# block 1

--- config.mk ---
export PLATFORM = sky130hd
export DESIGN_NAME = id_stage
export DESIGN_NICKNAME = d
export VERILOG_FILES = /design/src/rtl/id_pkg.sv /design/src/rtl/id_stage_decode.sv /design/src/rtl/id_stage.sv
export SDC_FILE = /design/constraint.sdc
export NUM_CORES = 1
export LEC_CHECK = 0
export CAP_MARGIN = 20
export CORE_MARGIN = 2
export CORE_UTILIZATION = 38
export DETAILED_ROUTE_END_ITERATION = 10
export PLACE_DENSITY = 0.71
export SYNTH_ARGS = -nofsm -noshare
export SYNTH_HDL_FRONTEND = slang
export SYNTH_SLANG_ARGS = --single-unit
--- constraint.sdc ---
create_clock -name clk -period 10.2 [get_ports clk]
set_clock_uncertainty 0.15 [all_clocks]
set_input_delay 2.55 -clock clk [delete_from_list [all_inputs] [get_ports clk]]
set_output_delay 2.55 -clock clk [all_outputs]
set_load 0.01 [all_outputs]
--- src/rtl/id_pkg.sv ---
// Decode-stage shared types: decode bundle, opcode/funct constants, operation and
// instruction-type encodings. EX imports the same package.
package id_pkg;

   localparam int XLEN   = 32;
   localparam int RIDX_W = 5;

   localparam logic [5:0] OPC_SPEC   = 6'h00;
   localparam logic [5:0] OPC_REGIMM = 6'h01;
   localparam logic [5:0] OPC_J      = 6'h02;
   localparam logic [5:0] OPC_JAL    = 6'h03;
   localparam logic [5:0] OPC_BEQ    = 6'h04;
   localparam logic [5:0] OPC_BNE    = 6'h05;
   localparam logic [5:0] OPC_BLEZ   = 6'h06;
   localparam logic [5:0] OPC_BGTZ   = 6'h07;
   localparam logic [5:0] OPC_ADDI   = 6'h08;
   localparam logic [5:0] OPC_ADDIU  = 6'h09;
   localparam logic [5:0] OPC_SLTI   = 6'h0A;
   localparam logic [5:0] OPC_SLTIU  = 6'h0B;
   localparam logic [5:0] OPC_ANDI   = 6'h0C;
   localparam logic [5:0] OPC_ORI    = 6'h0D;
   localparam logic [5:0] OPC_XORI   = 6'h0E;
   localparam logic [5:0] OPC_LUI    = 6'h0F;
   localparam logic [5:0] OPC_LW     = 6'h23;
   localparam logic [5:0] OPC_SW     = 6'h2B;

   localparam logic [5:0] FN_SLL     = 6'h00;
   localparam logic [5:0] FN_SRL     = 6'h02;
   localparam logic [5:0] FN_SRA     = 6'h03;
   localparam logic [5:0] FN_JR      = 6'h08;
   localparam logic [5:0] FN_JALR    = 6'h09;
   localparam logic [5:0] FN_SYSCALL = 6'h0C;
   localparam logic [5:0] FN_BREAK   = 6'h0D;
   localparam logic [5:0] FN_ADD     = 6'h20;
   localparam logic [5:0] FN_ADDU    = 6'h21;
   localparam logic [5:0] FN_SUB     = 6'h22;
   localparam logic [5:0] FN_SUBU    = 6'h23;
   localparam logic [5:0] FN_AND     = 6'h24;
   localparam logic [5:0] FN_OR      = 6'h25;
   localparam logic [5:0] FN_XOR     = 6'h26;
   localparam logic [5:0] FN_NOR     = 6'h27;
   localparam logic [5:0] FN_SLT     = 6'h2A;
   localparam logic [5:0] FN_SLTU    = 6'h2B;

   localparam logic [4:0] RT_BLTZ    = 5'd0;
   localparam logic [4:0] RT_BGEZ    = 5'd1;
   localparam logic [4:0] REG_LINK   = 5'd31;

   typedef enum logic [2:0] {
      ITYP_NONE = 3'd0,
      ITYP_R    = 3'd1,
      ITYP_I    = 3'd2,
      ITYP_M    = 3'd3,
      ITYP_B    = 3'd4,
      ITYP_J    = 3'd5,
      ITYP_SYS  = 3'd6
   } ityp_t;

   typedef enum logic [4:0] {
      OPER_NOP  = 5'd0,  OPER_ADD = 5'd1,  OPER_ADDU = 5'd2,  OPER_SUB = 5'd3,
      OPER_SUBU = 5'd4,  OPER_AND = 5'd5,  OPER_OR   = 5'd6,  OPER_XOR = 5'd7,
      OPER_NOR  = 5'd8,  OPER_SLT = 5'd9,  OPER_SLTU = 5'd10, OPER_SLL = 5'd11,
      OPER_SRL  = 5'd12, OPER_SRA = 5'd13, OPER_LUI  = 5'd14, OPER_LW  = 5'd15,
      OPER_SW   = 5'd16, OPER_BR  = 5'd17, OPER_JMP  = 5'd18, OPER_JAL = 5'd19
   } oper_t;

   typedef enum logic [3:0] {
      BR_NONE = 4'd0, BR_EQ  = 4'd1, BR_NE  = 4'd2, BR_LEZ = 4'd3, BR_GTZ = 4'd4,
      BR_LTZ  = 4'd5, BR_GEZ = 4'd6, BR_J   = 4'd7, BR_JR  = 4'd8
   } br_t;

   typedef struct packed {
      logic [XLEN-1:0]   pc;
      ityp_t             ityp;
      oper_t             oper;
      logic [5:0]        func;
      logic [15:0]       imme;
      logic [RIDX_W-1:0] rs_regf;
      logic [RIDX_W-1:0] rt_regf;
      logic [RIDX_W-1:0] rd_regf;
      logic [XLEN-1:0]   srca;
      logic [XLEN-1:0]   srcb;
      logic              sy;
      logic              bp;
      logic              ri;
      logic              er;
   } dec_t;

   // Word offset of a conditional branch, sign-extended to the datapath.
   function automatic logic [XLEN-1:0] br_offset(input logic [15:0] imme);
      return {{(XLEN-18){imme[15]}}, imme, 2'b00};
   endfunction

endpackage

--- src/rtl/id_stage_decode.sv ---
// Combinational instruction decoder: classifies the word, extracts register fields,
// reports which sources are read and the branch kind; operands are filled in by id_stage.
module id_stage_decode
   import id_pkg::*;
(
   input  logic [XLEN-1:0] pc,
   input  logic [XLEN-1:0] inst,
   output dec_t            dec,
   output br_t             br,
   output logic            use_rs,
   output logic            use_rt
);

   logic [5:0] opc_s;
   logic [5:0] fn_s;

   assign opc_s = inst[31:26];
   assign fn_s  = inst[5:0];

   // opcode / funct classification
   always_comb begin
      dec         = '0;
      dec.pc      = pc;
      dec.func    = fn_s;
      dec.imme    = inst[15:0];
      dec.rs_regf = inst[25:21];
      dec.rt_regf = inst[20:16];
      dec.er      = (pc[1:0] != 2'b00);
      br          = BR_NONE;
      use_rs      = 1'b0;
      use_rt      = 1'b0;
      case (opc_s)
         OPC_SPEC: begin
            dec.ityp    = ITYP_R;
            dec.rd_regf = inst[15:11];
            use_rs      = 1'b1;
            use_rt      = 1'b1;
            case (fn_s)
               FN_SLL:  begin dec.oper = OPER_SLL; use_rs = 1'b0; end
               FN_SRL:  begin dec.oper = OPER_SRL; use_rs = 1'b0; end
               FN_SRA:  begin dec.oper = OPER_SRA; use_rs = 1'b0; end
               FN_JR:   begin dec.ityp = ITYP_J; dec.oper = OPER_JMP; dec.rd_regf = 5'd0;
                              use_rt = 1'b0; br = BR_JR; end
               FN_JALR: begin dec.ityp = ITYP_J; dec.oper = OPER_JAL; use_rt = 1'b0; br = BR_JR; end
               FN_SYSCALL: begin dec.ityp = ITYP_SYS; dec.sy = 1'b1; dec.rd_regf = 5'd0;
                                 use_rs = 1'b0; use_rt = 1'b0; end
               FN_BREAK: begin dec.ityp = ITYP_SYS; dec.bp = 1'b1; dec.rd_regf = 5'd0;
                               use_rs = 1'b0; use_rt = 1'b0; end
               FN_ADD:  dec.oper = OPER_ADD;
               FN_ADDU: dec.oper = OPER_ADDU;
               FN_SUB:  dec.oper = OPER_SUB;
               FN_SUBU: dec.oper = OPER_SUBU;
               FN_AND:  dec.oper = OPER_AND;
               FN_OR:   dec.oper = OPER_OR;
               FN_XOR:  dec.oper = OPER_XOR;
               FN_NOR:  dec.oper = OPER_NOR;
               FN_SLT:  dec.oper = OPER_SLT;
               FN_SLTU: dec.oper = OPER_SLTU;
               default: begin dec.ityp = ITYP_NONE; dec.ri = 1'b1; dec.rd_regf = 5'd0;
                              use_rs = 1'b0; use_rt = 1'b0; end
            endcase
         end
         OPC_REGIMM: begin
            dec.ityp = ITYP_B;
            dec.oper = OPER_BR;
            use_rs   = 1'b1;
            case (inst[20:16])
               RT_BLTZ: br = BR_LTZ;
               RT_BGEZ: br = BR_GEZ;
               default: begin dec.ityp = ITYP_NONE; dec.oper = OPER_NOP; dec.ri = 1'b1;
                              use_rs = 1'b0; end
            endcase
         end
         OPC_J:    begin dec.ityp = ITYP_J; dec.oper = OPER_JMP; br = BR_J; end
         OPC_JAL:  begin dec.ityp = ITYP_J; dec.oper = OPER_JAL; dec.rd_regf = REG_LINK; br = BR_J; end
         OPC_BEQ:  begin dec.ityp = ITYP_B; dec.oper = OPER_BR; use_rs = 1'b1; use_rt = 1'b1; br = BR_EQ; end
         OPC_BNE:  begin dec.ityp = ITYP_B; dec.oper = OPER_BR; use_rs = 1'b1; use_rt = 1'b1; br = BR_NE; end
         OPC_BLEZ: begin dec.ityp = ITYP_B; dec.oper = OPER_BR; use_rs = 1'b1; br = BR_LEZ; end
         OPC_BGTZ: begin dec.ityp = ITYP_B; dec.oper = OPER_BR; use_rs = 1'b1; br = BR_GTZ; end
         OPC_ADDI:  begin dec.ityp = ITYP_I; dec.oper = OPER_ADD;  dec.rd_regf = inst[20:16]; use_rs = 1'b1; end
         OPC_ADDIU: begin dec.ityp = ITYP_I; dec.oper = OPER_ADDU; dec.rd_regf = inst[20:16]; use_rs = 1'b1; end
         OPC_SLTI:  begin dec.ityp = ITYP_I; dec.oper = OPER_SLT;  dec.rd_regf = inst[20:16]; use_rs = 1'b1; end
         OPC_SLTIU: begin dec.ityp = ITYP_I; dec.oper = OPER_SLTU; dec.rd_regf = inst[20:16]; use_rs = 1'b1; end
         OPC_ANDI:  begin dec.ityp = ITYP_I; dec.oper = OPER_AND;  dec.rd_regf = inst[20:16]; use_rs = 1'b1; end
         OPC_ORI:   begin dec.ityp = ITYP_I; dec.oper = OPER_OR;   dec.rd_regf = inst[20:16]; use_rs = 1'b1; end
         OPC_XORI:  begin dec.ityp = ITYP_I; dec.oper = OPER_XOR;  dec.rd_regf = inst[20:16]; use_rs = 1'b1; end
         OPC_LUI:   begin dec.ityp = ITYP_I; dec.oper = OPER_LUI;  dec.rd_regf = inst[20:16]; end
         OPC_LW:    begin dec.ityp = ITYP_M; dec.oper = OPER_LW;   dec.rd_regf = inst[20:16]; use_rs = 1'b1; end
         OPC_SW:    begin dec.ityp = ITYP_M; dec.oper = OPER_SW;   use_rs = 1'b1; use_rt = 1'b1; end
         default:   begin dec.ityp = ITYP_NONE; dec.ri = 1'b1; end
      endcase
   end

endmodule

--- src/rtl/id_stage.sv ---
// Instruction decode stage: operand forwarding, load-use stall, branch resolution
// and the registered valid/ready handshake toward EX.
module id_stage
   import id_pkg::*;
#(
   parameter int DATA_W = XLEN,
   parameter int REGF_N = 32,
   parameter int FWD_N  = 3,
   localparam int REGF_W = $clog2(REGF_N)
)(
   input  logic                         clk,
   input  logic                         rst,
   input  logic                         in_valid,
   output logic                         in_ready,
   input  logic [DATA_W-1:0]            in_pc,
   input  logic [DATA_W-1:0]            in_inst,
   input  logic [DATA_W-1:0]            rs_data,
   input  logic [DATA_W-1:0]            rt_data,
   input  logic [FWD_N-1:0]             fwd_valid,
   input  logic [FWD_N-1:0]             fwd_pending,
   input  logic [FWD_N-1:0][REGF_W-1:0] fwd_regf,
   input  logic [FWD_N-1:0][DATA_W-1:0] fwd_data,
   input  logic                         flush,
   output logic                         out_valid,
   input  logic                         out_ready,
   output dec_t                         out_dec,
   output logic                         branch,
   output logic [DATA_W-1:0]            branch_addr,
   output logic [15:0]                  stall_cnt
);

   dec_t              dec_s;
   dec_t              dec_next_s;
   br_t               br_s;
   logic              use_rs_s;
   logic              use_rt_s;
   logic [DATA_W-1:0] fwd_a_s;
   logic [DATA_W-1:0] fwd_b_s;
   logic [DATA_W-1:0] srca_s;
   logic [DATA_W-1:0] srcb_s;
   logic              dep_s;
   logic              hazard_s;
   logic              accept_s;
   logic              cond_s;
   logic              taken_s;
   logic [DATA_W-1:0] pc4_s;
   logic [DATA_W-1:0] target_s;

   id_stage_decode u_decode (
      .pc     (in_pc),
      .inst   (in_inst),
      .dec    (dec_s),
      .br     (br_s),
      .use_rs (use_rs_s),
      .use_rt (use_rt_s)
   );

   // forwarding mux (lowest index wins) and pending-producer dependency
   always_comb begin
      fwd_a_s = rs_data;
      fwd_b_s = rt_data;
      dep_s   = 1'b0;
      for (int i = FWD_N - 1; i >= 0; i--) begin
         fwd_a_s = (fwd_valid[i] && !fwd_pending[i] && (fwd_regf[i] == dec_s.rs_regf))
                   ? fwd_data[i] : fwd_a_s;
         fwd_b_s = (fwd_valid[i] && !fwd_pending[i] && (fwd_regf[i] == dec_s.rt_regf))
                   ? fwd_data[i] : fwd_b_s;
         dep_s   = dep_s | (fwd_valid[i] && fwd_pending[i] && (fwd_regf[i] != {REGF_W{1'b0}}) &&
                            ((use_rs_s && (fwd_regf[i] == dec_s.rs_regf)) ||
                             (use_rt_s && (fwd_regf[i] == dec_s.rt_regf))));
      end
      srca_s = (dec_s.rs_regf == 5'd0) ? {DATA_W{1'b0}} : fwd_a_s;
      srcb_s = (dec_s.rt_regf == 5'd0) ? {DATA_W{1'b0}} : fwd_b_s;
   end

   assign hazard_s = in_valid && dep_s;
   assign in_ready = (!out_valid || out_ready) && !hazard_s && !flush;
   assign accept_s = in_valid && in_ready;
   assign pc4_s    = in_pc + 32'd4;

   // branch condition and redirect target
   always_comb begin
      case (br_s)
         BR_EQ:   cond_s = (srca_s == srcb_s);
         BR_NE:   cond_s = (srca_s != srcb_s);
         BR_LEZ:  cond_s = srca_s[DATA_W-1] || (srca_s == {DATA_W{1'b0}});
         BR_GTZ:  cond_s = !srca_s[DATA_W-1] && (srca_s != {DATA_W{1'b0}});
         BR_LTZ:  cond_s = srca_s[DATA_W-1];
         BR_GEZ:  cond_s = !srca_s[DATA_W-1];
         BR_J:    cond_s = 1'b1;
         BR_JR:   cond_s = 1'b1;
         default: cond_s = 1'b0;
      endcase
      case (br_s)
         BR_J:    target_s = {pc4_s[DATA_W-1:28], in_inst[25:0], 2'b00};
         BR_JR:   target_s = srca_s;
         default: target_s = pc4_s + br_offset(dec_s.imme);
      endcase
      taken_s = cond_s && !dec_s.ri && !dec_s.er;
   end

   // decoded bundle with resolved operands
   always_comb begin
      dec_next_s      = dec_s;
      dec_next_s.srca = srca_s;
      dec_next_s.srcb = srcb_s;
   end

   // output register, handshake and one-cycle branch pulse
   always_ff @(posedge clk) begin
      if (rst) begin
         out_valid   <= 1'b0;
         out_dec     <= '0;
         branch      <= 1'b0;
         branch_addr <= {DATA_W{1'b0}};
      end else if (flush) begin
         out_valid   <= 1'b0;
         branch      <= 1'b0;
         branch_addr <= {DATA_W{1'b0}};
      end else if (accept_s) begin
         out_valid   <= 1'b1;
         out_dec     <= dec_next_s;
         branch      <= taken_s;
         branch_addr <= taken_s ? target_s : {DATA_W{1'b0}};
      end else begin
         out_valid   <= out_valid && !out_ready;
         branch      <= 1'b0;
         branch_addr <= {DATA_W{1'b0}};
      end
   end

   // saturating hazard-stall counter
   always_ff @(posedge clk) begin
      if (rst) begin
         stall_cnt <= 16'd0;
      end else if (hazard_s && (stall_cnt != 16'hFFFF)) begin
         stall_cnt <= stall_cnt + 16'd1;
      end else begin
         stall_cnt <= stall_cnt;
      end
   end

endmodule

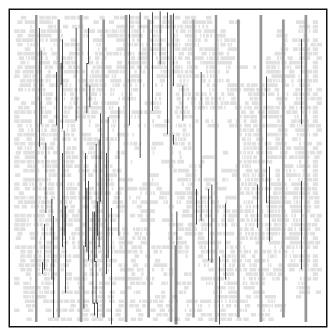
Fig. 1. Signal wires on met4 (block 1).
Supply wires on this layer in grey. Cells faint in the background.
longest straight run: 89.8 µm
main direction: vertical
share of all routed wire: 4.5%
nets with wire on the layer: 48
wire length on this layer: 2,560 µm

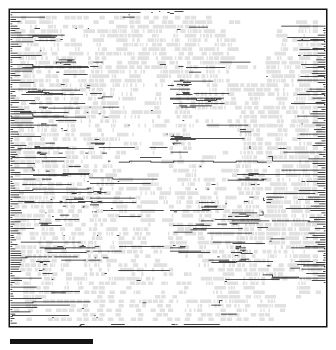
Fig. 2. Met3 routing (block 1).
Bar = 50 µm. Cells faint in the background.
nets with wire on the layer: 421
longest straight run: 78.2 µm
wire length on this layer: 4,790 µm
share of all routed wire: 8.4%

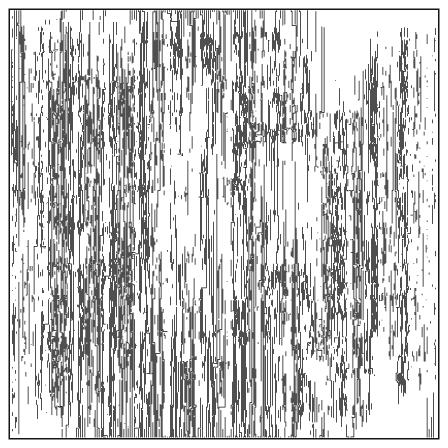
Fig. 3. The metal 2 layer (block 1).
longest straight run: 98.4 µm
share of all routed wire: 47%
main direction: vertical
met2 Use GR: 51.14%
final wirelength: 57.20 mm

## critical path: cells and delay by family
| family | cells | cell delay, ns |
|---|---|---|
| compound gates | 3 | 0.72 |
| buf+inv | 2 | 1.22 |
| simple gates | 3 | 1.18 |
## power breakdown
part	switching [mW]	total, mW	internal, mW
Combinational	0.301	0.576	0.275
Sequential	0.0153	0.780	0.765
Clock	0.331	0.729	0.398
## Yosys cell counts (all sizes together), types with 59 or more instances
library cell,count,share of area [%]
xnor2,63,4.2
nor3,62,3.1
a221oi,59,3.9
mux2,64,5.4
and3,80,3.8
a21oi,170,6.4
dfxtp,189,29
xor2,67,4.4
nor2,217,6.1
nand2,202,5.7
a211oi,73,6.3
clkbuf,91,2.6
## cell families after synthesis
group	synth area share [%]
adder cells (fa/ha/maj)	3.073
buffers and inverters	5.590
AND-OR/OR-AND	22.23
flip-flops	28.50
AND/OR/NAND/NOR	26.30
XOR/XNOR	8.578
multiplexers	5.731
## metal layers
layer / track usage [%] / vias up / part of all wire (%)
met5: 0 / - / 0.023
met4: 14.52 / 2 / 4.5
met3: 6.224 / 112 / 8.4
met2: 51.14 / 719 / 47
met1: 38.73 / 6815 / 40
li1: - / 6727 / -
==> flow.log <==
[report] implementation figures
INFO  metric ys_async_sr_fraction = 0%
INFO  metric timing.slew.headroom = 28.56%
INFO  metric cts_resized = 0
INFO  metric multiInputCombCellCount = 1,349
INFO  metric crit_fanout = 18
INFO  metric timing.critical_path.cells = clkdlybuf4s50_1 > nor4_1 > nand2_1 > nor2_1 > a221oi_1 > o22ai_1 > a211oi_1 > clkdlybuf4s50_1
INFO  metric yosys_most_used_dff = sky130_fd_sc_hd__dfxtp_1
INFO  metric final-setup-viol-count = 0
INFO  metric finalClockPeriodUsage = 82.14%
INFO  metric clock_buffers = 18
INFO  metric die_height = 190.9 µm
INFO  metric std_cell_rows = 68
INFO  metric worst_hold_path.num_cells = 2
INFO  metric class_of_the_most_critical_hold_timing_path = reg -> reg
INFO  metric power.density_cell_area = roughly 110 nW/µm²
INFO  metric regToRegStartpoint = stall_cnt[3]
INFO  metric status = finished, final reports clean
INFO  metric area.growth.synth_to_final = 38.71%
INFO  metric crit_path_end_kind = output port
INFO  metric initialDrtViolationCount = 1,325
INFO  metric worst-endpoint-arrival = roughly 5.7 ns
INFO  metric insertion_delay = 0.45 ns
INFO  metric finalMaxSlewViolations = 0
INFO  metric number_of_flip_flops_under_the_largest_register_name = 139
INFO  metric place_ws = 1.843 ns
INFO  metric synth-area-yosys = approximately 13,000 µm²
INFO  metric cp_slowest_cell = sky130_fd_sc_hd__clkdlybuf4s50_1
INFO  metric worst_slew_pin_slew = 1.072 ns
INFO  metric cp_common_cell = sky130_fd_sc_hd__clkdlybuf4s50_1
INFO  metric floorplanUtilization = approximately two fifths
INFO  metric area.sequential = approximately 3800 µm²
INFO  metric cell_chosen_for_the_clock_root = sky130_fd_sc_hd__clkbuf_16
INFO  metric worst_hold_startpoint = out_dec[2]
INFO  metric first_pass_iters = 5
INFO  metric inverters_excl_clock = 13
INFO  metric comb_share = 47.70%
INFO  metric stage_log_warnings = 29
INFO  metric drt-vias-per-instance = 5.741
INFO  metric floorplan.core_area = roughly 34,000 µm²
INFO  metric layout.cells.most_common = sky130_fd_sc_hd__clkdlybuf4s50_1
INFO  metric hold-path-endpoint = out_dec[2]

# block 2

==> config.mk <==
export PLATFORM = sky130hd
export DESIGN_NAME = hilbert_frame_ctrl
export DESIGN_NICKNAME = d
export VERILOG_FILES = /design/src/rtl/hilbert_pkg.sv /design/src/rtl/hilbert_mod_cnt.sv /design/src/rtl/hilbert_frame_ctrl.sv
export SDC_FILE = /design/constraint.sdc
export NUM_CORES = 1
export LEC_CHECK = 0
export CORE_UTILIZATION = 45
export DETAILED_ROUTE_END_ITERATION = 10
export PLACE_DENSITY_LB_ADDON = 0.08
export SYNTH_ARGS = -nofsm -noshare
export SYNTH_HDL_FRONTEND = slang
export SYNTH_SLANG_ARGS = --single-unit
==> constraint.sdc <==
create_clock -name CLK -period 4.9 [get_ports CLK]
set_clock_uncertainty 0.1 [all_clocks]
set_input_delay 1.47 -clock CLK [delete_from_list [all_inputs] [get_ports CLK]]
set_output_delay 1.47 -clock CLK [all_outputs]
set_load 0.02 [all_outputs]
==> src/rtl/hilbert_pkg.sv <==
// Shared types and default sizing for the hilbert FFT frame sequencer.
package hilbert_pkg;

    localparam int unsigned DEF_N       = 32;
    localparam int unsigned DEF_ADDR_W  = 5;
    localparam int unsigned DEF_DATA_W  = 32;
    localparam int unsigned DEF_TIMEOUT = 256;
    localparam int unsigned DEF_FCNT_W  = 16;

    typedef enum logic [2:0] {
        IDLE,
        START,
        LOAD,
        WAIT_RDY,
        UNLOAD,
        DONE
    } state_t;

endpackage

==> src/rtl/hilbert_mod_cnt.sv <==
// Clock-enabled modulo-N counter with synchronous clear, increment and terminal-count flag.
module hilbert_mod_cnt
    import hilbert_pkg::*;
#(
    parameter int unsigned N = DEF_N,
    parameter int unsigned W = DEF_ADDR_W
) (
    input  logic         clk,
    input  logic         rst_n,
    input  logic         ed,
    input  logic         clr,
    input  logic         inc,
    output logic [W-1:0] count,
    output logic         tc_c
);

    assign tc_c = (count == W'(N - 1));

    always_ff @(posedge clk or negedge rst_n) begin
        if (!rst_n) begin
            count <= '0;
        end else if (ed) begin
            if (clr) begin
                count <= '0;
            end else if (inc) begin
                count <= tc_c ? '0 : count + W'(1);
            end
        end
    end

endmodule

==> src/rtl/hilbert_frame_ctrl.sv <==
// Frame sequencer for the hilbert FFT core: start/load, wait for RDY with watchdog,
// capture the N output bins into an indexed stream and count finished frames.
module hilbert_frame_ctrl
    import hilbert_pkg::*;
#(
    parameter int unsigned N       = DEF_N,
    parameter int unsigned ADDR_W  = DEF_ADDR_W,
    parameter int unsigned DATA_W  = DEF_DATA_W,
    parameter int unsigned TIMEOUT = DEF_TIMEOUT,
    parameter int unsigned FCNT_W  = DEF_FCNT_W
) (
    input  logic              CLK,
    input  logic              RST_N,
    input  logic              ED,
    input  logic              GO,
    output logic              BUSY,
    output logic              FFT_START,
    output logic [ADDR_W-1:0] SRC_ADDR,
    input  logic              FFT_RDY,
    input  logic [DATA_W-1:0] FFT_DOREAL,
    input  logic [DATA_W-1:0] FFT_DOIMAG,
    output logic              OUT_VALID,
    output logic [ADDR_W-1:0] OUT_IDX,
    output logic [DATA_W-1:0] OUT_RE,
    output logic [DATA_W-1:0] OUT_IM,
    output logic              FRAME_DONE,
    output logic              TIMEOUT_ERR,
    output logic [FCNT_W-1:0] FRAME_CNT
);

    localparam int unsigned WD_W = $clog2(TIMEOUT);

    state_t state, state_d;

    logic              rdy_q;
    logic              rdy_rise_c;
    logic [WD_W-1:0]   wd;
    logic [ADDR_W-1:0] idx_cnt;
    logic              src_tc, idx_tc;
    logic              start_q, valid_q, done_q;

    logic src_clr, src_inc, idx_clr, capture;
    logic start_d, done_d, err_set, err_clr, wd_clr, wd_inc;

    assign rdy_rise_c = FFT_RDY & ~rdy_q;

    // Strobes are frozen with the rest of the state, so mask them while ED is low.
    assign FFT_START  = start_q & ED;
    assign OUT_VALID  = valid_q & ED;
    assign FRAME_DONE = done_q & ED;

    hilbert_mod_cnt #(.N(N), .W(ADDR_W)) u_src_cnt (
        .clk   (CLK),
        .rst_n (RST_N),
        .ed    (ED),
        .clr   (src_clr),
        .inc   (src_inc),
        .count (SRC_ADDR),
        .tc_c  (src_tc)
    );

    hilbert_mod_cnt #(.N(N), .W(ADDR_W)) u_idx_cnt (
        .clk   (CLK),
        .rst_n (RST_N),
        .ed    (ED),
        .clr   (idx_clr),
        .inc   (capture),
        .count (idx_cnt),
        .tc_c  (idx_tc)
    );

    always_ff @(posedge CLK or negedge RST_N) begin
        if (!RST_N) begin
            state <= IDLE;
        end else if (ED) begin
            state <= state_d;
        end
    end

    // Next-state and per-cycle control decode.
    always_comb begin
        state_d = state;
        src_clr = 1'b0;
        src_inc = 1'b0;
        idx_clr = 1'b0;
        capture = 1'b0;
        start_d = 1'b0;
        done_d  = 1'b0;
        err_set = 1'b0;
        err_clr = 1'b0;
        wd_clr  = 1'b0;
        wd_inc  = 1'b0;
        case (state)
            IDLE: begin
                if (GO) begin
                    state_d = START;
                    src_clr = 1'b1;
                    err_clr = 1'b1;
                    start_d = 1'b1;
                end
            end
            START: begin
                state_d = LOAD;
                src_inc = 1'b1;
                idx_clr = 1'b1;
            end
            LOAD: begin
                if (src_tc) begin
                    state_d = WAIT_RDY;
                    wd_clr  = 1'b1;
                end else begin
                    src_inc = 1'b1;
                end
            end
            WAIT_RDY: begin
                wd_inc = 1'b1;
                // A rising RDY on the expiry cycle still wins over the timeout.
                if (rdy_rise_c) begin
                    state_d = UNLOAD;
                    capture = 1'b1;
                end else if (wd == WD_W'(TIMEOUT - 1)) begin
                    state_d = IDLE;
                    err_set = 1'b1;
                end
            end
            UNLOAD: begin
                capture = 1'b1;
                if (idx_tc) begin
                    state_d = DONE;
                end
            end
            DONE: begin
                state_d = IDLE;
                done_d  = 1'b1;
            end
            default: state_d = IDLE;
        endcase
    end

    // Registered outputs, watchdog and RDY edge detector.
    always_ff @(posedge CLK or negedge RST_N) begin
        if (!RST_N) begin
            BUSY        <= 1'b0;
            start_q     <= 1'b0;
            valid_q     <= 1'b0;
            done_q      <= 1'b0;
            OUT_IDX     <= '0;
            OUT_RE      <= '0;
            OUT_IM      <= '0;
            TIMEOUT_ERR <= 1'b0;
            FRAME_CNT   <= '0;
            rdy_q       <= 1'b0;
            wd          <= '0;
        end else if (ED) begin
            BUSY    <= (state_d != IDLE);
            start_q <= start_d;
            valid_q <= capture;
            done_q  <= done_d;
            rdy_q   <= FFT_RDY;
            if (capture) begin
                OUT_IDX <= idx_cnt;
                OUT_RE  <= FFT_DOREAL;
                OUT_IM  <= FFT_DOIMAG;
            end
            if (err_clr) begin
                TIMEOUT_ERR <= 1'b0;
            end else if (err_set) begin
                TIMEOUT_ERR <= 1'b1;
            end
            if (done_d) begin
                FRAME_CNT <= FRAME_CNT + FCNT_W'(1);
            end
            if (wd_clr) begin
                wd <= '0;
            end else if (wd_inc) begin
                wd <= wd + WD_W'(1);
            end
        end
    end

endmodule

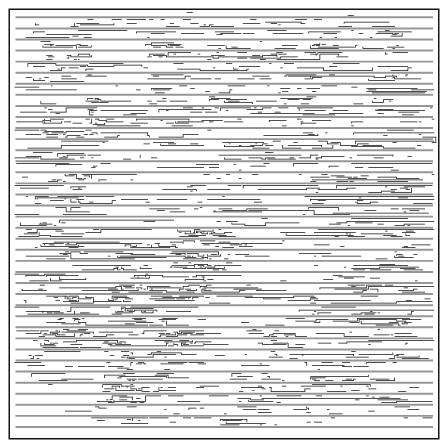
Fig. 4. M1 wires (block 2).
Supply wires on this layer in grey.
wire length on this layer: 4,730 µm
nets with wire on the layer: 524
main direction: horizontal
met1 capacity usage during global routing: 26.61%
final wirelength: 10.37 mm
via total after detailed routing: 3,320

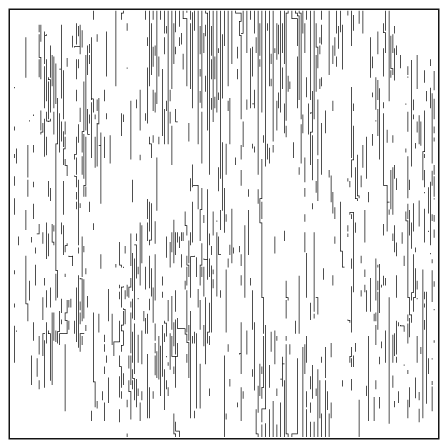
Fig. 5. The metal 2 layer (block 2).
share of all routed wire: 48%
nets with wire on the layer: 534
met2 Use GR: 32.17%

==> flow.log <==
[report] implementation figures
INFO  metric status = finished, final reports clean
INFO  metric timing.final.crit_period = 4.414 ns
INFO  metric worst_hold_path.num_cells = 1
INFO  metric regToRegStartpoint = state[0]
INFO  metric timing.reg2reg.setup_slack = between 2 and 2.5 ns
INFO  metric layout.cells.most_common = sky130_fd_sc_hd__clkdlybuf4s50_1
INFO  metric initialDrtViolationCount = 142
INFO  metric top_cell_area_share = 58.52%
INFO  metric floorplanUtilization = 46.39%
INFO  metric finish.instance_area = roughly 6700 µm²
INFO  metric worst-path-buf-inv = 3
INFO  metric finalMaxSlewViolations = 0
INFO  metric crit_start = ED
INFO  metric combinational_fraction_of_design_power = ~44%
INFO  metric comb_share = 27.39%
INFO  metric area.growth.synth_to_final = 40.39%
INFO  metric yosysWarnings = 0
INFO  metric top_sig_layer = met4
INFO  metric flip_flops_with_a_built_in_enable = 0
INFO  metric clock_buffers = 12
INFO  metric crit_fanout = 5
INFO  metric setup.worst_path.end = FFT_START
INFO  metric cp_common_cell = sky130_fd_sc_hd__clkdlybuf4s50_1
INFO  metric fp_nets = 433
INFO  metric drt-vias-per-instance = 5.030
INFO  metric grt_start_max_net_pins = 110
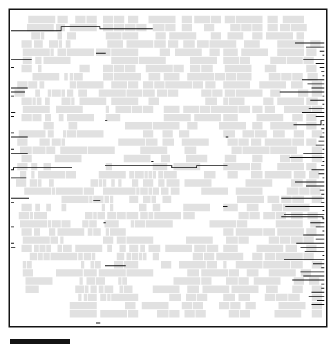
Fig. 6. Met3 routing (block 2).
Bar = 20 µm. Cells faint in the background.
longest straight run: 22.1 µm
wire length on this layer: 462 µm
nets with wire on the layer: 86
main direction: horizontal
met3 usage in global routing: 3.306%

==> power groups by stage <==
stage / Clock, mW / Combinational, mW / Sequential, mW
after global placement: 0 / 1.54 / 1.46
after CTS: 0.562 / 1.57 / 1.46
after global routing: 0.596 / 1.64 / 1.51
final: 0.539 / 1.55 / 1.46
after detailed placement: 0 / 1.57 / 1.48
after floorplan: 0 / 0.447 / 1.81
==> sequential cells by signal, summed over array words and instances (netlist names), 3 cells and up <==
register         count
OUT_IM              32
OUT_RE              32
FRAME_CNT           16
wd                   8
OUT_IDX              5
u_idx_cnt.count      5
u_src_cnt.count      5
state                3
==> Yosys cell counts, drive strengths merged (3+ instances only) <==
| library cell | number |
|---|---|
| nand2 | 15 |
| a21o | 5 |
| nor3b | 4 |
| nor2 | 20 |
| and4 | 3 |
| nor3 | 4 |
| o21ai | 9 |
| inv | 12 |
| dfrtp | 112 |
| xnor2 | 10 |
| xor2 | 11 |
| nor4 | 3 |
| mux2 | 72 |
| nand4 | 7 |
| and2 | 3 |
| nand3 | 13 |
| ha | 6 |
| buf | 13 |
| and3 | 3 |

# block 3

Fig. 7: block 3, M1 wires
Supply wires on this layer in grey.
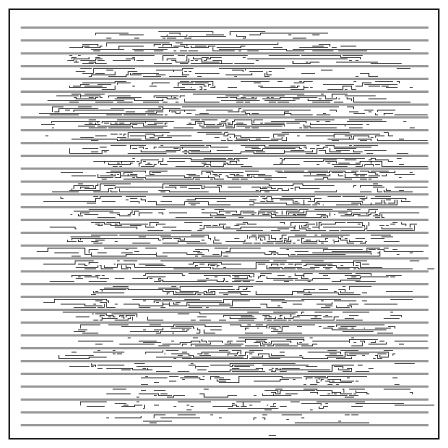
Fig. 8: block 3, the metal 2 layer
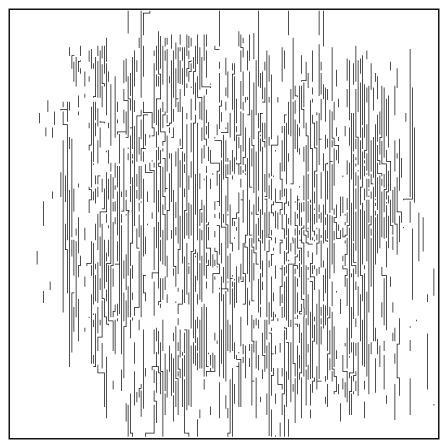
==> config.mk <==
export PLATFORM = sky130hd
export DESIGN_NAME = neuron_tdm_scheduler_flat
export DESIGN_NICKNAME = d
export VERILOG_FILES = /design/src/rtl/neuron_tdm_if.sv /design/src/rtl/neuron_tdm_scheduler.sv /design/src/flat_wrapper.sv
export SDC_FILE = /design/constraint.sdc
export NUM_CORES = 1
export LEC_CHECK = 0
export CORE_MARGIN = 2
export CORE_UTILIZATION = 64
export CTS_CLUSTER_DIAMETER = 120
export DETAILED_ROUTE_END_ITERATION = 8
export PLACE_DENSITY = 0.94
export SLEW_MARGIN = 20
export SYNTH_ARGS = -nofsm -noshare
export SYNTH_HDL_FRONTEND = slang
export SYNTH_SLANG_ARGS = --single-unit
==> constraint.sdc <==
create_clock -name clk -period 12.3 [get_ports clk]
set_input_delay 3.69 -clock clk [delete_from_list [all_inputs] [get_ports clk]]
set_output_delay 3.69 -clock clk [all_outputs]
set_load 0.02 [all_outputs]
==> src/rtl/neuron_tdm_if.sv <==
// Bus between the TDM neuron scheduler and its current source, spike/AER sink and step controller.
// The master side drives step control, currents and spike_ready; the slave side is the scheduler.
interface neuron_tdm_if #(
  parameter int N_NEURONS = 8,
  parameter int WIDTH     = 8
);
  localparam int IDXW = $clog2(N_NEURONS);

  logic             step_start;
  logic             clear;
  logic [WIDTH-1:0] threshold;
  logic [IDXW-1:0]  cur_idx;
  logic [WIDTH-1:0] cur_in;
  logic             spike_valid;
  logic             spike_ready;
  logic [IDXW-1:0]  spike_addr;
  logic             busy;
  logic             step_done;

  modport master (
    output step_start, clear, threshold, cur_in, spike_ready,
    input  cur_idx, spike_valid, spike_addr, busy, step_done
  );

  modport slave (
    input  step_start, clear, threshold, cur_in, spike_ready,
    output cur_idx, spike_valid, spike_addr, busy, step_done
  );
endinterface

==> src/rtl/neuron_tdm_scheduler.sv <==
// Time-multiplexed integrate-and-fire controller: one shared accumulate/leak/threshold datapath
// walks all neurons each timestep and emits spikes as address-events.
//
// state    | meaning
// ---------+-----------------------------------------------------------
// S_IDLE   | waiting for step_start; clear zeroes all membranes
// S_UPDATE | integrate neuron idx (one neuron per cycle)
// S_EMIT   | spike for neuron idx held on the AER port until accepted
// S_DONE   | step_done pulse, return to idle
module neuron_tdm_scheduler #(
  parameter int N_NEURONS = 8,
  parameter int WIDTH     = 8,
  parameter int LEAK      = 1
) (
  input  logic         clk,
  input  logic         rst_n,
  neuron_tdm_if.slave  bus
);
  localparam int              IDXW     = $clog2(N_NEURONS);
  localparam logic [IDXW-1:0] LAST_IDX = IDXW'(N_NEURONS - 1);
  localparam logic [WIDTH-1:0] LEAK_W  = WIDTH'(LEAK);

  typedef enum logic [1:0] {
    S_IDLE,
    S_UPDATE,
    S_EMIT,
    S_DONE
  } state_t;

  state_t           state;
  logic [IDXW-1:0]  idx;
  logic [WIDTH-1:0] thr_q;
  logic [WIDTH-1:0] mem [N_NEURONS];
  logic [IDXW-1:0]  spike_addr_q;
  logic             spike_valid_q;
  logic             busy_q;
  logic             step_done_q;

  logic [WIDTH:0]   sum;
  logic [WIDTH-1:0] sat;
  logic [WIDTH-1:0] v;
  logic             last;

  // Sum is one bit wider so overflow can be detected and clamped before the leak.
  always_comb begin
    sum  = {1'b0, mem[idx]} + {1'b0, bus.cur_in};
    sat  = sum[WIDTH] ? '1 : sum[WIDTH-1:0];
    v    = (sat > LEAK_W) ? (sat - LEAK_W) : '0;
    last = (idx == LAST_IDX);
  end

  always_ff @(posedge clk or negedge rst_n) begin
    if (!rst_n) begin
      state         <= S_IDLE;
      idx           <= '0;
      thr_q         <= '0;
      spike_addr_q  <= '0;
      spike_valid_q <= 1'b0;
      busy_q        <= 1'b0;
      step_done_q   <= 1'b0;
      for (int i = 0; i < N_NEURONS; i++) mem[i] <= '0;
    end else begin
      step_done_q <= 1'b0;
      case (state)
        S_IDLE: begin
          if (bus.clear) begin
            for (int i = 0; i < N_NEURONS; i++) mem[i] <= '0;
          end else if (bus.step_start) begin
            thr_q  <= bus.threshold;
            idx    <= '0;
            busy_q <= 1'b1;
            state  <= S_UPDATE;
          end
        end
        S_UPDATE: begin
          if (v >= thr_q) begin
            mem[idx]      <= '0;
            spike_addr_q  <= idx;
            spike_valid_q <= 1'b1;
            state         <= S_EMIT;
          end else begin
            mem[idx] <= v;
            if (last) begin
              step_done_q <= 1'b1;
              state       <= S_DONE;
            end else begin
              idx <= idx + IDXW'(1);
            end
          end
        end
        S_EMIT: begin
          if (spike_valid_q && bus.spike_ready) begin
            spike_valid_q <= 1'b0;
            if (last) begin
              step_done_q <= 1'b1;
              state       <= S_DONE;
            end else begin
              idx   <= idx + IDXW'(1);
              state <= S_UPDATE;
            end
          end
        end
        S_DONE: begin
          idx    <= '0;
          busy_q <= 1'b0;
          state  <= S_IDLE;
        end
        default: begin
          busy_q <= 1'b0;
          state  <= S_IDLE;
        end
      endcase
    end
  end

  assign bus.cur_idx     = idx;
  assign bus.spike_valid = spike_valid_q;
  assign bus.spike_addr  = spike_addr_q;
  assign bus.busy        = busy_q;
  assign bus.step_done   = step_done_q;
endmodule

==> src/flat_wrapper.sv <==
// flat-port wrapper written by rule: the top's interface ports become plain ports
module neuron_tdm_scheduler_flat 
#(
  parameter int N_NEURONS = 8,
  parameter int WIDTH     = 8,
  parameter int LEAK      = 1
)
  (clk, rst_n, bus_step_start, bus_clear, bus_threshold, bus_cur_in, bus_spike_ready, bus_cur_idx, bus_spike_valid, bus_spike_addr, bus_busy, bus_step_done);
  neuron_tdm_if #(.N_NEURONS(N_NEURONS), .WIDTH(WIDTH)) bus_i ();
  input  logic clk;
  input  logic rst_n;
  input wire logic [$bits(bus_i.step_start)-1:0] bus_step_start;
  input wire logic [$bits(bus_i.clear)-1:0] bus_clear;
  input wire logic [$bits(bus_i.threshold)-1:0] bus_threshold;
  input wire logic [$bits(bus_i.cur_in)-1:0] bus_cur_in;
  input wire logic [$bits(bus_i.spike_ready)-1:0] bus_spike_ready;
  output wire logic [$bits(bus_i.cur_idx)-1:0] bus_cur_idx;
  output wire logic [$bits(bus_i.spike_valid)-1:0] bus_spike_valid;
  output wire logic [$bits(bus_i.spike_addr)-1:0] bus_spike_addr;
  output wire logic [$bits(bus_i.busy)-1:0] bus_busy;
  output wire logic [$bits(bus_i.step_done)-1:0] bus_step_done;
  assign bus_i.step_start = bus_step_start;
  assign bus_i.clear = bus_clear;
  assign bus_i.threshold = bus_threshold;
  assign bus_i.cur_in = bus_cur_in;
  assign bus_i.spike_ready = bus_spike_ready;
  assign bus_cur_idx = bus_i.cur_idx;
  assign bus_spike_valid = bus_i.spike_valid;
  assign bus_spike_addr = bus_i.spike_addr;
  assign bus_busy = bus_i.busy;
  assign bus_step_done = bus_i.step_done;
  neuron_tdm_scheduler #(.N_NEURONS(N_NEURONS), .WIDTH(WIDTH), .LEAK(LEAK)) u_core (.clk(clk), .rst_n(rst_n), .bus(bus_i));
endmodule
==> flow.log <==
[report] implementation figures
INFO  metric status = finished, final reports clean
INFO  metric rsz0062_at_grt = no
INFO  metric vdd.ir_drop.worst = approximately 0.22 mV
INFO  metric cts_buffer_depth = 2
INFO  metric mostFrequentLayoutCells = sky130_fd_sc_hd__dfrtp_1, sky130_fd_sc_hd__nand2_1, sky130_fd_sc_hd__o21ai_0
INFO  metric hold_buffers = 0
INFO  metric area.sequential = 2077 µm²
INFO  metric post_route_cells_drive_above_1_share = 11.34%
INFO  metric number_of_flip_flops_under_the_largest_register_name = 64
INFO  metric detail_route.wl_per_cell = 20.35 µm
INFO  metric num_io_pins = 30
INFO  metric finalMaxSlewViolations = 0
INFO  metric first_pass_iters = 6
INFO  metric crit_path_end_kind = flop
INFO  metric die_height = 90.78 µm
INFO  metric initialDrtViolationCount = between 600 and 700
INFO  metric total_switching_power = 760.2 µW
INFO  metric numCtsBuffers = 9
INFO  metric combinational_fraction_of_design_power = 59.4%
INFO  metric comb_pwr = 925 µW
INFO  metric yosys_register_bits = 83
INFO  metric place_ws = 3.007 ns
INFO  metric cpLargestDelayFamily = AND-OR/OR-AND gates
INFO  metric p_total = 1.556 mW
INFO  metric top_sig_layer = met4
INFO  metric timing.slew.headroom = 39.98%
INFO  metric syn_area = 4820 µm²
INFO  metric floorplanUtilization = 66.09%
INFO  metric std_cell_rows = 31
INFO  metric wl_met2 = 6.009 mm
INFO  metric cp_slowest_cell = sky130_fd_sc_hd__o22ai_2
INFO  metric worst_slew_pin_slew = 0.9003 ns
INFO  metric power.switching_fraction = between 40% and 50%
INFO  metric wirelength = 12.78 mm
INFO  metric worst_setup_hold_path_clk_slew = 0.09 ns
INFO  metric yosys-top-cells-count = sky130_fd_sc_hd__dfrtp_1, sky130_fd_sc_hd__nand2_1, sky130_fd_sc_hd__o21ai_0, sky130_fd_sc_hd__nor2_1, sky130_fd_sc_hd__ha_1
INFO  metric top_regs = u_core.mem x64, u_core.thr_q x8
INFO  metric grtUsageMet1 = 45.22%
INFO  metric achievable-frequency = 111.2 MHz
INFO  metric cts_resized = 0
INFO  metric ys_cells = roughly 500
INFO  metric critical_path_class = in -> reg
INFO  metric fp_nets = 541
INFO  metric placedCellCount = 612
INFO  metric place_congestion = 0.9041
INFO  metric yosys_most_used_dff = sky130_fd_sc_hd__dfrtp_1
INFO  metric met3_wirelength = 1.264 mm
INFO  metric hold_violations = 0
INFO  metric timing.final.crit_period = 8.995 ns
## Picture notes: Fig. 7
wire length on this layer: 5,180 µm
nets with wire on the layer: 533

## Picture notes: Fig. 8
wire length on this layer: 6,010 µm
share of all routed wire: 47%

-- final timing paths --
| path | depth (start not counted) | to | start | slack, ns |
|---|---|---|---|---|
| setup reg to reg | 22 | u_core.mem[47] | u_core.bus.cur_idx[1] | 4.97 |
| min in group asynchronous | 1 | u_core.state[1] | rst_n | 3.34 |
| hold reg to reg | 2 | u_core.mem[55] | u_core.mem[55] | 0.48 |
| max in group asynchronous | 1 | u_core.thr_q[6] | rst_n | 8.43 |
| setup / recovery | 20 | u_core.mem[47] | bus_cur_in[0] | 3.31 |
| hold / removal | 2 | u_core.mem[55] | u_core.mem[55] | 0.48 |
-- stage by stage --
step / utilization [%] / hold WS, ns
floorplan: - / 0.4429
global placement: 70.88 / 0.4543
detailed placement: 70.88 / 0.4662
CTS: 74.31 / 0.4863
global route: 74.37 / 0.5075
finish: 74.37 / 0.4832
-- final cells by class --
class / instances / share of cell area (%)
repair buffers: 33 / 5.930
multi-input cells: 375 / 47.35
inverters: 22 / 1.523
clock buffers: 10 / 2.538
clock inverters: 6 / 2.077
flip-flops and latches: 83 / 38.30
well taps: 99 / 2.284

# block 4

<file path="src/rtl/custom_result_writer_pkg.sv">
// Shared definitions for the result writer: FSM encoding, lane count, memory address width.
package custom_result_writer_pkg;
  localparam int LANES  = 4;
  localparam int ADDR_W = 6;

  typedef enum logic [1:0] {
    ST_IDLE    = 2'd0,
    ST_CAPTURE = 2'd1,
    ST_WRITE   = 2'd2,
    ST_DONE    = 2'd3
  } state_t;
endpackage

</file>
<file path="src/rtl/custom_sat_quant.sv">
// Combinational quantizer: arithmetic right shift by SHIFT, then saturate to signed 8 bits.
// No state, no flow control; output follows input within the same cycle.
module custom_sat_quant #(
  parameter int ACC_W = 16,
  parameter int SHIFT = 4
) (
  input  logic signed [ACC_W-1:0] acc,
  output logic signed [7:0]       q
);
  localparam logic signed [ACC_W-1:0] Q_MAX = ACC_W'(127);
  localparam logic signed [ACC_W-1:0] Q_MIN = ACC_W'(-128);

  logic signed [ACC_W-1:0] shifted;

  assign shifted = acc >>> SHIFT;

  always_comb begin
    if (shifted > Q_MAX)      q = 8'sh7f;
    else if (shifted < Q_MIN) q = 8'sh80;
    else                      q = shifted[7:0];
  end
endmodule

</file>
<file path="src/rtl/custom_result_writer.sv">
// Captures four accumulator lanes, clears them, writes quantized bytes to consecutive addresses.
// Fixed 7-cycle job (capture, 4 writes, done); start requests while busy are dropped, never queued.
module custom_result_writer
  import custom_result_writer_pkg::*;
#(
  parameter int                ACC_W     = 16,
  parameter int                SHIFT     = 4,
  parameter logic [ADDR_W-1:0] BASE_ADDR = 6'd32
) (
  input  logic                   clk,
  input  logic                   rst,
  input  logic                   en,
  input  logic                   acc_valid_i,
  input  logic [LANES*ACC_W-1:0] acc_data_i,
  output logic [LANES-1:0]       acc_clr_o,
  output logic [ADDR_W-1:0]      addr_o,
  output logic                   we_o,
  output logic [7:0]             mem_data_o,
  output logic                   busy_o,
  output logic                   is_done_o
);
  state_t                   state_q, state_d;
  logic [1:0]               lane_q;
  logic [LANES*ACC_W-1:0]   cap_q;
  logic signed [ACC_W-1:0]  sel_acc;
  logic signed [7:0]        q_lane;

  always_ff @(posedge clk or negedge rst) begin
    if (!rst) state_q <= ST_IDLE;
    else      state_q <= state_d;
  end

  always_ff @(posedge clk or negedge rst) begin
    if (!rst) begin
      lane_q <= 2'd0;
      cap_q  <= '0;
    end else begin
      if (state_q == ST_IDLE && en && acc_valid_i) cap_q <= acc_data_i;
      if (state_q == ST_CAPTURE)    lane_q <= 2'd0;
      else if (state_q == ST_WRITE) lane_q <= lane_q + 2'd1;
    end
  end

  // Single quantizer shared across lanes; the captured copy isolates it from live accumulators.
  assign sel_acc = cap_q[lane_q*ACC_W +: ACC_W];

  custom_sat_quant #(
    .ACC_W (ACC_W),
    .SHIFT (SHIFT)
  ) u_quant (
    .acc (sel_acc),
    .q   (q_lane)
  );

  always_comb begin
    state_d    = state_q;
    acc_clr_o  = '0;
    addr_o     = '0;
    we_o       = 1'b0;
    mem_data_o = '0;
    busy_o     = 1'b1;
    is_done_o  = 1'b0;
    case (state_q)
      ST_IDLE: begin
        busy_o = 1'b0;
        if (en && acc_valid_i) state_d = ST_CAPTURE;
      end
      ST_CAPTURE: begin
        acc_clr_o = '1;
        state_d   = ST_WRITE;
      end
      ST_WRITE: begin
        we_o       = 1'b1;
        addr_o     = BASE_ADDR + ADDR_W'(lane_q);
        mem_data_o = q_lane;
        if (lane_q == 2'd3) state_d = ST_DONE;
      end
      ST_DONE: begin
        is_done_o = 1'b1;
        state_d   = ST_IDLE;
      end
      default: state_d = ST_IDLE;
    endcase
  end
endmodule

</file>
<file path="config.mk">
export PLATFORM = sky130hd
export DESIGN_NAME = custom_result_writer
export DESIGN_NICKNAME = d
export VERILOG_FILES = /design/src/rtl/custom_result_writer_pkg.sv /design/src/rtl/custom_sat_quant.sv /design/src/rtl/custom_result_writer.sv
export SDC_FILE = /design/constraint.sdc
export NUM_CORES = 1
export LEC_CHECK = 0
export ABC_AREA = 1
export CORE_ASPECT_RATIO = 2
export CORE_MARGIN = 2
export CORE_UTILIZATION = 55
export DETAILED_ROUTE_END_ITERATION = 7
export PLACE_DENSITY = 0.87
export SLEW_MARGIN = 20
export SYNTH_ARGS = -nofsm -noshare
export SYNTH_HDL_FRONTEND = slang
export SYNTH_HIERARCHICAL = 1
export SYNTH_SLANG_ARGS = --single-unit
export TNS_END_PERCENT = 5
</file>
<file path="constraint.sdc">
create_clock -name clk -period 4.3 [get_ports clk]
set_input_delay 0.645 -clock clk [delete_from_list [all_inputs] [get_ports clk]]
set_output_delay 0.645 -clock clk [all_outputs]
set_load 0.1 [all_outputs]
</file>
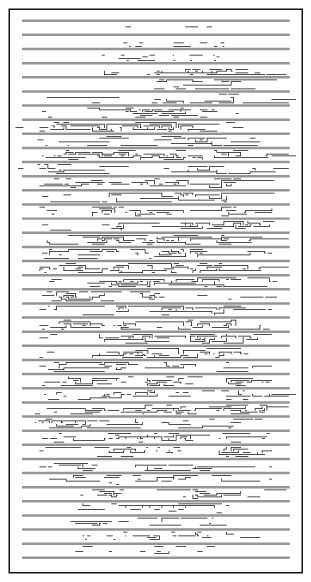
Fig. 9. M1 wires (block 4).
Supply wires on this layer in grey.
main direction: horizontal
nets with wire on the layer: 448
wire length on this layer: 2,420 µm

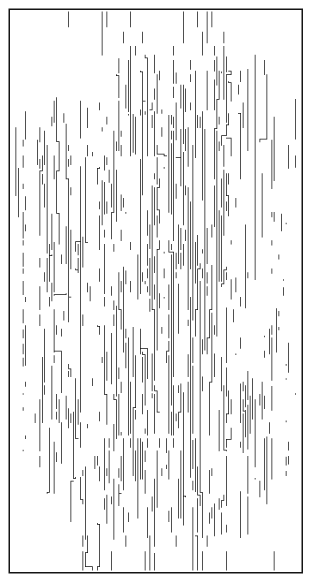
Fig. 10. The metal 2 layer (block 4).
nets with wire on the layer: 361
main direction: vertical
longest straight run: 47.3 µm
share of all routed wire: 51%
wire length on this layer: 2,920 µm

==> flow.log <==
[report] implementation figures
INFO  metric cap_violations = 0
INFO  metric nFillCells = 460
INFO  metric area.growth.synth_to_final = 22.27%
INFO  metric cts_resized = 0
INFO  metric die_height = 108.1 µm
INFO  metric yosysWarnings = 6
INFO  metric finish.instance_area = 3647 µm²
INFO  metric insertion_delay = 0.30 ns
INFO  metric htree_num_levels = 2
INFO  metric timing.slew.headroom = 31.38%
INFO  metric final.setup.worst_slack = 0.8109 ns
INFO  metric numCtsBuffers = 5
INFO  metric worstPathRequired = between 3 and 4 ns
INFO  metric regToRegEndpoint = cap_q[15]
INFO  metric std_cell_rows = 38
INFO  metric stdcell_count = approximately 530
INFO  metric cp_common_cell = sky130_fd_sc_hd__nand2_1
INFO  metric dpl.hpwl = 4.388 mm
INFO  metric critPathLaunchType = flop
INFO  metric mostFrequentLayoutCells = sky130_fd_sc_hd__nand2_1, sky130_fd_sc_hd__inv_1, sky130_fd_sc_hd__clkdlybuf4s50_1
INFO  metric grt_pass1_wl = 9.949 mm
INFO  metric floorplan.core_area = 5325 µm²
INFO  metric reg2regPathDepth = 6
INFO  metric port-buffer-count = 69
INFO  metric achievable-frequency = 286.6 MHz
INFO  metric worst_slew_pin_slew = 1.029 ns
INFO  metric slowest_delay = 1.03 ns
INFO  metric worst-endpoint-arrival = 2.84 ns
INFO  metric crit_path_end_kind = output port
INFO  metric cell_chosen_for_the_clock_root = sky130_fd_sc_hd__clkbuf_8
INFO  metric initialDrtViolationCount = 83
INFO  metric worst-path-buf-inv = 3
INFO  metric cts_tree = built
INFO  metric grtUsageTotal = 20.76%
INFO  metric utilization_after_layout = 68.49%
INFO  metric syn_area = slightly below 3000 µm²
INFO  metric floorplanUtilization = 56.02%
INFO  metric finalMaxSlewViolations = 0
INFO  metric hold_buffers = 0
INFO  metric status = finished, final reports clean
INFO  metric final_ant_viol_nets = 0
INFO  metric detail_route.wl_per_cell = 10.80 µm
INFO  metric class_of_the_most_critical_hold_timing_path = in -> async
INFO  metric post_cts_buffers = 0
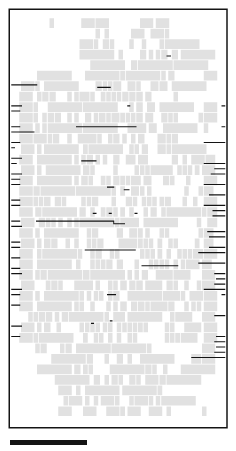
Fig. 11. Met3 routing (block 4).
Bar = 20 µm. Cells faint in the background.
share of all routed wire: 4.1%
main direction: horizontal
wire length on this layer: 236 µm
longest straight run: 20.0 µm
nets with wire on the layer: 62

-- state kept, by name, summed over array words and instances, names as in the netlist --
signal,cells
cap_q,48
lane_q,2
state_q,2
-- worst min-delay path by stage --
stage          slack [ns]      start         end  cells after the start
5_1_grt              0.40        rst  state_q[0]                      1
3_5_place_dp         0.47  cap_q[43]   cap_q[43]                      2
3_3_place_gp         0.47  cap_q[42]   cap_q[42]                      2
4_1_cts              0.50  cap_q[40]   cap_q[40]                      2
6_report             0.34        rst   cap_q[63]                      1
2_1_floorplan        0.35        rst   cap_q[10]                      0
-- area by class of cell --
class / instances / area [µm²] / area share (%)
multi-input cells: 237 / 1112 / 30.50
well taps: 60 / 75.07 / 2.058
flip-flops and latches: 52 / 1301 / 35.68
inverters: 103 / 386.6 / 10.60
clock inverters: 2 / 16.27 / 0.4460
repair buffers: 71 / 683.2 / 18.73
clock buffers: 6 / 72.57 / 1.990
-- layer usage --
metal	routed length, µm	up-vias	share of wire (%)	global-route usage (%)
met4	163	0	2.8	8.844
met2	2915	76	51	36.22
met5	0	-	0	0
met3	235	12	4.1	2.990
met1	2418	1036	42	25.31
li1	-	1317	-	-

# block 5

$ cat src/rtl/countdown_timer.sv
// Loadable down-counter timer with valid/ready load, start/stop control and a
// one-cycle expire pulse; one-shot or periodic. Optional prescaler: COUNTDOWN_TIMER_PRESCALE_EN.
//
//   state   | meaning
//   IDLE    | out of reset, nothing loaded
//   ARMED   | value loaded or paused, waiting for start
//   RUNNING | counting down, loads refused
//   DONE    | one-shot (or zero load) expired, cnt=0
module countdown_timer #(
   parameter int WIDTH = 32
) (
   input  logic             clk,
   input  logic             rstn,
   input  logic             load_valid,
   output logic             load_ready,
   input  logic [WIDTH-1:0] load_value,
   input  logic             load_periodic,
   input  logic             start,
   input  logic             stop,
`ifdef COUNTDOWN_TIMER_PRESCALE_EN
   input  logic [7:0]       prescale,
`endif
   output logic [WIDTH-1:0] cnt,
   output logic             running,
   output logic             expire
);

   typedef enum logic [1:0] {
      ST_IDLE    = 2'd0,
      ST_ARMED   = 2'd1,
      ST_RUNNING = 2'd2,
      ST_DONE    = 2'd3
   } state_t;

   state_t           state_q, state_d;
   logic [WIDTH-1:0] cnt_q, cnt_d;
   logic [WIDTH-1:0] reload_q, reload_d;
   logic             periodic_q, periodic_d;
   logic             expire_q, expire_d;
   logic             load_acc;
   logic             tick;

`ifdef COUNTDOWN_TIMER_PRESCALE_EN
   logic [7:0]       psc_q, psc_d;
   assign tick = (psc_q == prescale);
`else
   assign tick = 1'b1;
`endif

   assign load_acc   = load_valid && (state_q != ST_RUNNING);
   assign load_ready = (state_q != ST_RUNNING);
   assign running    = (state_q == ST_RUNNING);
   assign cnt        = cnt_q;
   assign expire     = expire_q;

   always_comb begin
      state_d    = state_q;
      cnt_d      = cnt_q;
      reload_d   = reload_q;
      periodic_d = periodic_q;
      expire_d   = 1'b0;
`ifdef COUNTDOWN_TIMER_PRESCALE_EN
      psc_d      = psc_q;
`endif
      case (state_q)
         ST_ARMED: begin
            if (start) begin
               state_d = ST_RUNNING;
`ifdef COUNTDOWN_TIMER_PRESCALE_EN
               psc_d   = 8'd0;
`endif
            end
         end
         ST_RUNNING: begin
            // stop wins over decrement and expiry, so a pause never expires
            if (stop) begin
               state_d = ST_ARMED;
            end else begin
`ifdef COUNTDOWN_TIMER_PRESCALE_EN
               psc_d = tick ? 8'd0 : psc_q + 8'd1;
`endif
               if (tick) begin
                  if (cnt_q == '0) begin
                     expire_d = 1'b1;
                     state_d  = ST_DONE;
                  end else if (cnt_q == WIDTH'(1)) begin
                     expire_d = 1'b1;
                     if (periodic_q) begin
                        cnt_d = reload_q;
                     end else begin
                        cnt_d   = '0;
                        state_d = ST_DONE;
                     end
                  end else begin
                     cnt_d = cnt_q - WIDTH'(1);
                  end
               end
            end
         end
         default: ;
      endcase
      if (load_acc) begin
         cnt_d      = load_value;
         reload_d   = load_value;
         periodic_d = load_periodic;
         state_d    = ST_ARMED;
`ifdef COUNTDOWN_TIMER_PRESCALE_EN
         psc_d      = 8'd0;
`endif
      end
   end

   always_ff @(posedge clk) begin
      if (!rstn) begin
         state_q    <= ST_IDLE;
         cnt_q      <= '0;
         reload_q   <= '0;
         periodic_q <= 1'b0;
         expire_q   <= 1'b0;
`ifdef COUNTDOWN_TIMER_PRESCALE_EN
         psc_q      <= 8'd0;
`endif
      end else begin
         state_q    <= state_d;
         cnt_q      <= cnt_d;
         reload_q   <= reload_d;
         periodic_q <= periodic_d;
         expire_q   <= expire_d;
`ifdef COUNTDOWN_TIMER_PRESCALE_EN
         psc_q      <= psc_d;
`endif
      end
   end

endmodule

$ cat config.mk
export PLATFORM = sky130hd
export DESIGN_NAME = countdown_timer
export DESIGN_NICKNAME = d
export VERILOG_FILES = /design/src/rtl/countdown_timer.sv
export SDC_FILE = /design/constraint.sdc
export NUM_CORES = 1
export LEC_CHECK = 0
export CAP_MARGIN = 20
export CORE_UTILIZATION = 45
export CTS_CLUSTER_SIZE = 8
export DETAILED_ROUTE_END_ITERATION = 6
export PLACE_DENSITY = 0.79
export SKIP_LAST_GASP = 1
export SYNTH_ARGS = -nofsm -noshare
export SYNTH_HDL_FRONTEND = slang
export SYNTH_SLANG_ARGS = --single-unit
$ cat constraint.sdc
create_clock -name clk -period 2.2 [get_ports clk]
set_input_delay 0.44 -clock clk [delete_from_list [all_inputs] [get_ports clk]]
set_output_delay 0.44 -clock clk [all_outputs]
set_load 0.05 [all_outputs]
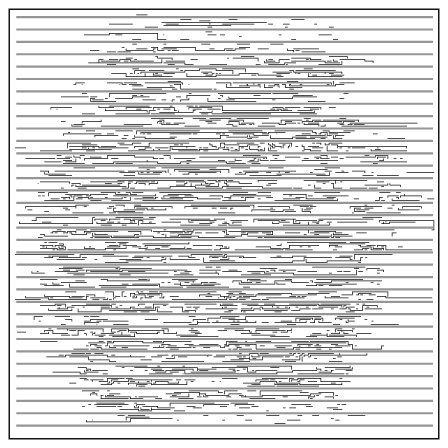
Fig. 12. M1 wires (block 5).
Supply wires on this layer in grey.
nets with wire on the layer: 582
share of all routed wire: 41%
met1 capacity usage during global routing: 38.11%
final wirelength: 12.90 mm
via total after detailed routing: 4,350

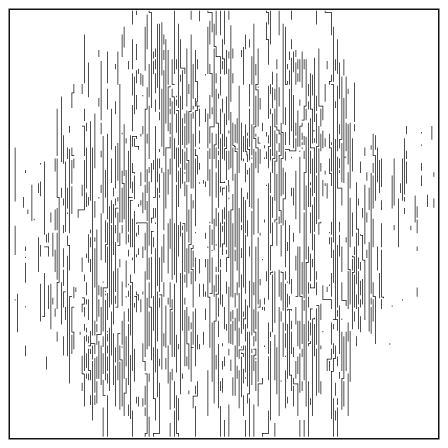
Fig. 13. The metal 2 layer (block 5).
wire length on this layer: 6,230 µm
share of all routed wire: 48%
longest straight run: 41.1 µm
nets with wire on the layer: 543
main direction: vertical

==> flow.log <==
[report] implementation figures
INFO  metric status = finished, final reports clean
INFO  metric power.switching_fraction = 35.34%
INFO  metric grt_pass1_wl = about 20 mm
INFO  metric area.growth.synth_to_final = 43.06%
INFO  metric std_cell_rows = 33
INFO  metric finalMaxSlewViolations = 0
INFO  metric finalClockPeriodUsage = a little over nine tenths
INFO  metric port-buffer-count = 72
INFO  metric power_frac_clock = a little under a third
INFO  metric clkSinkCount = between 60 and 70
INFO  metric largest_area_cell = sky130_fd_sc_hd__dfxtp_1
INFO  metric fp.dieArea = a little under 9000 µm²
INFO  metric worstPathRequired = 1.76 ns
INFO  metric worst_setup_hold_path_clk_slew = 0.08 ns
INFO  metric htree_num_levels = 3
INFO  metric final.setup.worst_slack = 0.02562 ns
INFO  metric flip_flops_with_a_built_in_enable = 0
INFO  metric tapcell_cnt = 105
INFO  metric netlist_top_cells_area = sky130_fd_sc_hd__dfxtp_1, sky130_fd_sc_hd__nand2_1, sky130_fd_sc_hd__a21boi_0, sky130_fd_sc_hd__o21ai_0, sky130_fd_sc_hd__a21oi_1
INFO  metric simple_gate_area_share = 26.98%
INFO  metric hold_buffers = 0
INFO  metric vdd.ir_drop.worst = 0.4686 mV
INFO  metric crit_start = cnt[4]
INFO  metric worst-endpoint-arrival = 1.73 ns
INFO  metric crit_path_end_kind = output port
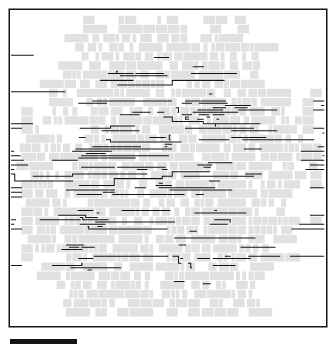
Fig. 14. Met3 routing (block 5).
Bar = 20 µm. Cells faint in the background.
share of all routed wire: 9.1%
longest straight run: 28.5 µm
nets with wire on the layer: 107
met3 usage in global routing: 6.634%

-- routing by layer --
layer,wire length [µm],vias to the layer above
met5,0,-
met1,5231,2063
li1,-,2000
met2,6230,257
met3,1174,30
met4,265,0
-- worst register-to-register path: stages (launching register included) --
cell and delay [ns]:
sky130_fd_sc_hd__dfxtp_2 0.36, sky130_fd_sc_hd__nor4_4 0.37, sky130_fd_sc_hd__buf_4 0.18, sky130_fd_sc_hd__nand3_1 0.13, sky130_fd_sc_hd__or3_4 0.41, sky130_fd_sc_hd__or3_1 0.32, sky130_fd_sc_hd__a21oi_1 0.17, sky130_fd_sc_hd__o22ai_1 0.11
-- timing repair --
action                                  CTS  global route
setup buffers                             0             4
endpoints found under the hold margin     0             0
pin swaps                                 0             5
endpoints found under the setup margin    5            36
resized                                   3            18
-- how the worst max path moves through the flow --
stage | endpoint | slack [ns] | cells past startpoint
floorplan | cnt[6] | 0.004 | 6
global placement | state_q[1] | -0.04 | 7
detailed placement | cnt[14] | -0.07 | 7
CTS | cnt[14] | -0.002 | 7
global route | cnt[11] | -0.05 | 7
finish | cnt[4] | 0.03 | 1

# block 6

Fig. 15: block 6, the metal 2 layer
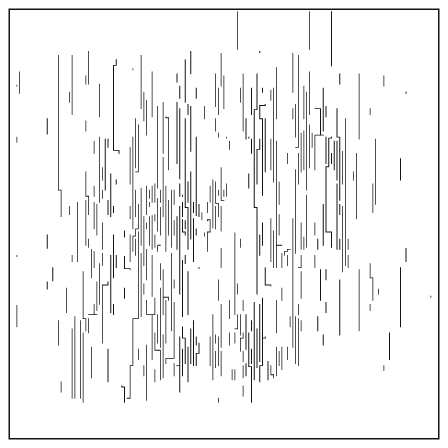
### src/rtl/trng_collector.sv
// Multi-source TRNG collector: synchronise and XOR-combine oscillator taps, optional
// von Neumann debiasing, repetition-count health test, word assembly with valid/ready output.
module trng_collector #(
  parameter int unsigned NUM_SRC   = 4,
  parameter int unsigned OUT_WIDTH = 8,
  parameter int unsigned REP_LIMIT = 16,
  parameter int unsigned DEBIAS    = 1
) (
  input  logic                 clk,
  input  logic                 n_reset,
  input  logic                 enable,
  input  logic [NUM_SRC-1:0]   entropy_in,
  input  logic                 clear_fail,
  output logic [OUT_WIDTH-1:0] rand_data,
  output logic                 rand_valid,
  input  logic                 rand_ready,
  output logic                 health_fail
);

  localparam int unsigned CW = $clog2(OUT_WIDTH + 1);

  typedef enum logic [1:0] {IDLE, COLLECT, FAIL} state_t;

  state_t               state;
  logic [NUM_SRC-1:0]   sync1, sync2;
  logic                 raw_q, prev_raw;
  logic                 pair_have, pair_first;
  logic [7:0]           run_cnt, run_next;
  logic [OUT_WIDTH-1:0] acc, word;
  logic [CW-1:0]        bit_cnt;
  logic                 emit, emit_bit, trip, xfer, out_free, acc_full, last_bit;

  always_comb begin
    run_next = 8'd1;
    if (run_cnt != '0 && raw_q == prev_raw)
      run_next = (run_cnt == '1) ? run_cnt : run_cnt + 8'd1;
    trip = run_next >= 8'(REP_LIMIT);
    if (DEBIAS != 0) begin
      emit     = pair_have && (raw_q != pair_first);
      emit_bit = pair_first;
    end else begin
      emit     = 1'b1;
      emit_bit = raw_q;
    end
    word     = {acc[OUT_WIDTH-2:0], emit_bit};
    xfer     = rand_valid && rand_ready;
    out_free = !rand_valid || rand_ready;
    acc_full = bit_cnt == CW'(OUT_WIDTH);
    last_bit = bit_cnt == CW'(OUT_WIDTH - 1);
  end

  always_ff @(posedge clk or negedge n_reset) begin
    if (!n_reset) begin
      state       <= IDLE;
      sync1       <= '0;
      sync2       <= '0;
      raw_q       <= 1'b0;
      prev_raw    <= 1'b0;
      pair_have   <= 1'b0;
      pair_first  <= 1'b0;
      run_cnt     <= '0;
      acc         <= '0;
      bit_cnt     <= '0;
      rand_data   <= '0;
      rand_valid  <= 1'b0;
      health_fail <= 1'b0;
    end else begin
      sync1 <= entropy_in;
      sync2 <= sync1;
      raw_q <= ^sync2;
      case (state)
        IDLE: begin
          if (xfer) rand_valid <= 1'b0;
          if (enable) state <= COLLECT;
        end
        COLLECT: begin
          if (!enable) begin
            state     <= IDLE;
            run_cnt   <= '0;
            pair_have <= 1'b0;
            acc       <= '0;
            bit_cnt   <= '0;
            if (xfer) rand_valid <= 1'b0;
          end else if (trip) begin
            // Tripping bit is not accumulated; any pending word is flushed.
            state       <= FAIL;
            health_fail <= 1'b1;
            rand_valid  <= 1'b0;
            run_cnt     <= '0;
            pair_have   <= 1'b0;
            acc         <= '0;
            bit_cnt     <= '0;
          end else begin
            run_cnt  <= run_next;
            prev_raw <= raw_q;
            if (DEBIAS != 0) begin
              pair_have <= !pair_have;
              if (!pair_have) pair_first <= raw_q;
            end
            if (xfer) rand_valid <= 1'b0;
            // A held word drains first; bits emitted while held are dropped.
            if (acc_full) begin
              if (out_free) begin
                rand_data  <= acc;
                rand_valid <= 1'b1;
                bit_cnt    <= '0;
              end
            end else if (emit) begin
              if (last_bit && out_free) begin
                rand_data  <= word;
                rand_valid <= 1'b1;
                bit_cnt    <= '0;
              end else begin
                acc     <= word;
                bit_cnt <= bit_cnt + CW'(1);
              end
            end
          end
        end
        FAIL: begin
          if (xfer) rand_valid <= 1'b0;
          if (clear_fail) begin
            health_fail <= 1'b0;
            state       <= IDLE;
          end
        end
        default: state <= IDLE;
      endcase
    end
  end

endmodule

### config.mk
export PLATFORM = sky130hd
export DESIGN_NAME = trng_collector
export DESIGN_NICKNAME = d
export VERILOG_FILES = /design/src/rtl/trng_collector.sv
export SDC_FILE = /design/constraint.sdc
export NUM_CORES = 1
export LEC_CHECK = 0
export CORE_MARGIN = 5
export CORE_UTILIZATION = 55
export CTS_CLUSTER_DIAMETER = 50
export DETAILED_ROUTE_END_ITERATION = 8
export PLACE_DENSITY = 0.75
export SYNTH_ARGS = -nofsm -noshare
export SYNTH_HDL_FRONTEND = slang
export SYNTH_SLANG_ARGS = --single-unit
### constraint.sdc
create_clock -name clk -period 3.3 [get_ports clk]
set_input_delay 0.66 -clock clk [delete_from_list [all_inputs] [get_ports clk]]
set_output_delay 0.66 -clock clk [all_outputs]
set_load 0.01 [all_outputs]
==> flow.log <==
[report] implementation figures
INFO  metric flip_flops_with_a_built_in_enable = 0
INFO  metric fa_ha_area_share = under 10%
INFO  metric cell_chosen_for_the_clock_root = sky130_fd_sc_hd__clkbuf_8
INFO  metric place_congestion = 0.8926
INFO  metric finalClockPeriodUsage = 80.92%
INFO  metric cts_resized = 0
INFO  metric layout.clock.cell_area_share = 4.082%
INFO  metric utilization_after_layout = 65.31%
INFO  metric layout.cells.most_common = sky130_fd_sc_hd__dfrtp_1
INFO  metric critical_path_class = reg -> reg
INFO  metric final-setup-viol-count = 0
INFO  metric num_antenna_cells = 0
INFO  metric crit_start = run_cnt[5]
INFO  metric die_w = between 70 and 80 µm
INFO  metric yosys.stat.seqShare = between 50% and 60%
INFO  metric rsz0062_at_grt = no
INFO  metric first_global_vias = between 1.5k and 2k
INFO  metric std_cell_rows = 22
INFO  metric yosysWarnings = 0
INFO  metric worst-endpoint-arrival = 2.85 ns
INFO  metric regToRegEndpoint = rand_data[4]
INFO  metric tapcell_cnt = 48
INFO  metric num-nets-final = around 230
INFO  metric vdd.ir_drop.worst = 0.3244 mV
INFO  metric synth.distinct_cells = 43
INFO  metric achievable-frequency = 374.5 MHz
INFO  metric non_clock_buffer_instance_count_of_the_final_layout = 19
INFO  metric grt_pass1_wl = 6.906 mm
INFO  metric port-buffer-count = 18
INFO  metric postSynthCellCount = 191
INFO  metric synth.cellmix.compoundShare = 14.75%
INFO  metric largest_combinational_cell_category_by_area = simple AND/OR/NAND/NOR gates
INFO  metric num_io_pins = 19
INFO  metric synth-area-yosys = 2069 µm²
INFO  metric stage_log_warnings = 28
INFO  metric clkSinkCount = 44
INFO  metric floorplanUtilization = a little under three fifths
INFO  metric top_cell_area_share = a little over half
INFO  metric insertion_delay = 0.30 ns
INFO  metric hold-path-endpoint = sync2[1]
INFO  metric detail_route.wl_per_cell = approximately 15 µm
INFO  metric yosys-top-cells-count = sky130_fd_sc_hd__dfrtp_1, sky130_fd_sc_hd__nand2_1, sky130_fd_sc_hd__a22o_1, sky130_fd_sc_hd__inv_1
INFO  metric final_ant_viol_nets = 0
INFO  metric largestPowerGroup = registers
INFO  metric leakagePower = 1.114 nW
INFO  metric regToRegStartpoint = run_cnt[5]
INFO  metric grt_remaining_overflow = 0
INFO  metric post_cts_buffers = 0
INFO  metric mostFrequentLayoutCells = sky130_fd_sc_hd__dfrtp_1, sky130_fd_sc_hd__nand2_1, sky130_fd_sc_hd__clkdlybuf4s50_1
INFO  metric drt_drc_violations_left = 0
INFO  metric worstPathRequired = 3.48 ns
INFO  metric status = finished, final reports clean
Notes on Fig. 15 above:
wire length on this layer: 1,770 µm
longest straight run: 24.5 µm
share of all routed wire: 45%
via total after detailed routing: 1,515
final wirelength: 3.942 mm
met2 Use GR: 26.02%

## sequential cells by signal, indices dropped and copies added, names as in the netlist
signal       flops
state            2
emit_bit         1
sync1            4
raw_q            1
pair_have        1
run_cnt          8
health_fail      1
rand_valid       1
sync2            4
acc              8
prev_raw         1
bit_cnt          4
rand_data        8
## layer usage
layer  global-route usage [%]  part of all wire (%)  vias to the layer above
met5                        0                     0                        -
met4                    7.307                   1.9                        0
met3                    5.049                   5.0                        7
met2                    26.02                    45                       39
met1                    23.49                    48                      745
li1                         -                     -                      724
## through the flow
stage	worst slack, ns	power (mW)	instance area [µm²]	std cells
floorplan	0.9708	0.9116	2069	191
global placement	0.5410	1.007	2293	255
detailed placement	0.4676	1.022	2293	255
CTS	0.6287	1.377	2391	263
global route	0.4944	1.455	2391	263
finish	0.6298	1.373	2391	263
## critical path, cell delays in order (launching register included)
cell	delay (ns)
sky130_fd_sc_hd__dfrtp_1	0.42
sky130_fd_sc_hd__or4b_1	0.55
sky130_fd_sc_hd__a211oi_2	0.26
sky130_fd_sc_hd__nor2_2	0.13
sky130_fd_sc_hd__or4_1	0.80
sky130_fd_sc_hd__mux2_4	0.39

# block 7

Fig. 16: block 7, met3 routing
Bar = 50 µm. Cells faint in the background.
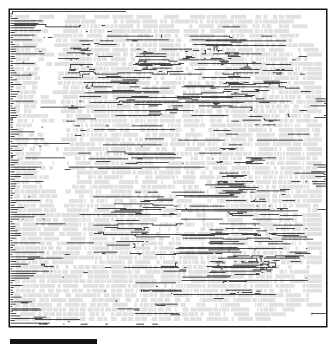
Fig. 17: block 7, M1 wires
Supply wires on this layer in grey.
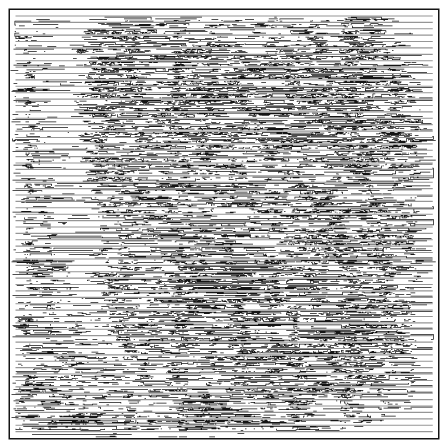
**config.mk**
```make
export PLATFORM = sky130hd
export DESIGN_NAME = dnc_read_keys_flat
export DESIGN_NICKNAME = d
export VERILOG_FILES = /design/src/rtl/dnc_read_keys_pkg.sv /design/src/rtl/dnc_read_keys_if.sv /design/src/rtl/dnc_read_keys_buffer.sv /design/src/rtl/dnc_read_keys.sv /design/src/flat_wrapper.sv
export SDC_FILE = /design/constraint.sdc
export NUM_CORES = 1
export LEC_CHECK = 0
export CORE_MARGIN = 2
export CORE_UTILIZATION = 60
export CTS_CLUSTER_DIAMETER = 30
export DETAILED_ROUTE_END_ITERATION = 10
export PLACE_DENSITY = 0.86
export RECOVER_POWER = 100
export SLEW_MARGIN = 0
export SYNTH_ARGS = -nofsm -noshare
export SYNTH_HDL_FRONTEND = slang
export SYNTH_SLANG_ARGS = --single-unit
```
**constraint.sdc**
```tcl
create_clock -name CLK -period 7.1 [get_ports CLK]
set_input_delay 2.13 -clock CLK [delete_from_list [all_inputs] [get_ports CLK]]
set_output_delay 2.13 -clock CLK [all_outputs]
set_load 0.005 [all_outputs]
```
**src/rtl/dnc_read_keys_pkg.sv**
```systemverilog
// dnc_read_keys shared types: FSM state enum, default sizes,
// size clamp and address-width helpers.
package dnc_read_keys_pkg;

  localparam int DEF_DATA_SIZE    = 64;
  localparam int DEF_CONTROL_SIZE = 64;
  localparam int DEF_R            = 64;
  localparam int DEF_W            = 64;

  typedef enum logic [1:0] {
    S_IDLE,
    S_LOAD,
    S_EMIT,
    S_DONE
  } state_t;

  function automatic logic [63:0] clamp(
    input logic [63:0] v,
    input logic [63:0] lim
  );
    return (v > lim) ? lim : v;
  endfunction

  function automatic int addr_w(input int depth);
    return (depth > 1) ? $clog2(depth) : 1;
  endfunction

endpackage

```
**src/rtl/dnc_read_keys_if.sv**
```systemverilog
// READ_KEYS handshake bundle: START/READY, sizes, input and output
// element streams. master = read-heads driver, slave = responder.
interface dnc_read_keys_if #(
  parameter int DATA_SIZE    = 64,
  parameter int CONTROL_SIZE = 64
);
  logic                    START;
  logic                    READY;
  logic [CONTROL_SIZE-1:0] SIZE_R_IN;
  logic [CONTROL_SIZE-1:0] SIZE_W_IN;
  logic                    K_IN_I_ENABLE;
  logic                    K_IN_K_ENABLE;
  logic [DATA_SIZE-1:0]    K_IN;
  logic                    K_OUT_I_ENABLE;
  logic                    K_OUT_K_ENABLE;
  logic [DATA_SIZE-1:0]    K_OUT;

  modport master (
    output START, SIZE_R_IN, SIZE_W_IN,
    output K_IN_I_ENABLE, K_IN_K_ENABLE, K_IN,
    input  READY, K_OUT_I_ENABLE, K_OUT_K_ENABLE, K_OUT
  );

  modport slave (
    input  START, SIZE_R_IN, SIZE_W_IN,
    input  K_IN_I_ENABLE, K_IN_K_ENABLE, K_IN,
    output READY, K_OUT_I_ENABLE, K_OUT_K_ENABLE, K_OUT
  );
endinterface

```
**src/rtl/dnc_read_keys_buffer.sv**
```systemverilog
// Single-port sync RAM, DEPTH x DATA_SIZE, registered read data.
// Ports: clk, rst_n, we, re, addr, wdata, rdata.
module dnc_read_keys_buffer
  import dnc_read_keys_pkg::*;
#(
  parameter int DEPTH     = DEF_R * DEF_W,
  parameter int DATA_SIZE = DEF_DATA_SIZE,
  localparam int AW       = addr_w(DEPTH)
) (
  input  logic                 clk,
  input  logic                 rst_n,
  input  logic                 we,
  input  logic                 re,
  input  logic [AW-1:0]        addr,
  input  logic [DATA_SIZE-1:0] wdata,
  output logic [DATA_SIZE-1:0] rdata
);

  logic [DATA_SIZE-1:0] mem [DEPTH];

  always_ff @(posedge clk) begin
    if (we) mem[addr] <= wdata;
  end

  always_ff @(posedge clk or negedge rst_n) begin
    if (!rst_n)  rdata <= '0;
    else if (re) rdata <= mem[addr];
  end

endmodule

```
**src/rtl/dnc_read_keys.sv**
```systemverilog
// DNC read-keys responder: loads an sr x sw key matrix and returns it
// row-major. Ports: CLK, RST (async active-low), bus (slave).
// DNC_READ_KEYS_BUFFER_EN: buffered mode; undefined: cut-through.
module dnc_read_keys
  import dnc_read_keys_pkg::*;
#(
  parameter int DATA_SIZE    = DEF_DATA_SIZE,
  parameter int CONTROL_SIZE = DEF_CONTROL_SIZE,
  parameter int R            = DEF_R,
  parameter int W            = DEF_W
) (
  input logic           CLK,
  input logic           RST,
  dnc_read_keys_if.slave bus
);

  typedef logic [CONTROL_SIZE-1:0] cnt_t;

  localparam cnt_t ONE = cnt_t'(1);

  state_t state;
  cnt_t   sr, sw, i, k;
  cnt_t   i_nx, k_nx;
  cnt_t   sr_in, sw_in;
  logic   last_col, last;
  logic   ready_q, ien_q, ken_q;

  assign sr_in = cnt_t'(clamp(64'(bus.SIZE_R_IN), 64'(R)));
  assign sw_in = cnt_t'(clamp(64'(bus.SIZE_W_IN), 64'(W)));

  assign last_col = (k == sw - ONE);
  assign last     = last_col && (i == sr - ONE);

  always_comb begin
    i_nx = last_col ? i + ONE : i;
    k_nx = last_col ? '0 : k + ONE;
  end

  assign bus.READY          = ready_q;
  assign bus.K_OUT_I_ENABLE = ien_q;
  assign bus.K_OUT_K_ENABLE = ken_q;

`ifdef DNC_READ_KEYS_BUFFER_EN
  localparam int DEPTH = R * W;
  localparam int AW    = addr_w(DEPTH);

  logic [AW-1:0]        addr;
  logic [DATA_SIZE-1:0] rdata;
  logic [DATA_SIZE-1:0] head_q;
  logic                 sel_q;
  logic                 we, re;

  assign addr = AW'(i * cnt_t'(W) + k);
  assign we   = (state == S_LOAD) && bus.K_IN_K_ENABLE;
  assign re   = (state == S_EMIT);

  // Element 0 is held aside so the first output can leave the cycle
  // after the last write, before the RAM port is free to read.
  assign bus.K_OUT = !ken_q ? '0 : sel_q ? head_q : rdata;

  dnc_read_keys_buffer #(
    .DEPTH    (DEPTH),
    .DATA_SIZE(DATA_SIZE)
  ) u_buf (
    .clk  (CLK),
    .rst_n(RST),
    .we   (we),
    .re   (re),
    .addr (addr),
    .wdata(bus.K_IN),
    .rdata(rdata)
  );
`else
  logic [DATA_SIZE-1:0] kout_q;

  assign bus.K_OUT = kout_q;
`endif

  always_ff @(posedge CLK or negedge RST) begin
    if (!RST) begin
      state   <= S_IDLE;
      sr      <= '0;
      sw      <= '0;
      i       <= '0;
      k       <= '0;
      ready_q <= 1'b0;
      ien_q   <= 1'b0;
      ken_q   <= 1'b0;
`ifdef DNC_READ_KEYS_BUFFER_EN
      head_q  <= '0;
      sel_q   <= 1'b0;
`else
      kout_q  <= '0;
`endif
    end else begin
      ready_q <= 1'b0;
      ien_q   <= 1'b0;
      ken_q   <= 1'b0;
`ifndef DNC_READ_KEYS_BUFFER_EN
      kout_q  <= '0;
`endif
      unique case (state)
        S_IDLE: begin
          if (bus.START) begin
            sr <= sr_in;
            sw <= sw_in;
            i  <= '0;
            k  <= '0;
            if (sr_in == '0 || sw_in == '0) state <= S_DONE;
            else                            state <= S_LOAD;
          end
        end
        S_LOAD: begin
          if (bus.K_IN_K_ENABLE) begin
`ifdef DNC_READ_KEYS_BUFFER_EN
            if (i == '0 && k == '0) head_q <= bus.K_IN;
            if (last) begin
              // Output regs take element 0 now; counters point at the
              // next element so its read is issued one cycle ahead.
              ken_q <= 1'b1;
              ien_q <= 1'b1;
              sel_q <= 1'b1;
              i     <= (sw == ONE) ? ONE : '0;
              k     <= (sw == ONE) ? '0 : ONE;
              state <= (i == '0 && k == '0) ? S_DONE : S_EMIT;
            end else begin
              i <= i_nx;
              k <= k_nx;
            end
`else
            ken_q  <= 1'b1;
            ien_q  <= (k == '0);
            kout_q <= bus.K_IN;
            if (last) begin
              i     <= '0;
              k     <= '0;
              state <= S_DONE;
            end else begin
              i <= i_nx;
              k <= k_nx;
            end
`endif
          end
        end
        S_EMIT: begin
`ifdef DNC_READ_KEYS_BUFFER_EN
          ken_q <= 1'b1;
          ien_q <= (k == '0);
          sel_q <= 1'b0;
          if (last) begin
            state <= S_DONE;
          end else begin
            i <= i_nx;
            k <= k_nx;
          end
`else
          state <= S_IDLE;
`endif
        end
        S_DONE: begin
          ready_q <= 1'b1;
          i       <= '0;
          k       <= '0;
          state   <= S_IDLE;
        end
        default: state <= S_IDLE;
      endcase
    end
  end

endmodule

```
**src/flat_wrapper.sv**
```systemverilog
// flat-port wrapper written by rule: the top's interface ports become plain ports
module dnc_read_keys_flat import dnc_read_keys_pkg::*;
#(
  parameter int DATA_SIZE    = DEF_DATA_SIZE,
  parameter int CONTROL_SIZE = DEF_CONTROL_SIZE,
  parameter int R            = DEF_R,
  parameter int W            = DEF_W
)
  (CLK, RST, bus_START, bus_SIZE_R_IN, bus_SIZE_W_IN, bus_K_IN_I_ENABLE, bus_K_IN_K_ENABLE, bus_K_IN, bus_READY, bus_K_OUT_I_ENABLE, bus_K_OUT_K_ENABLE, bus_K_OUT);
  dnc_read_keys_if #(.DATA_SIZE(DATA_SIZE), .CONTROL_SIZE(CONTROL_SIZE)) bus_i ();
  input logic CLK;
  input logic RST;
  input wire logic [$bits(bus_i.START)-1:0] bus_START;
  input wire logic [$bits(bus_i.SIZE_R_IN)-1:0] bus_SIZE_R_IN;
  input wire logic [$bits(bus_i.SIZE_W_IN)-1:0] bus_SIZE_W_IN;
  input wire logic [$bits(bus_i.K_IN_I_ENABLE)-1:0] bus_K_IN_I_ENABLE;
  input wire logic [$bits(bus_i.K_IN_K_ENABLE)-1:0] bus_K_IN_K_ENABLE;
  input wire logic [$bits(bus_i.K_IN)-1:0] bus_K_IN;
  output wire logic [$bits(bus_i.READY)-1:0] bus_READY;
  output wire logic [$bits(bus_i.K_OUT_I_ENABLE)-1:0] bus_K_OUT_I_ENABLE;
  output wire logic [$bits(bus_i.K_OUT_K_ENABLE)-1:0] bus_K_OUT_K_ENABLE;
  output wire logic [$bits(bus_i.K_OUT)-1:0] bus_K_OUT;
  assign bus_i.START = bus_START;
  assign bus_i.SIZE_R_IN = bus_SIZE_R_IN;
  assign bus_i.SIZE_W_IN = bus_SIZE_W_IN;
  assign bus_i.K_IN_I_ENABLE = bus_K_IN_I_ENABLE;
  assign bus_i.K_IN_K_ENABLE = bus_K_IN_K_ENABLE;
  assign bus_i.K_IN = bus_K_IN;
  assign bus_READY = bus_i.READY;
  assign bus_K_OUT_I_ENABLE = bus_i.K_OUT_I_ENABLE;
  assign bus_K_OUT_K_ENABLE = bus_i.K_OUT_K_ENABLE;
  assign bus_K_OUT = bus_i.K_OUT;
  dnc_read_keys #(.DATA_SIZE(DATA_SIZE), .CONTROL_SIZE(CONTROL_SIZE), .R(R), .W(W)) u_core (.CLK(CLK), .RST(RST), .bus(bus_i));
endmodule
```
==> flow.log <==
[report] implementation figures
INFO  metric worstPathRequired = 7.54 ns
INFO  metric stage_log_warnings = 32
INFO  metric floorplanUtilization = 60.59%
INFO  metric failed_checks = max-capacitance violations, max-slew violations
INFO  metric hold_violations = 0
INFO  metric synth.distinct_cells = 80
INFO  metric hold_buffers = 0
INFO  metric whs = between 0.5 and 0.6 ns
INFO  metric critPathLaunchType = input pin
INFO  metric wl_met2 = 28.76 mm
INFO  metric worst-endpoint-arrival = 6.50 ns
INFO  metric top_sig_layer = met4
INFO  metric antenna_found_initial = 2
INFO  metric finalMaxSlewViolations = 302
INFO  metric top_cell_area_share = 42.75%
INFO  metric crit_path_end_kind = flop
INFO  metric drt_drc_violations_left = 0
INFO  metric final_ant_viol_nets = 0
INFO  metric power_report.internal_total = 4.627 mW
INFO  metric yosysWarnings = 0
INFO  metric ys_cells = 2,048
INFO  metric die_w = 182.1 µm
INFO  metric status = finished, violations left
INFO  metric flip_flops_with_a_built_in_enable = 0
INFO  metric grtUsageTotal = between 30 and 40%
INFO  metric cell_chosen_for_the_clock_root = sky130_fd_sc_hd__clkbuf_16
INFO  metric clkSinkCount = roughly 330
INFO  metric insertion_delay = 0.58 ns
INFO  metric final-setup-viol-count = 0
INFO  metric area.growth.synth_to_final = 28.13%
INFO  metric worst-path-buf-inv = 2
INFO  metric post-synth-top-count-cell = sky130_fd_sc_hd__dfrtp_1
INFO  metric detail_route.wl_per_cell = 22.38 µm
INFO  metric simple_gate_area_share = between 30% and 40%
INFO  metric post_cts_buffers = 0
INFO  metric cap_violations = 4
INFO  metric mostFrequentLayoutCells = sky130_fd_sc_hd__dfrtp_1, sky130_fd_sc_hd__clkdlybuf4s50_1, sky130_fd_sc_hd__nor2_1
INFO  metric first_pass_iters = 6
INFO  metric grt_remaining_overflow = 0
INFO  metric worst_setup_hold_path_clk_slew = 0.05 ns
INFO  metric std_cell_rows = ~65
INFO  metric initialDrtViolationCount = roughly 2.0k
INFO  metric combinational_fraction_of_design_power = 10.8%
INFO  metric largest_area_cell = sky130_fd_sc_hd__dfrtp_1
INFO  metric numCtsBuffers = 75
INFO  metric post_route_cells_drive_above_1_share = 8.070%
INFO  metric synth.mux.area_fraction = 2.651%
INFO  metric slowest_delay = 1.79 ns
INFO  metric finalClockPeriodUsage = 85.35%
INFO  metric power.density_cell_area = 252.9 nW/µm²
INFO  metric placement.cell_area = 21,850 µm²
INFO  metric drt-vias-per-instance = 6.520
INFO  metric grt-busiest-layer = met2
## Picture notes: Fig. 16
longest straight run: 78.2 µm
main direction: horizontal
share of all routed wire: 10%
nets with wire on the layer: 446

## Picture notes: Fig. 17
nets with wire on the layer: 2,291
wire length on this layer: 24.4 mm
share of all routed wire: 40%
main direction: horizontal
via total after detailed routing: 17.90k
met1 capacity usage during global routing: 48.97%
final wirelength: 61.46 mm

-- final cells by class --
| cell class | instances | area, µm² | area share (%) |
|---|---|---|---|
| multi-input cells | 1559 | 10240 | 42.03 |
| flip-flops and latches | 325 | 8133 | 33.37 |
| repair buffers | 280 | 2760 | 11.33 |
| clock buffers | 92 | 2073 | 8.507 |
| well taps | 402 | 503.0 | 2.064 |
| clock inverters | 42 | 489.2 | 2.007 |
| inverters | 44 | 165.2 | 0.6777 |
| diodes | 2 | 5.005 | 0.02053 |
-- worst paths after layout --
check	startpoint	to	slack [ns]	cells past startpoint
max	bus_K_IN_K_ENABLE	u_core.k[63]	1.04	10
min	u_core.sw[63]	u_core.sw[63]	0.51	1
max reg2reg	u_core.sw[7]	u_core.i[16]	1.16	11
min reg2reg	u_core.sw[63]	u_core.sw[63]	0.51	1
max in group asynchronous	RST	u_core.bus.K_OUT[9]	3.00	2
min in group asynchronous	RST	u_core.sw[21]	2.43	1
-- power groups by stage --
stage               Sequential [mW]  Combinational (mW)  Clock (mW)
floorplan                      2.00               0.362           0
global placement               2.03               0.645           0
detailed placement             2.04               0.658           0
CTS                            2.01               0.668        3.50
global route                   2.02               0.718        3.60
finish                         2.01               0.668        3.48

# block 8

Fig. 18: block 8, M1 wires
Supply wires on this layer in grey.
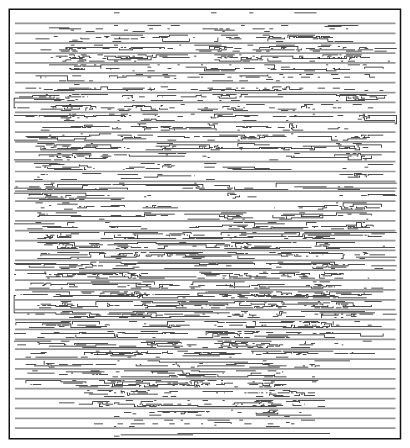
Fig. 19: block 8, the metal 2 layer
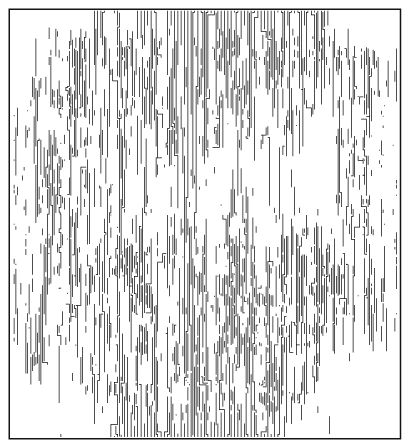
$ cat config.mk
export PLATFORM = sky130hd
export DESIGN_NAME = ifetch_stage_flat
export DESIGN_NICKNAME = d
export VERILOG_FILES = /design/src/rtl/ifetch_stage_pkg.sv /design/src/rtl/ifetch_stage_if.sv /design/src/rtl/ifetch_stage_if_id_reg.sv /design/src/rtl/ifetch_stage.sv /design/src/flat_wrapper.sv
export SDC_FILE = /design/constraint.sdc
export NUM_CORES = 1
export LEC_CHECK = 0
export ABC_AREA = 0
export CORE_ASPECT_RATIO = 1.1
export CORE_MARGIN = 1
export CORE_UTILIZATION = 43
export DETAILED_ROUTE_END_ITERATION = 8
export HOLD_SLACK_MARGIN = 0.15
export PLACE_DENSITY = 0.8
export SKIP_CTS_REPAIR_TIMING = 1
export SLEW_MARGIN = 25
export SYNTH_ARGS = -nofsm -noshare
export SYNTH_HDL_FRONTEND = slang
export SYNTH_SLANG_ARGS = --single-unit
$ cat constraint.sdc
create_clock -name clk -period 4.8 [get_ports clk]
set_clock_uncertainty 0.05 [all_clocks]
set_input_delay 0.96 -clock clk [delete_from_list [all_inputs] [get_ports clk]]
set_output_delay 0.96 -clock clk [all_outputs]
set_load 0.02 [all_outputs]
$ cat src/rtl/ifetch_stage_pkg.sv
// Shared pipeline definitions: bubble/trap encodings, opcode field position,
// fetch-state encoding and IF/ID bundle widths.
package pipeline_defs;

    localparam int INSTR_W = 32;
    localparam int PC_W    = 32;

    localparam logic [INSTR_W-1:0] NOP_INSTR   = 32'h5400_0000;
    localparam logic [5:0]         TRAP_OPCODE = 6'h11;

    localparam int OPC_HI = 31;
    localparam int OPC_LO = 26;

    typedef enum logic {
        RUN    = 1'b0,
        HALTED = 1'b1
    } fetch_state_t;

    function automatic logic is_trap(input logic [INSTR_W-1:0] word);
        return word[OPC_HI:OPC_LO] == TRAP_OPCODE;
    endfunction

endpackage

$ cat src/rtl/ifetch_stage_if.sv
// Fetch-stage bundle: imem address/data, hazard and redirect controls, IF/ID outputs.
interface ifetch_stage_if #(
    parameter int CNT_W = 16
);
    logic [31:0]      initPC;
    logic [31:0]      instruction;
    logic             stall;
    logic             takeLeap;
    logic [31:0]      leapPC;
    logic [31:0]      iAddr;
    logic [31:0]      instr_1;
    logic [31:0]      incPC_1;
    logic             valid_1;
    logic             pc_enable;
    logic             halted;
    logic [CNT_W-1:0] fetchCount;

    modport master (
        input  initPC, instruction, stall, takeLeap, leapPC,
        output iAddr, instr_1, incPC_1, valid_1, pc_enable, halted, fetchCount
    );

    modport slave (
        output initPC, instruction, stall, takeLeap, leapPC,
        input  iAddr, instr_1, incPC_1, valid_1, pc_enable, halted, fetchCount
    );

endinterface

$ cat src/rtl/ifetch_stage_if_id_reg.sv
// IF/ID pipeline register: bubble beats load, otherwise hold.
module if_id_reg
    import pipeline_defs::*;
(
    input  logic               clk,
    input  logic               rst,
    input  logic               load,
    input  logic               bubble,
    input  logic [INSTR_W-1:0] instr_in,
    input  logic [PC_W-1:0]    incpc_in,
    output logic [INSTR_W-1:0] instr_out,
    output logic [PC_W-1:0]    incpc_out,
    output logic               valid_out
);

    always_ff @(posedge clk) begin
        if (!rst || bubble) begin
            instr_out <= NOP_INSTR;
            incpc_out <= '0;
            valid_out <= 1'b0;
        end else if (load) begin
            instr_out <= instr_in;
            incpc_out <= incpc_in;
            valid_out <= 1'b1;
        end
    end

endmodule

$ cat src/rtl/ifetch_stage.sv
// Instruction-fetch stage: owns the PC, drives imem address, feeds IF/ID,
// and stops fetching on TRAP until redirected or reset.
module ifetch_stage
    import pipeline_defs::*;
#(
    parameter int CNT_W = 16
) (
    input  logic           clk,
    input  logic           rst,
    ifetch_stage_if.master fetch
);

    fetch_state_t      state_q;
    fetch_state_t      state_d;
    logic [PC_W-1:0]   pc_q;
    logic [PC_W-1:0]   pc_next_seq;
    logic [CNT_W-1:0]  fetch_cnt_q;
    logic              do_fetch;
    logic              hit_trap;
    logic              bubble;

    assign pc_next_seq = pc_q + 32'd4;
    assign hit_trap    = is_trap(fetch.instruction);
    assign bubble      = fetch.takeLeap || (state_q == HALTED);

    always_ff @(posedge clk) begin
        if (!rst) state_q <= RUN;
        else      state_q <= state_d;
    end

    always_comb begin
        state_d = state_q;
        if (fetch.takeLeap)
            state_d = RUN;
        else if (state_q == RUN && !fetch.stall && hit_trap)
            state_d = HALTED;
    end

    always_comb begin
        do_fetch = (state_q == RUN) && !fetch.stall && !fetch.takeLeap;
        fetch.pc_enable = do_fetch;
        fetch.halted    = (state_q == HALTED);
    end

    // A fetched TRAP is latched but the PC parks on it.
    always_ff @(posedge clk) begin
        if (!rst)
            pc_q <= fetch.initPC;
        else if (fetch.takeLeap)
            pc_q <= {fetch.leapPC[31:2], 2'b00};
        else if (do_fetch && !hit_trap)
            pc_q <= pc_next_seq;
    end

    always_ff @(posedge clk) begin
        if (!rst)
            fetch_cnt_q <= '0;
        else if (do_fetch)
            fetch_cnt_q <= fetch_cnt_q + CNT_W'(1);
    end

    assign fetch.iAddr      = pc_q;
    assign fetch.fetchCount = fetch_cnt_q;

    if_id_reg u_if_id (
        .clk       (clk),
        .rst       (rst),
        .load      (do_fetch),
        .bubble    (bubble),
        .instr_in  (fetch.instruction),
        .incpc_in  (pc_next_seq),
        .instr_out (fetch.instr_1),
        .incpc_out (fetch.incPC_1),
        .valid_out (fetch.valid_1)
    );

endmodule
$ cat src/flat_wrapper.sv
// flat-port wrapper written by rule: the top's interface ports become plain ports
module ifetch_stage_flat import pipeline_defs::*;
#(
    parameter int CNT_W = 16
)
  (clk, rst, fetch_initPC, fetch_instruction, fetch_stall, fetch_takeLeap, fetch_leapPC, fetch_iAddr, fetch_instr_1, fetch_incPC_1, fetch_valid_1, fetch_pc_enable, fetch_halted, fetch_fetchCount);
  ifetch_stage_if #(.CNT_W(CNT_W)) fetch_i ();
  input  logic clk;
  input  logic rst;
  input wire logic [$bits(fetch_i.initPC)-1:0] fetch_initPC;
  input wire logic [$bits(fetch_i.instruction)-1:0] fetch_instruction;
  input wire logic [$bits(fetch_i.stall)-1:0] fetch_stall;
  input wire logic [$bits(fetch_i.takeLeap)-1:0] fetch_takeLeap;
  input wire logic [$bits(fetch_i.leapPC)-1:0] fetch_leapPC;
  output wire logic [$bits(fetch_i.iAddr)-1:0] fetch_iAddr;
  output wire logic [$bits(fetch_i.instr_1)-1:0] fetch_instr_1;
  output wire logic [$bits(fetch_i.incPC_1)-1:0] fetch_incPC_1;
  output wire logic [$bits(fetch_i.valid_1)-1:0] fetch_valid_1;
  output wire logic [$bits(fetch_i.pc_enable)-1:0] fetch_pc_enable;
  output wire logic [$bits(fetch_i.halted)-1:0] fetch_halted;
  output wire logic [$bits(fetch_i.fetchCount)-1:0] fetch_fetchCount;
  assign fetch_i.initPC = fetch_initPC;
  assign fetch_i.instruction = fetch_instruction;
  assign fetch_i.stall = fetch_stall;
  assign fetch_i.takeLeap = fetch_takeLeap;
  assign fetch_i.leapPC = fetch_leapPC;
  assign fetch_iAddr = fetch_i.iAddr;
  assign fetch_instr_1 = fetch_i.instr_1;
  assign fetch_incPC_1 = fetch_i.incPC_1;
  assign fetch_valid_1 = fetch_i.valid_1;
  assign fetch_pc_enable = fetch_i.pc_enable;
  assign fetch_halted = fetch_i.halted;
  assign fetch_fetchCount = fetch_i.fetchCount;
  ifetch_stage #(.CNT_W(CNT_W)) u_core (.clk(clk), .rst(rst), .fetch(fetch_i));
endmodule
==> flow.log <==
[report] implementation figures
INFO  metric grt_start_max_net_pins = 90
INFO  metric top_sig_layer = met4
INFO  metric gr-usage-met3 = 6.478%
INFO  metric cts_tree = built
INFO  metric finalClockPeriodUsage = approximately three quarters
INFO  metric post-synth-top-count-cell = sky130_fd_sc_hd__nand2_1
INFO  metric first_global_vias = roughly 5.2k
INFO  metric ys_async_sr_fraction = 0%
INFO  metric grtUsageTotal = a little over a quarter
INFO  metric post_synth.cell_area_avg = between 9 and 10 µm²
INFO  metric critical_path_class = in -> out
INFO  metric top_cell_area_share = 31.24%
INFO  metric final_ant_viol_nets = 0
INFO  metric largest_area_cell = sky130_fd_sc_hd__dfxtp_1
INFO  metric hold-path-endpoint = u_core.u_if_id.incpc_out[14]
INFO  metric clkSinkCount = 114
INFO  metric cts_buffer_depth = 2
INFO  metric cell_chosen_for_the_clock_root = sky130_fd_sc_hd__clkbuf_16
INFO  metric flip_flops_with_a_built_in_enable = 32
INFO  metric setup.worst_path.end = fetch_pc_enable
INFO  metric detail_route.wl_per_cell = 17.80 µm
INFO  metric ys_cells = between 500 and 600
INFO  metric crit_start = fetch_stall
INFO  metric postSynthCellCount = 579
INFO  metric nFillCells = 879
INFO  metric grt_remaining_overflow = 0
INFO  metric grtUsageMet1 = 31.75%
INFO  metric global_route.usage.met2 = 46.01%
INFO  metric fp_nets = just under 700
INFO  metric syn_area = around 5300 µm²
INFO  metric htree_num_levels = 4
INFO  metric largest_combinational_cell_category_by_area = simple AND/OR/NAND/NOR gates
INFO  metric fp.dieArea = 12,670 µm²
INFO  metric floorplan.core_area = 11,700 µm²
INFO  metric floorplanUtilization = 44.93%
INFO  metric rsz0062_at_grt = no
INFO  metric crit_fanout = 4
INFO  metric numCtsBuffers = 17
INFO  metric yosys-top-cells-count = sky130_fd_sc_hd__nand2_1, sky130_fd_sc_hd__dfxtp_1, sky130_fd_sc_hd__a21oi_1, sky130_fd_sc_hd__nor2_1, sky130_fd_sc_hd__o21ai_0
INFO  metric layout.cells.most_common = sky130_fd_sc_hd__clkdlybuf4s50_1
INFO  metric yosys_most_used_dff = sky130_fd_sc_hd__dfxtp_1
INFO  metric timing.slew.headroom = 41.71%
INFO  metric p_total = 2.812 mW
INFO  metric worst_setup_hold_path_clk_slew = 0.05 ns
INFO  metric timing.final.crit_period = 3.629 ns
INFO  metric cap_violations = 0
INFO  metric synth.cellmix.xorXnorShare = a little over 6%
INFO  metric reg2regPathDepth = 6
INFO  metric stage_log_warnings = 28
INFO  metric std_cell_rows = 41
INFO  metric cp_common_cell = sky130_fd_sc_hd__clkdlybuf4s50_1
INFO  metric hold_violations = 0
INFO  metric num_antenna_cells = 0
INFO  metric grt_pass1_wl = 26.39 mm
INFO  metric regToRegStartpoint = u_core.fetch.iAddr[2]
INFO  metric first_pass_iters = 7
INFO  metric cp_slowest_cell = sky130_fd_sc_hd__clkdlybuf4s50_1
INFO  metric port-buffer-count = 212
INFO  metric insertion_delay = 0.40 ns
INFO  metric dpl.hpwl = 11.67 mm
INFO  metric timing.reg2reg.setup_slack = approximately 2.0 ns
INFO  metric num_io_pins = 215
INFO  metric die_w = 107.4 µm
INFO  metric status = finished, final reports clean
INFO  metric drt_drc_violations_left = 0
## Picture notes: Fig. 18
main direction: horizontal
wire length on this layer: 6,560 µm
nets with wire on the layer: 775
share of all routed wire: 39%

## Picture notes: Fig. 19
main direction: vertical
share of all routed wire: 50%
nets with wire on the layer: 761
longest straight run: 59.8 µm
wire length on this layer: 8,370 µm

## through the flow
stage	instance area, µm²	cells	worst slack (ns)	util (%)	hold slack (ns)
after global routing	8063	936	1.127	68.93	0.4256
final	8063	936	1.171	68.93	0.4038
after CTS	8063	936	1.172	68.93	0.4075
after floorplan	5255	579	0.8152	-	0.4486
after global placement	7437	905	1.190	63.59	0.3921
after detailed placement	7437	905	1.128	63.59	0.3994
## cell type report
type                    instances  area (µm²)  area share (%)
well taps                     150       187.7           2.328
multi-input cells             415        2442           30.29
clock buffers                  27       598.1           7.418
inverters                       6       22.52          0.2793
flip-flops and latches        114        2603           32.28
repair buffers                220        2182           27.06
clock inverters                 4       27.53          0.3414
## flip-flops by register name, indices dropped and copies added (netlist names)
signal,count
u_core.u_if_id.incpc_out,32
u_core.fetch.iAddr,32
u_core.u_if_id.instr_out,32
u_core.u_if_id.valid_out,1
u_core.fetch.fetchCount,16
u_core.fetch.halted,1
## worst max-delay path, delay by kind of cell
kind,cells,cell delay [ns]
buffers and inverters,3,1.25
and+or+nand+nor,1,0.40
## where the power goes
part | switching, mW | internal (mW)
Combinational | 0.213 | 0.211
Sequential | 0.0629 | 1.05
Clock | 0.428 | 0.851

# block 9

===== config.mk =====
export PLATFORM = sky130hd
export DESIGN_NAME = truth_table_sweeper_flat
export DESIGN_NICKNAME = d
export VERILOG_FILES = /design/src/rtl/truth_table_sweeper_if.sv /design/src/rtl/truth_table_sweeper.sv /design/src/flat_wrapper.sv
export SDC_FILE = /design/constraint.sdc
export NUM_CORES = 1
export LEC_CHECK = 0
export CAP_MARGIN = 20
export CORE_UTILIZATION = 50
export CTS_CLUSTER_DIAMETER = 50
export DETAILED_ROUTE_END_ITERATION = 6
export PLACE_DENSITY = 0.88
export SLEW_MARGIN = 0
export SYNTH_ARGS = -nofsm -noshare
export SYNTH_HDL_FRONTEND = slang
export SYNTH_SLANG_ARGS = --single-unit

===== constraint.sdc =====
create_clock -name clk -period 2 [get_ports clk]
set_clock_uncertainty 0.05 [all_clocks]
set_input_delay 0.4 -clock clk [delete_from_list [all_inputs] [get_ports clk]]
set_output_delay 0.4 -clock clk [all_outputs]
set_load 0.02 [all_outputs]

===== src/rtl/truth_table_sweeper_if.sv =====
// rtl/truth_table_sweeper_if.sv - result record stream between the sweeper and its consumer
interface truth_table_sweeper_if #(
    parameter int N_IN = 4
);
    logic            res_valid;
    logic            res_ready;
    logic [N_IN-1:0] res_idx;
    logic            res_y;
    logic            res_exp;

    modport master (
        output res_valid,
        output res_idx,
        output res_y,
        output res_exp,
        input  res_ready
    );

    modport slave (
        input  res_valid,
        input  res_idx,
        input  res_y,
        input  res_exp,
        output res_ready
    );
endinterface


===== src/rtl/truth_table_sweeper.sv =====
// rtl/truth_table_sweeper.sv - exhaustive truth-table sweep of a combinational cell with result stream
module truth_table_sweeper #(
    parameter int                   N_IN   = 4,
    parameter int                   SETTLE = 2,
    parameter logic [2**N_IN-1:0]   EXPECT = 16'h0777
) (
    input  logic                clk,
    input  logic                rst_n,
    input  logic                start,
    output logic [N_IN-1:0]     stim,
    input  logic                dut_y,
    output logic                busy,
    output logic                done,
    output logic                pass,
    output logic [N_IN:0]       err_count,
    output logic [N_IN-1:0]     first_fail_idx,
    output logic                first_fail_vld,
    truth_table_sweeper_if.master res
);

    // Counter only has to hold SETTLE-1; keep at least one bit.
    localparam int CW = (SETTLE > 1) ? $clog2(SETTLE) : 1;

    localparam logic [CW-1:0]   CNT_LOAD = CW'(SETTLE - 1);
    localparam logic [CW-1:0]   CNT_ONE  = CW'(1);
    localparam logic [N_IN-1:0] IDX_ONE  = N_IN'(1);
    localparam logic [N_IN-1:0] IDX_LAST = {N_IN{1'b1}};
    localparam logic [N_IN:0]   ERR_ONE  = (N_IN+1)'(1);

    typedef enum logic [1:0] {
        S_IDLE,
        S_SETTLE,
        S_REPORT
    } state_t;

    state_t          state;
    state_t          state_nxt;
    logic [CW-1:0]   cnt;
    logic [N_IN-1:0] idx;

    logic            accept;
    logic            sample;
    logic            handshake;
    logic            last_vec;
    logic            exp_bit;
    logic            mismatch;

    // Expected value for the vector currently on stim; X/Z on dut_y is a mismatch.
    always_comb begin
        exp_bit  = EXPECT[idx];
        mismatch = (dut_y !== exp_bit);
        last_vec = (idx == IDX_LAST);
    end

    // State register.
    always_ff @(posedge clk) begin
        if (!rst_n) begin
            state <= S_IDLE;
        end else begin
            state <= state_nxt;
        end
    end

    // Next-state logic and per-cycle event strobes.
    always_comb begin
        state_nxt = state;
        accept    = 1'b0;
        sample    = 1'b0;
        handshake = 1'b0;
        case (state)
            S_IDLE: begin
                if (start) begin
                    accept    = 1'b1;
                    state_nxt = S_SETTLE;
                end
            end
            S_SETTLE: begin
                if (cnt == '0) begin
                    sample    = 1'b1;
                    state_nxt = S_REPORT;
                end
            end
            S_REPORT: begin
                if (res.res_valid && res.res_ready) begin
                    handshake = 1'b1;
                    state_nxt = last_vec ? S_IDLE : S_SETTLE;
                end
            end
            default: begin
                state_nxt = S_IDLE;
            end
        endcase
    end

    // Sweep datapath: vector index, settle counter, result record and summary.
    always_ff @(posedge clk) begin
        if (!rst_n) begin
            idx            <= '0;
            cnt            <= '0;
            stim           <= '0;
            busy           <= 1'b0;
            done           <= 1'b0;
            pass           <= 1'b0;
            err_count      <= '0;
            first_fail_idx <= '0;
            first_fail_vld <= 1'b0;
            res.res_valid  <= 1'b0;
            res.res_idx    <= '0;
            res.res_y      <= 1'b0;
            res.res_exp    <= 1'b0;
        end else begin
            if (accept) begin
                idx            <= '0;
                stim           <= '0;
                cnt            <= CNT_LOAD;
                busy           <= 1'b1;
                done           <= 1'b0;
                pass           <= 1'b0;
                err_count      <= '0;
                first_fail_idx <= '0;
                first_fail_vld <= 1'b0;
            end

            if (state == S_SETTLE && cnt != '0) begin
                cnt <= cnt - CNT_ONE;
            end

            if (sample) begin
                res.res_valid <= 1'b1;
                res.res_idx   <= idx;
                res.res_y     <= dut_y;
                res.res_exp   <= exp_bit;
                if (mismatch) begin
                    err_count <= err_count + ERR_ONE;
                    if (!first_fail_vld) begin
                        first_fail_idx <= idx;
                        first_fail_vld <= 1'b1;
                    end
                end
            end

            if (handshake) begin
                res.res_valid <= 1'b0;
                if (last_vec) begin
                    busy <= 1'b0;
                    done <= 1'b1;
                    pass <= (err_count == '0);
                    stim <= '0;
                end else begin
                    idx  <= idx + IDX_ONE;
                    stim <= idx + IDX_ONE;
                    cnt  <= CNT_LOAD;
                end
            end
        end
    end

endmodule

===== src/flat_wrapper.sv =====
// flat-port wrapper written by rule: the top's interface ports become plain ports
module truth_table_sweeper_flat 
#(
    parameter int                   N_IN   = 4,
    parameter int                   SETTLE = 2,
    parameter logic [2**N_IN-1:0]   EXPECT = 16'h0777
)
  (clk, rst_n, start, stim, dut_y, busy, done, pass, err_count, first_fail_idx, first_fail_vld, res_res_valid, res_res_idx, res_res_y, res_res_exp, res_res_ready);
  truth_table_sweeper_if #(.N_IN(N_IN)) res_i ();
  input  logic clk;
  input  logic rst_n;
  input  logic start;
  output logic [N_IN-1:0] stim;
  input  logic dut_y;
  output logic busy;
  output logic done;
  output logic pass;
  output logic [N_IN:0] err_count;
  output logic [N_IN-1:0] first_fail_idx;
  output logic first_fail_vld;
  output wire logic [$bits(res_i.res_valid)-1:0] res_res_valid;
  output wire logic [$bits(res_i.res_idx)-1:0] res_res_idx;
  output wire logic [$bits(res_i.res_y)-1:0] res_res_y;
  output wire logic [$bits(res_i.res_exp)-1:0] res_res_exp;
  input wire logic [$bits(res_i.res_ready)-1:0] res_res_ready;
  assign res_res_valid = res_i.res_valid;
  assign res_res_idx = res_i.res_idx;
  assign res_res_y = res_i.res_y;
  assign res_res_exp = res_i.res_exp;
  assign res_i.res_ready = res_res_ready;
  truth_table_sweeper #(.N_IN(N_IN), .SETTLE(SETTLE), .EXPECT(EXPECT)) u_core (.clk(clk), .rst_n(rst_n), .start(start), .stim(stim), .dut_y(dut_y), .busy(busy), .done(done), .pass(pass), .err_count(err_count), .first_fail_idx(first_fail_idx), .first_fail_vld(first_fail_vld), .res(res_i));
endmodule

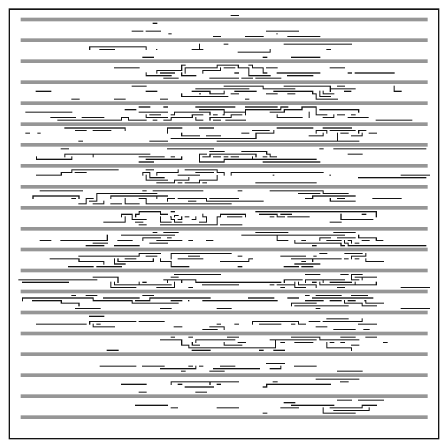
Fig. 20. M1 wires (block 9).
Supply wires on this layer in grey.
nets with wire on the layer: 177
share of all routed wire: 43%
wire length on this layer: 1,330 µm
longest straight run: 18.4 µm
main direction: horizontal

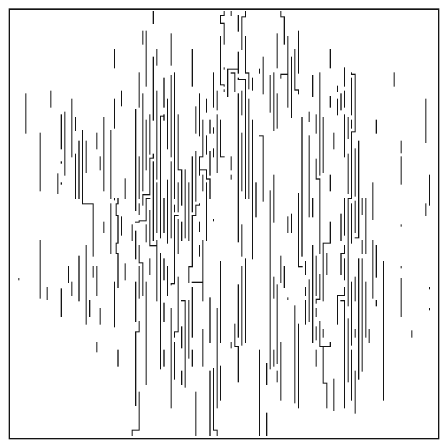
Fig. 21. The metal 2 layer (block 9).
main direction: vertical
wire length on this layer: 1,500 µm
via total after detailed routing: 1,274
final wirelength: 3.073 mm
met2 Use GR: 37.01%

==> flow.log <==
[report] implementation figures
INFO  metric status = finished, final reports clean
INFO  metric fin_tns_setup = 0 ns
INFO  metric first_global_vias = 1,213
INFO  metric mostFrequentLayoutCells = sky130_fd_sc_hd__dfxtp_1, sky130_fd_sc_hd__nand2_1, sky130_fd_sc_hd__a21oi_1, sky130_fd_sc_hd__clkdlybuf4s50_1, sky130_fd_sc_hd__nor2_1
INFO  metric finalClockPeriodUsage = around 94%
INFO  metric cell_chosen_for_the_clock_root = sky130_fd_sc_hd__clkbuf_4
INFO  metric power.switching_fraction = between 20 and 30%
INFO  metric crit_path_end_kind = output port
INFO  metric synth.distinct_cells = 40
INFO  metric cts_buffer_depth = 2
INFO  metric final-setup-viol-count = 0
INFO  metric hold-path-endpoint = u_core.res.res_idx[0]
INFO  metric power.share.sequential = a little under three fifths
INFO  metric wl_met1 = between 1 and 1.5 mm
INFO  metric comb_share = 40.36%
INFO  metric non_clock_buffer_instance_count_of_the_final_layout = 32
INFO  metric power.density_cell_area = 668.4 nW/µm²
INFO  metric regToRegStartpoint = u_core.state[0]
INFO  metric cpLargestDelayFamily = buffers and inverters
INFO  metric slowest_delay = 0.65 ns
INFO  metric critical_path_class = reg -> out
INFO  metric worstPathRequired = 1.55 ns
INFO  metric area.sequential = 640.6 µm²
INFO  metric clkSinkCount = 32
INFO  metric layout.clock.cell_area_share = 3.259%
INFO  metric number_of_flip_flops_under_the_largest_register_name = 5
INFO  metric timing.critical_path.cells = clkdlybuf4s50_1
INFO  metric largest_class = multi-input combinational cells
INFO  metric die_w = 55.62 µm
INFO  metric hold_violations = 0
INFO  metric timing.reg2reg.setup_slack = 0.27 ns
INFO  metric yosys_register_bits = 32
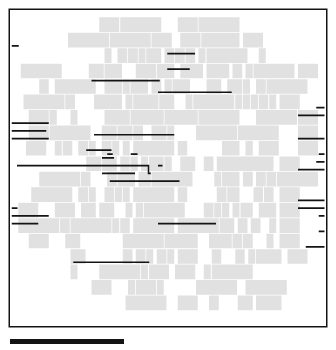
Fig. 22. Met3 routing (block 9).
Bar = 20 µm. Cells faint in the background.
main direction: horizontal
longest straight run: 23.0 µm
share of all routed wire: 5.8%
nets with wire on the layer: 27
met3 usage in global routing: 7.674%

-- stage by stage --
stage | power [mW] | cell area [µm²] | setup slack [ns]
floorplan | 0.7907 | 1438 | 0.5010
global placement | 0.8352 | 1745 | 0.08027
detailed placement | 0.8397 | 1745 | 0.01229
CTS | 1.218 | 1804 | 0.1089
global route | 1.262 | 1804 | 0.06591
finish | 1.206 | 1804 | 0.1167
-- synthesized netlist by cell type (3+ instances only) --
| library cell | number |
|---|---|
| sky130_fd_sc_hd__xor2_1 | 3 |
| sky130_fd_sc_hd__nand3b_1 | 6 |
| sky130_fd_sc_hd__o21ai_1 | 3 |
| sky130_fd_sc_hd__nor2_1 | 11 |
| sky130_fd_sc_hd__nor3_1 | 3 |
| sky130_fd_sc_hd__ha_1 | 3 |
| sky130_fd_sc_hd__nand2_1 | 28 |
| sky130_fd_sc_hd__inv_1 | 3 |
| sky130_fd_sc_hd__dfxtp_1 | 32 |
| sky130_fd_sc_hd__a21oi_1 | 28 |
| sky130_fd_sc_hd__buf_6 | 3 |
| sky130_fd_sc_hd__nand3_1 | 6 |

# block 10

[src/rtl/mips_pkg.sv]
// Shared MIPS front-end definitions: fetch FSM states, opcode/funct constants, reset PC.
// Pure declarations; no timing or flow-control behaviour of its own.
package mips_pkg;

    typedef enum logic [1:0] {
        ST_REQ    = 2'd0,
        ST_SQUASH = 2'd1,
        ST_HOLD   = 2'd2
    } fetch_state_t;

    localparam logic [31:0] RESET_PC_DEFAULT = 32'h0000_0000;

    localparam logic [5:0] OP_RTYPE = 6'h00;
    localparam logic [5:0] OP_J     = 6'h02;
    localparam logic [5:0] OP_JAL   = 6'h03;
    localparam logic [5:0] OP_BEQ   = 6'h04;
    localparam logic [5:0] OP_BNE   = 6'h05;
    localparam logic [5:0] OP_LW    = 6'h23;
    localparam logic [5:0] OP_SW    = 6'h2B;

    localparam logic [5:0] FN_JR    = 6'h08;
    localparam logic [5:0] FN_ADD   = 6'h20;

    function automatic logic [31:0] word_align(input logic [31:0] addr);
        return {addr[31:2], 2'b00};
    endfunction

endpackage

[src/rtl/instr_fields.sv]
// Splits a MIPS instruction word into its control and operand fields.
// Purely combinational (zero latency); no flow control.
module instr_fields
    import mips_pkg::*;
(
    input  logic [31:0] instr,
    output logic [5:0]  opcode,
    output logic [5:0]  funct,
    output logic [4:0]  rs,
    output logic [4:0]  rt,
    output logic [4:0]  rd,
    output logic [15:0] imm,
    output logic [25:0] jtarget
);

    assign opcode  = instr[31:26];
    assign rs      = instr[25:21];
    assign rt      = instr[20:16];
    assign rd      = instr[15:11];
    assign imm     = instr[15:0];
    assign funct   = instr[5:0];
    assign jtarget = instr[25:0];

endmodule

[src/rtl/instr_fetch.sv]
// Single-outstanding instruction fetch with redirect squash; word valid one cycle after imem_ack.
// Holds the word until id_ready (outputs frozen meanwhile); at most one instruction per two cycles.
module instr_fetch
    import mips_pkg::*;
#(
    parameter logic [31:0] RESET_PC = RESET_PC_DEFAULT
) (
    input  logic        clk,
    input  logic        rst_n,
    output logic        imem_req,
    output logic [31:0] imem_addr,
    input  logic        imem_ack,
    input  logic [31:0] imem_rdata,
    input  logic        redirect_valid,
    input  logic [31:0] redirect_pc,
    output logic        if_valid,
    input  logic        id_ready,
    output logic [31:0] instr,
    output logic [31:0] pc_out,
    output logic [31:0] pc_plus4,
    output logic [5:0]  opcode,
    output logic [5:0]  funct,
    output logic [4:0]  rs,
    output logic [4:0]  rt,
    output logic [4:0]  rd,
    output logic [15:0] imm,
    output logic [25:0] jtarget,
    output logic        misalign
);

    fetch_state_t state;
    // Next fetch address; while squashing it holds the redirect target, imem_addr the stale one.
    logic [31:0]  pc;
    logic [31:0]  target;
    logic [31:0]  hold_next;

    assign target    = word_align(redirect_pc);
    assign hold_next = redirect_valid ? target : pc;
    assign pc_plus4  = pc_out + 32'd4;

    always_ff @(posedge clk) begin
        if (!rst_n) begin
            state     <= ST_REQ;
            pc        <= RESET_PC;
            imem_req  <= 1'b1;
            imem_addr <= RESET_PC;
            instr     <= 32'h0;
            pc_out    <= 32'h0;
            if_valid  <= 1'b0;
            misalign  <= 1'b0;
        end else begin
            misalign <= redirect_valid && (redirect_pc[1:0] != 2'b00);
            case (state)
                ST_REQ: begin
                    if (redirect_valid) begin
                        pc <= target;
                        if (imem_ack) begin
                            imem_addr <= target;
                        end else begin
                            state <= ST_SQUASH;
                        end
                    end else if (imem_ack) begin
                        instr    <= imem_rdata;
                        pc_out   <= imem_addr;
                        pc       <= imem_addr + 32'd4;
                        if_valid <= 1'b1;
                        imem_req <= 1'b0;
                        state    <= ST_HOLD;
                    end
                end
                ST_SQUASH: begin
                    if (redirect_valid) begin
                        pc <= target;
                    end
                    if (imem_ack) begin
                        imem_addr <= hold_next;
                        state     <= ST_REQ;
                    end
                end
                ST_HOLD: begin
                    // A redirect alongside id_ready still lets decode consume the word.
                    if (redirect_valid || id_ready) begin
                        pc        <= hold_next;
                        imem_addr <= hold_next;
                        imem_req  <= 1'b1;
                        if_valid  <= 1'b0;
                        state     <= ST_REQ;
                    end
                end
                default: begin
                    state <= ST_REQ;
                end
            endcase
        end
    end

    instr_fields u_fields (
        .instr   (instr),
        .opcode  (opcode),
        .funct   (funct),
        .rs      (rs),
        .rt      (rt),
        .rd      (rd),
        .imm     (imm),
        .jtarget (jtarget)
    );

endmodule

[config.mk]
export PLATFORM = sky130hd
export DESIGN_NAME = instr_fetch
export DESIGN_NICKNAME = d
export VERILOG_FILES = /design/src/rtl/mips_pkg.sv /design/src/rtl/instr_fields.sv /design/src/rtl/instr_fetch.sv
export SDC_FILE = /design/constraint.sdc
export NUM_CORES = 1
export LEC_CHECK = 0
export CAP_MARGIN = 20
export CORE_UTILIZATION = 40
export CTS_CLUSTER_DIAMETER = 150
export DETAILED_ROUTE_END_ITERATION = 8
export GPL_TIMING_DRIVEN = 0
export PLACE_DENSITY = 0.74
export RECOVER_POWER = 100
export REMOVE_ABC_BUFFERS = 1
export SLEW_MARGIN = 20
export SYNTH_ARGS = -nofsm -noshare
export SYNTH_HDL_FRONTEND = slang
export SYNTH_HIERARCHICAL = 1
export SYNTH_SLANG_ARGS = --single-unit
[constraint.sdc]
create_clock -name clk -period 4.54 [get_ports clk]
set_clock_uncertainty 0.05 [all_clocks]
set_input_delay 1.362 -clock clk [delete_from_list [all_inputs] [get_ports clk]]
set_output_delay 1.362 -clock clk [all_outputs]
set_load 0.01 [all_outputs]
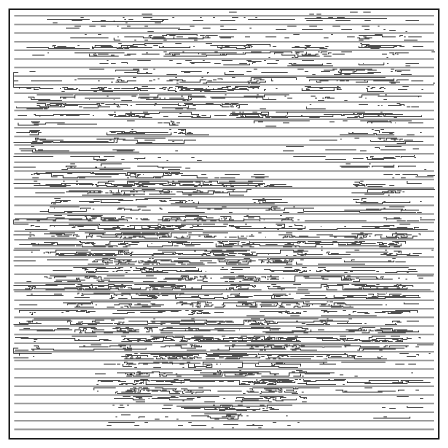
Fig. 23. M1 wires (block 10).
Supply wires on this layer in grey.
share of all routed wire: 43%
nets with wire on the layer: 987

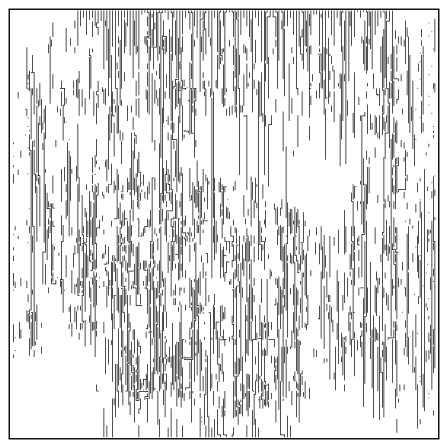
Fig. 24. The metal 2 layer (block 10).
longest straight run: 76.3 µm
nets with wire on the layer: 962
main direction: vertical
share of all routed wire: 50%

==> flow.log <==
[report] implementation figures
INFO  metric stage_log_warnings = 27
INFO  metric finalMaxSlewViolations = 35
INFO  metric yosysWarnings = 6
INFO  metric timing.critical_path.cells = ha_1 > nand3_1 > nor4_4 > nand3_1 > nor2_1 > xor2_1 > clkdlybuf4s50_1
INFO  metric critical_path_class = reg -> out
INFO  metric synth.distinct_cells = approximately 53
INFO  metric comb_pwr = 724 µW
INFO  metric grtUsageTotal = 24.03%
INFO  metric power_frac_clock = 37.7%
INFO  metric first_global_vias = 6,440
INFO  metric final_ant_viol_nets = 0
INFO  metric htree_num_levels = 4
INFO  metric slowest_delay = 0.55 ns
INFO  metric p_total = 3.452 mW
INFO  metric achievable-frequency = 231.4 MHz
INFO  metric top_sig_layer = met4
INFO  metric layout.cells.most_common = sky130_fd_sc_hd__nand2_1
INFO  metric failed_checks = max-capacitance violations, max-slew violations
INFO  metric first_pass_iters = 5
INFO  metric cts_tree = built
INFO  metric num_io_pins = 269
INFO  metric combinational_fraction_of_design_power = 21.0%
INFO  metric cts_buffer_depth = 2
INFO  metric floorplan.core_area = between 15,000 and 20,000 µm²
INFO  metric post_synth.cell_area_avg = 7.654 µm²
INFO  metric status = finished, violations left
INFO  metric cap_violations = 1
INFO  metric wl_met1 = 9.450 mm
INFO  metric gr-usage-met3 = 5.143%
INFO  metric yosys.stat.seqShare = about 38%
-- cell type report --
type                    instances  area [µm²]
flip-flops and latches        133        2663
inverters                      18       70.07
repair buffers                276        2829
clock inverters                 4       45.04
well taps                     225       281.5
clock buffers                  26       509.2
fillers                      1612        7323
multi-input cells             642        3576
-- registers in the layout (all words and copies together), names as in the netlist --
register,cells
instr,32
misalign,1
state,2
pc_out,32
pc,32
imem_addr,32
imem_req,1
if_valid,1
-- critical path: cells and delay by family, from the launching register on --
kind / cells / cell delay (ns)
adder cells (fa/ha/maj): 1 / 0.22
buffers and inverters: 1 / 0.55
AND/OR/NAND/NOR: 4 / 1.11
flip-flops: 1 / 0.43
XOR/XNOR: 1 / 0.17
-- per-stage QoR --
step	std cells	worst slack, ns
after global placement	1286	-2.835
after global routing	1324	0.02725
after detailed placement	1293	0.003985
final	1324	0.2193
after CTS	1323	0.1435
after floorplan	793	0.6689
-- worst paths after layout --
check / start / end / slack (ns) / depth (start not counted)
max: pc_out[2] / pc_plus4[30] / 0.22 / 7
min: pc[0] / imem_addr[0] / 0.42 / 2
max reg2reg: state[1] / imem_addr[14] / 1.30 / 8
min reg2reg: pc[0] / imem_addr[0] / 0.42 / 2


==> screenshots <==
Clock routing.
image #1
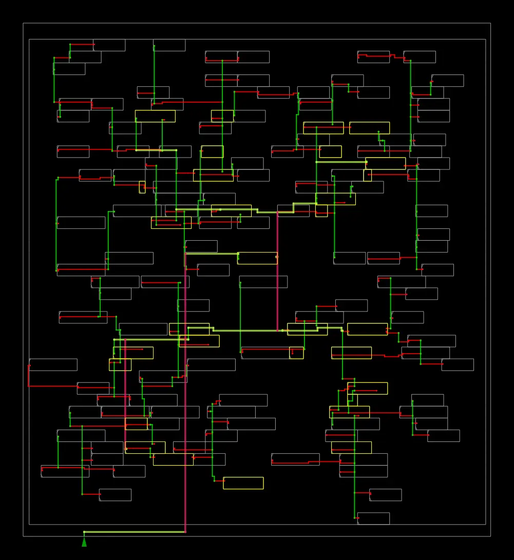
image #2
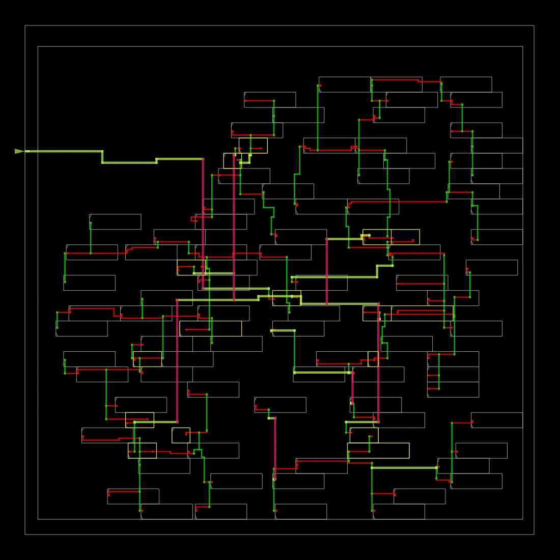
image #3
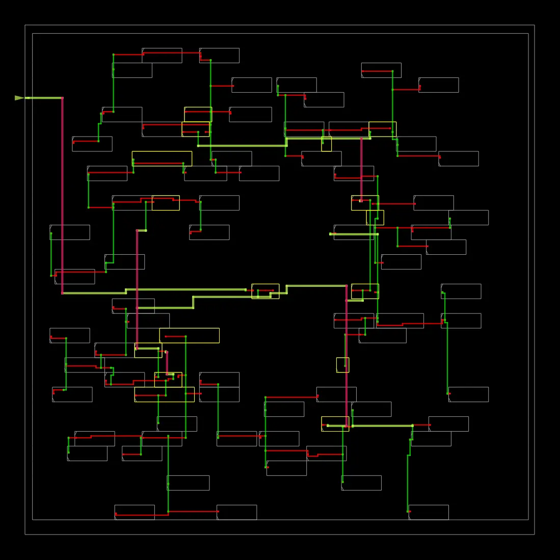
image #4
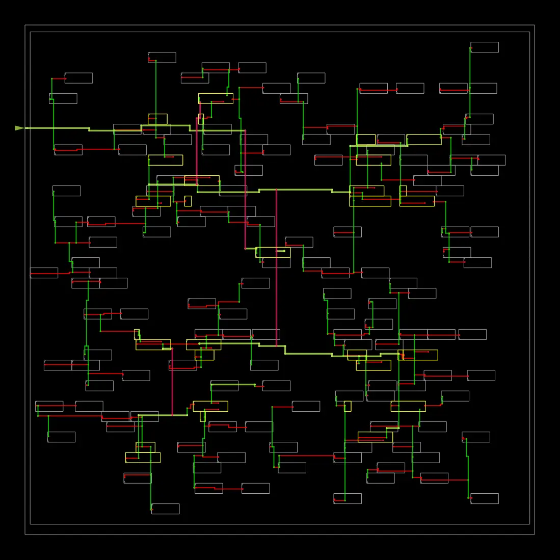
image #5
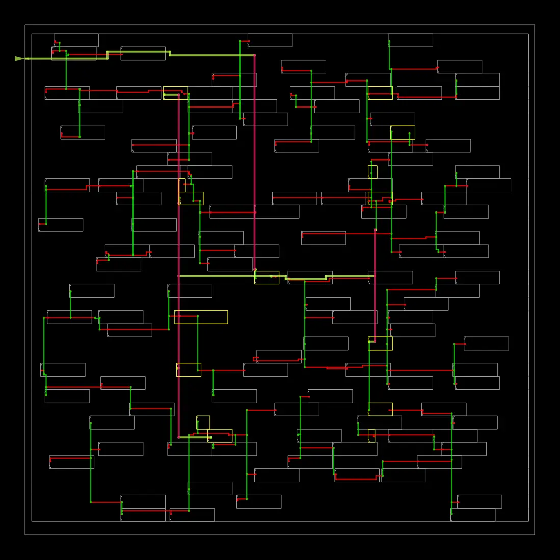
image #6
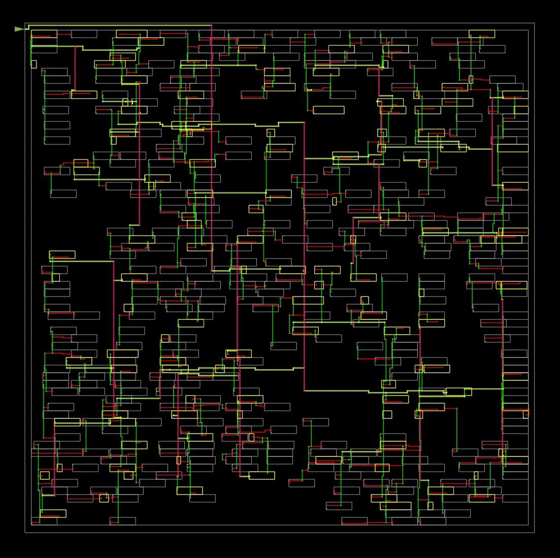
image #6 -> block 7
image #4 -> block 10
image #5 -> block 2
image #1 -> block 8
image #2 -> block 3
image #3 -> block 5
- fewest sequential cells: image #3
- most sequential cells: image #6


==> screenshots <==
Met3 routing.
panel A
Bar = 20 µm. Cells faint in the background.
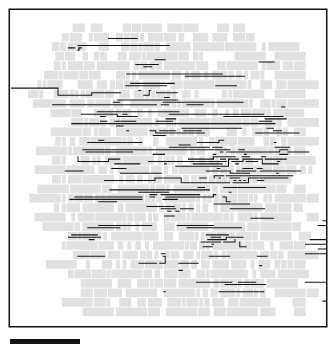
panel B
Bar = 20 µm. Cells faint in the background.
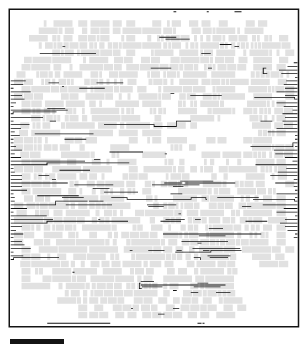
panel C
Bar = 20 µm. Cells faint in the background.
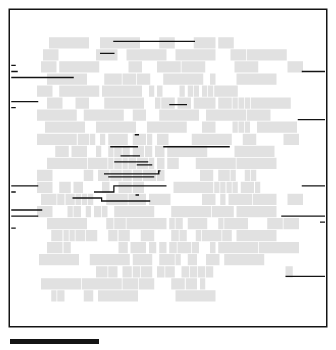
panel D
Bar = 50 µm. Cells faint in the background.
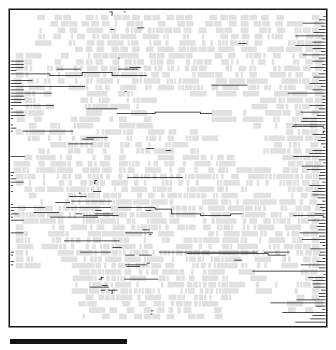
Block 10 is panel D.
Block 3 is panel A.
Block 6 is panel C.
Block 8 is panel B.
- largest die: panel D
- smallest die: panel C

Key to panel B:
share of all routed wire: 8.0%
longest straight run: 36.3 µm
wire length on this layer: 1,330 µm
nets with wire on the layer: 152
main direction: horizontal

Power figures rest on the tool's default switching activity, not on a simulated workload.
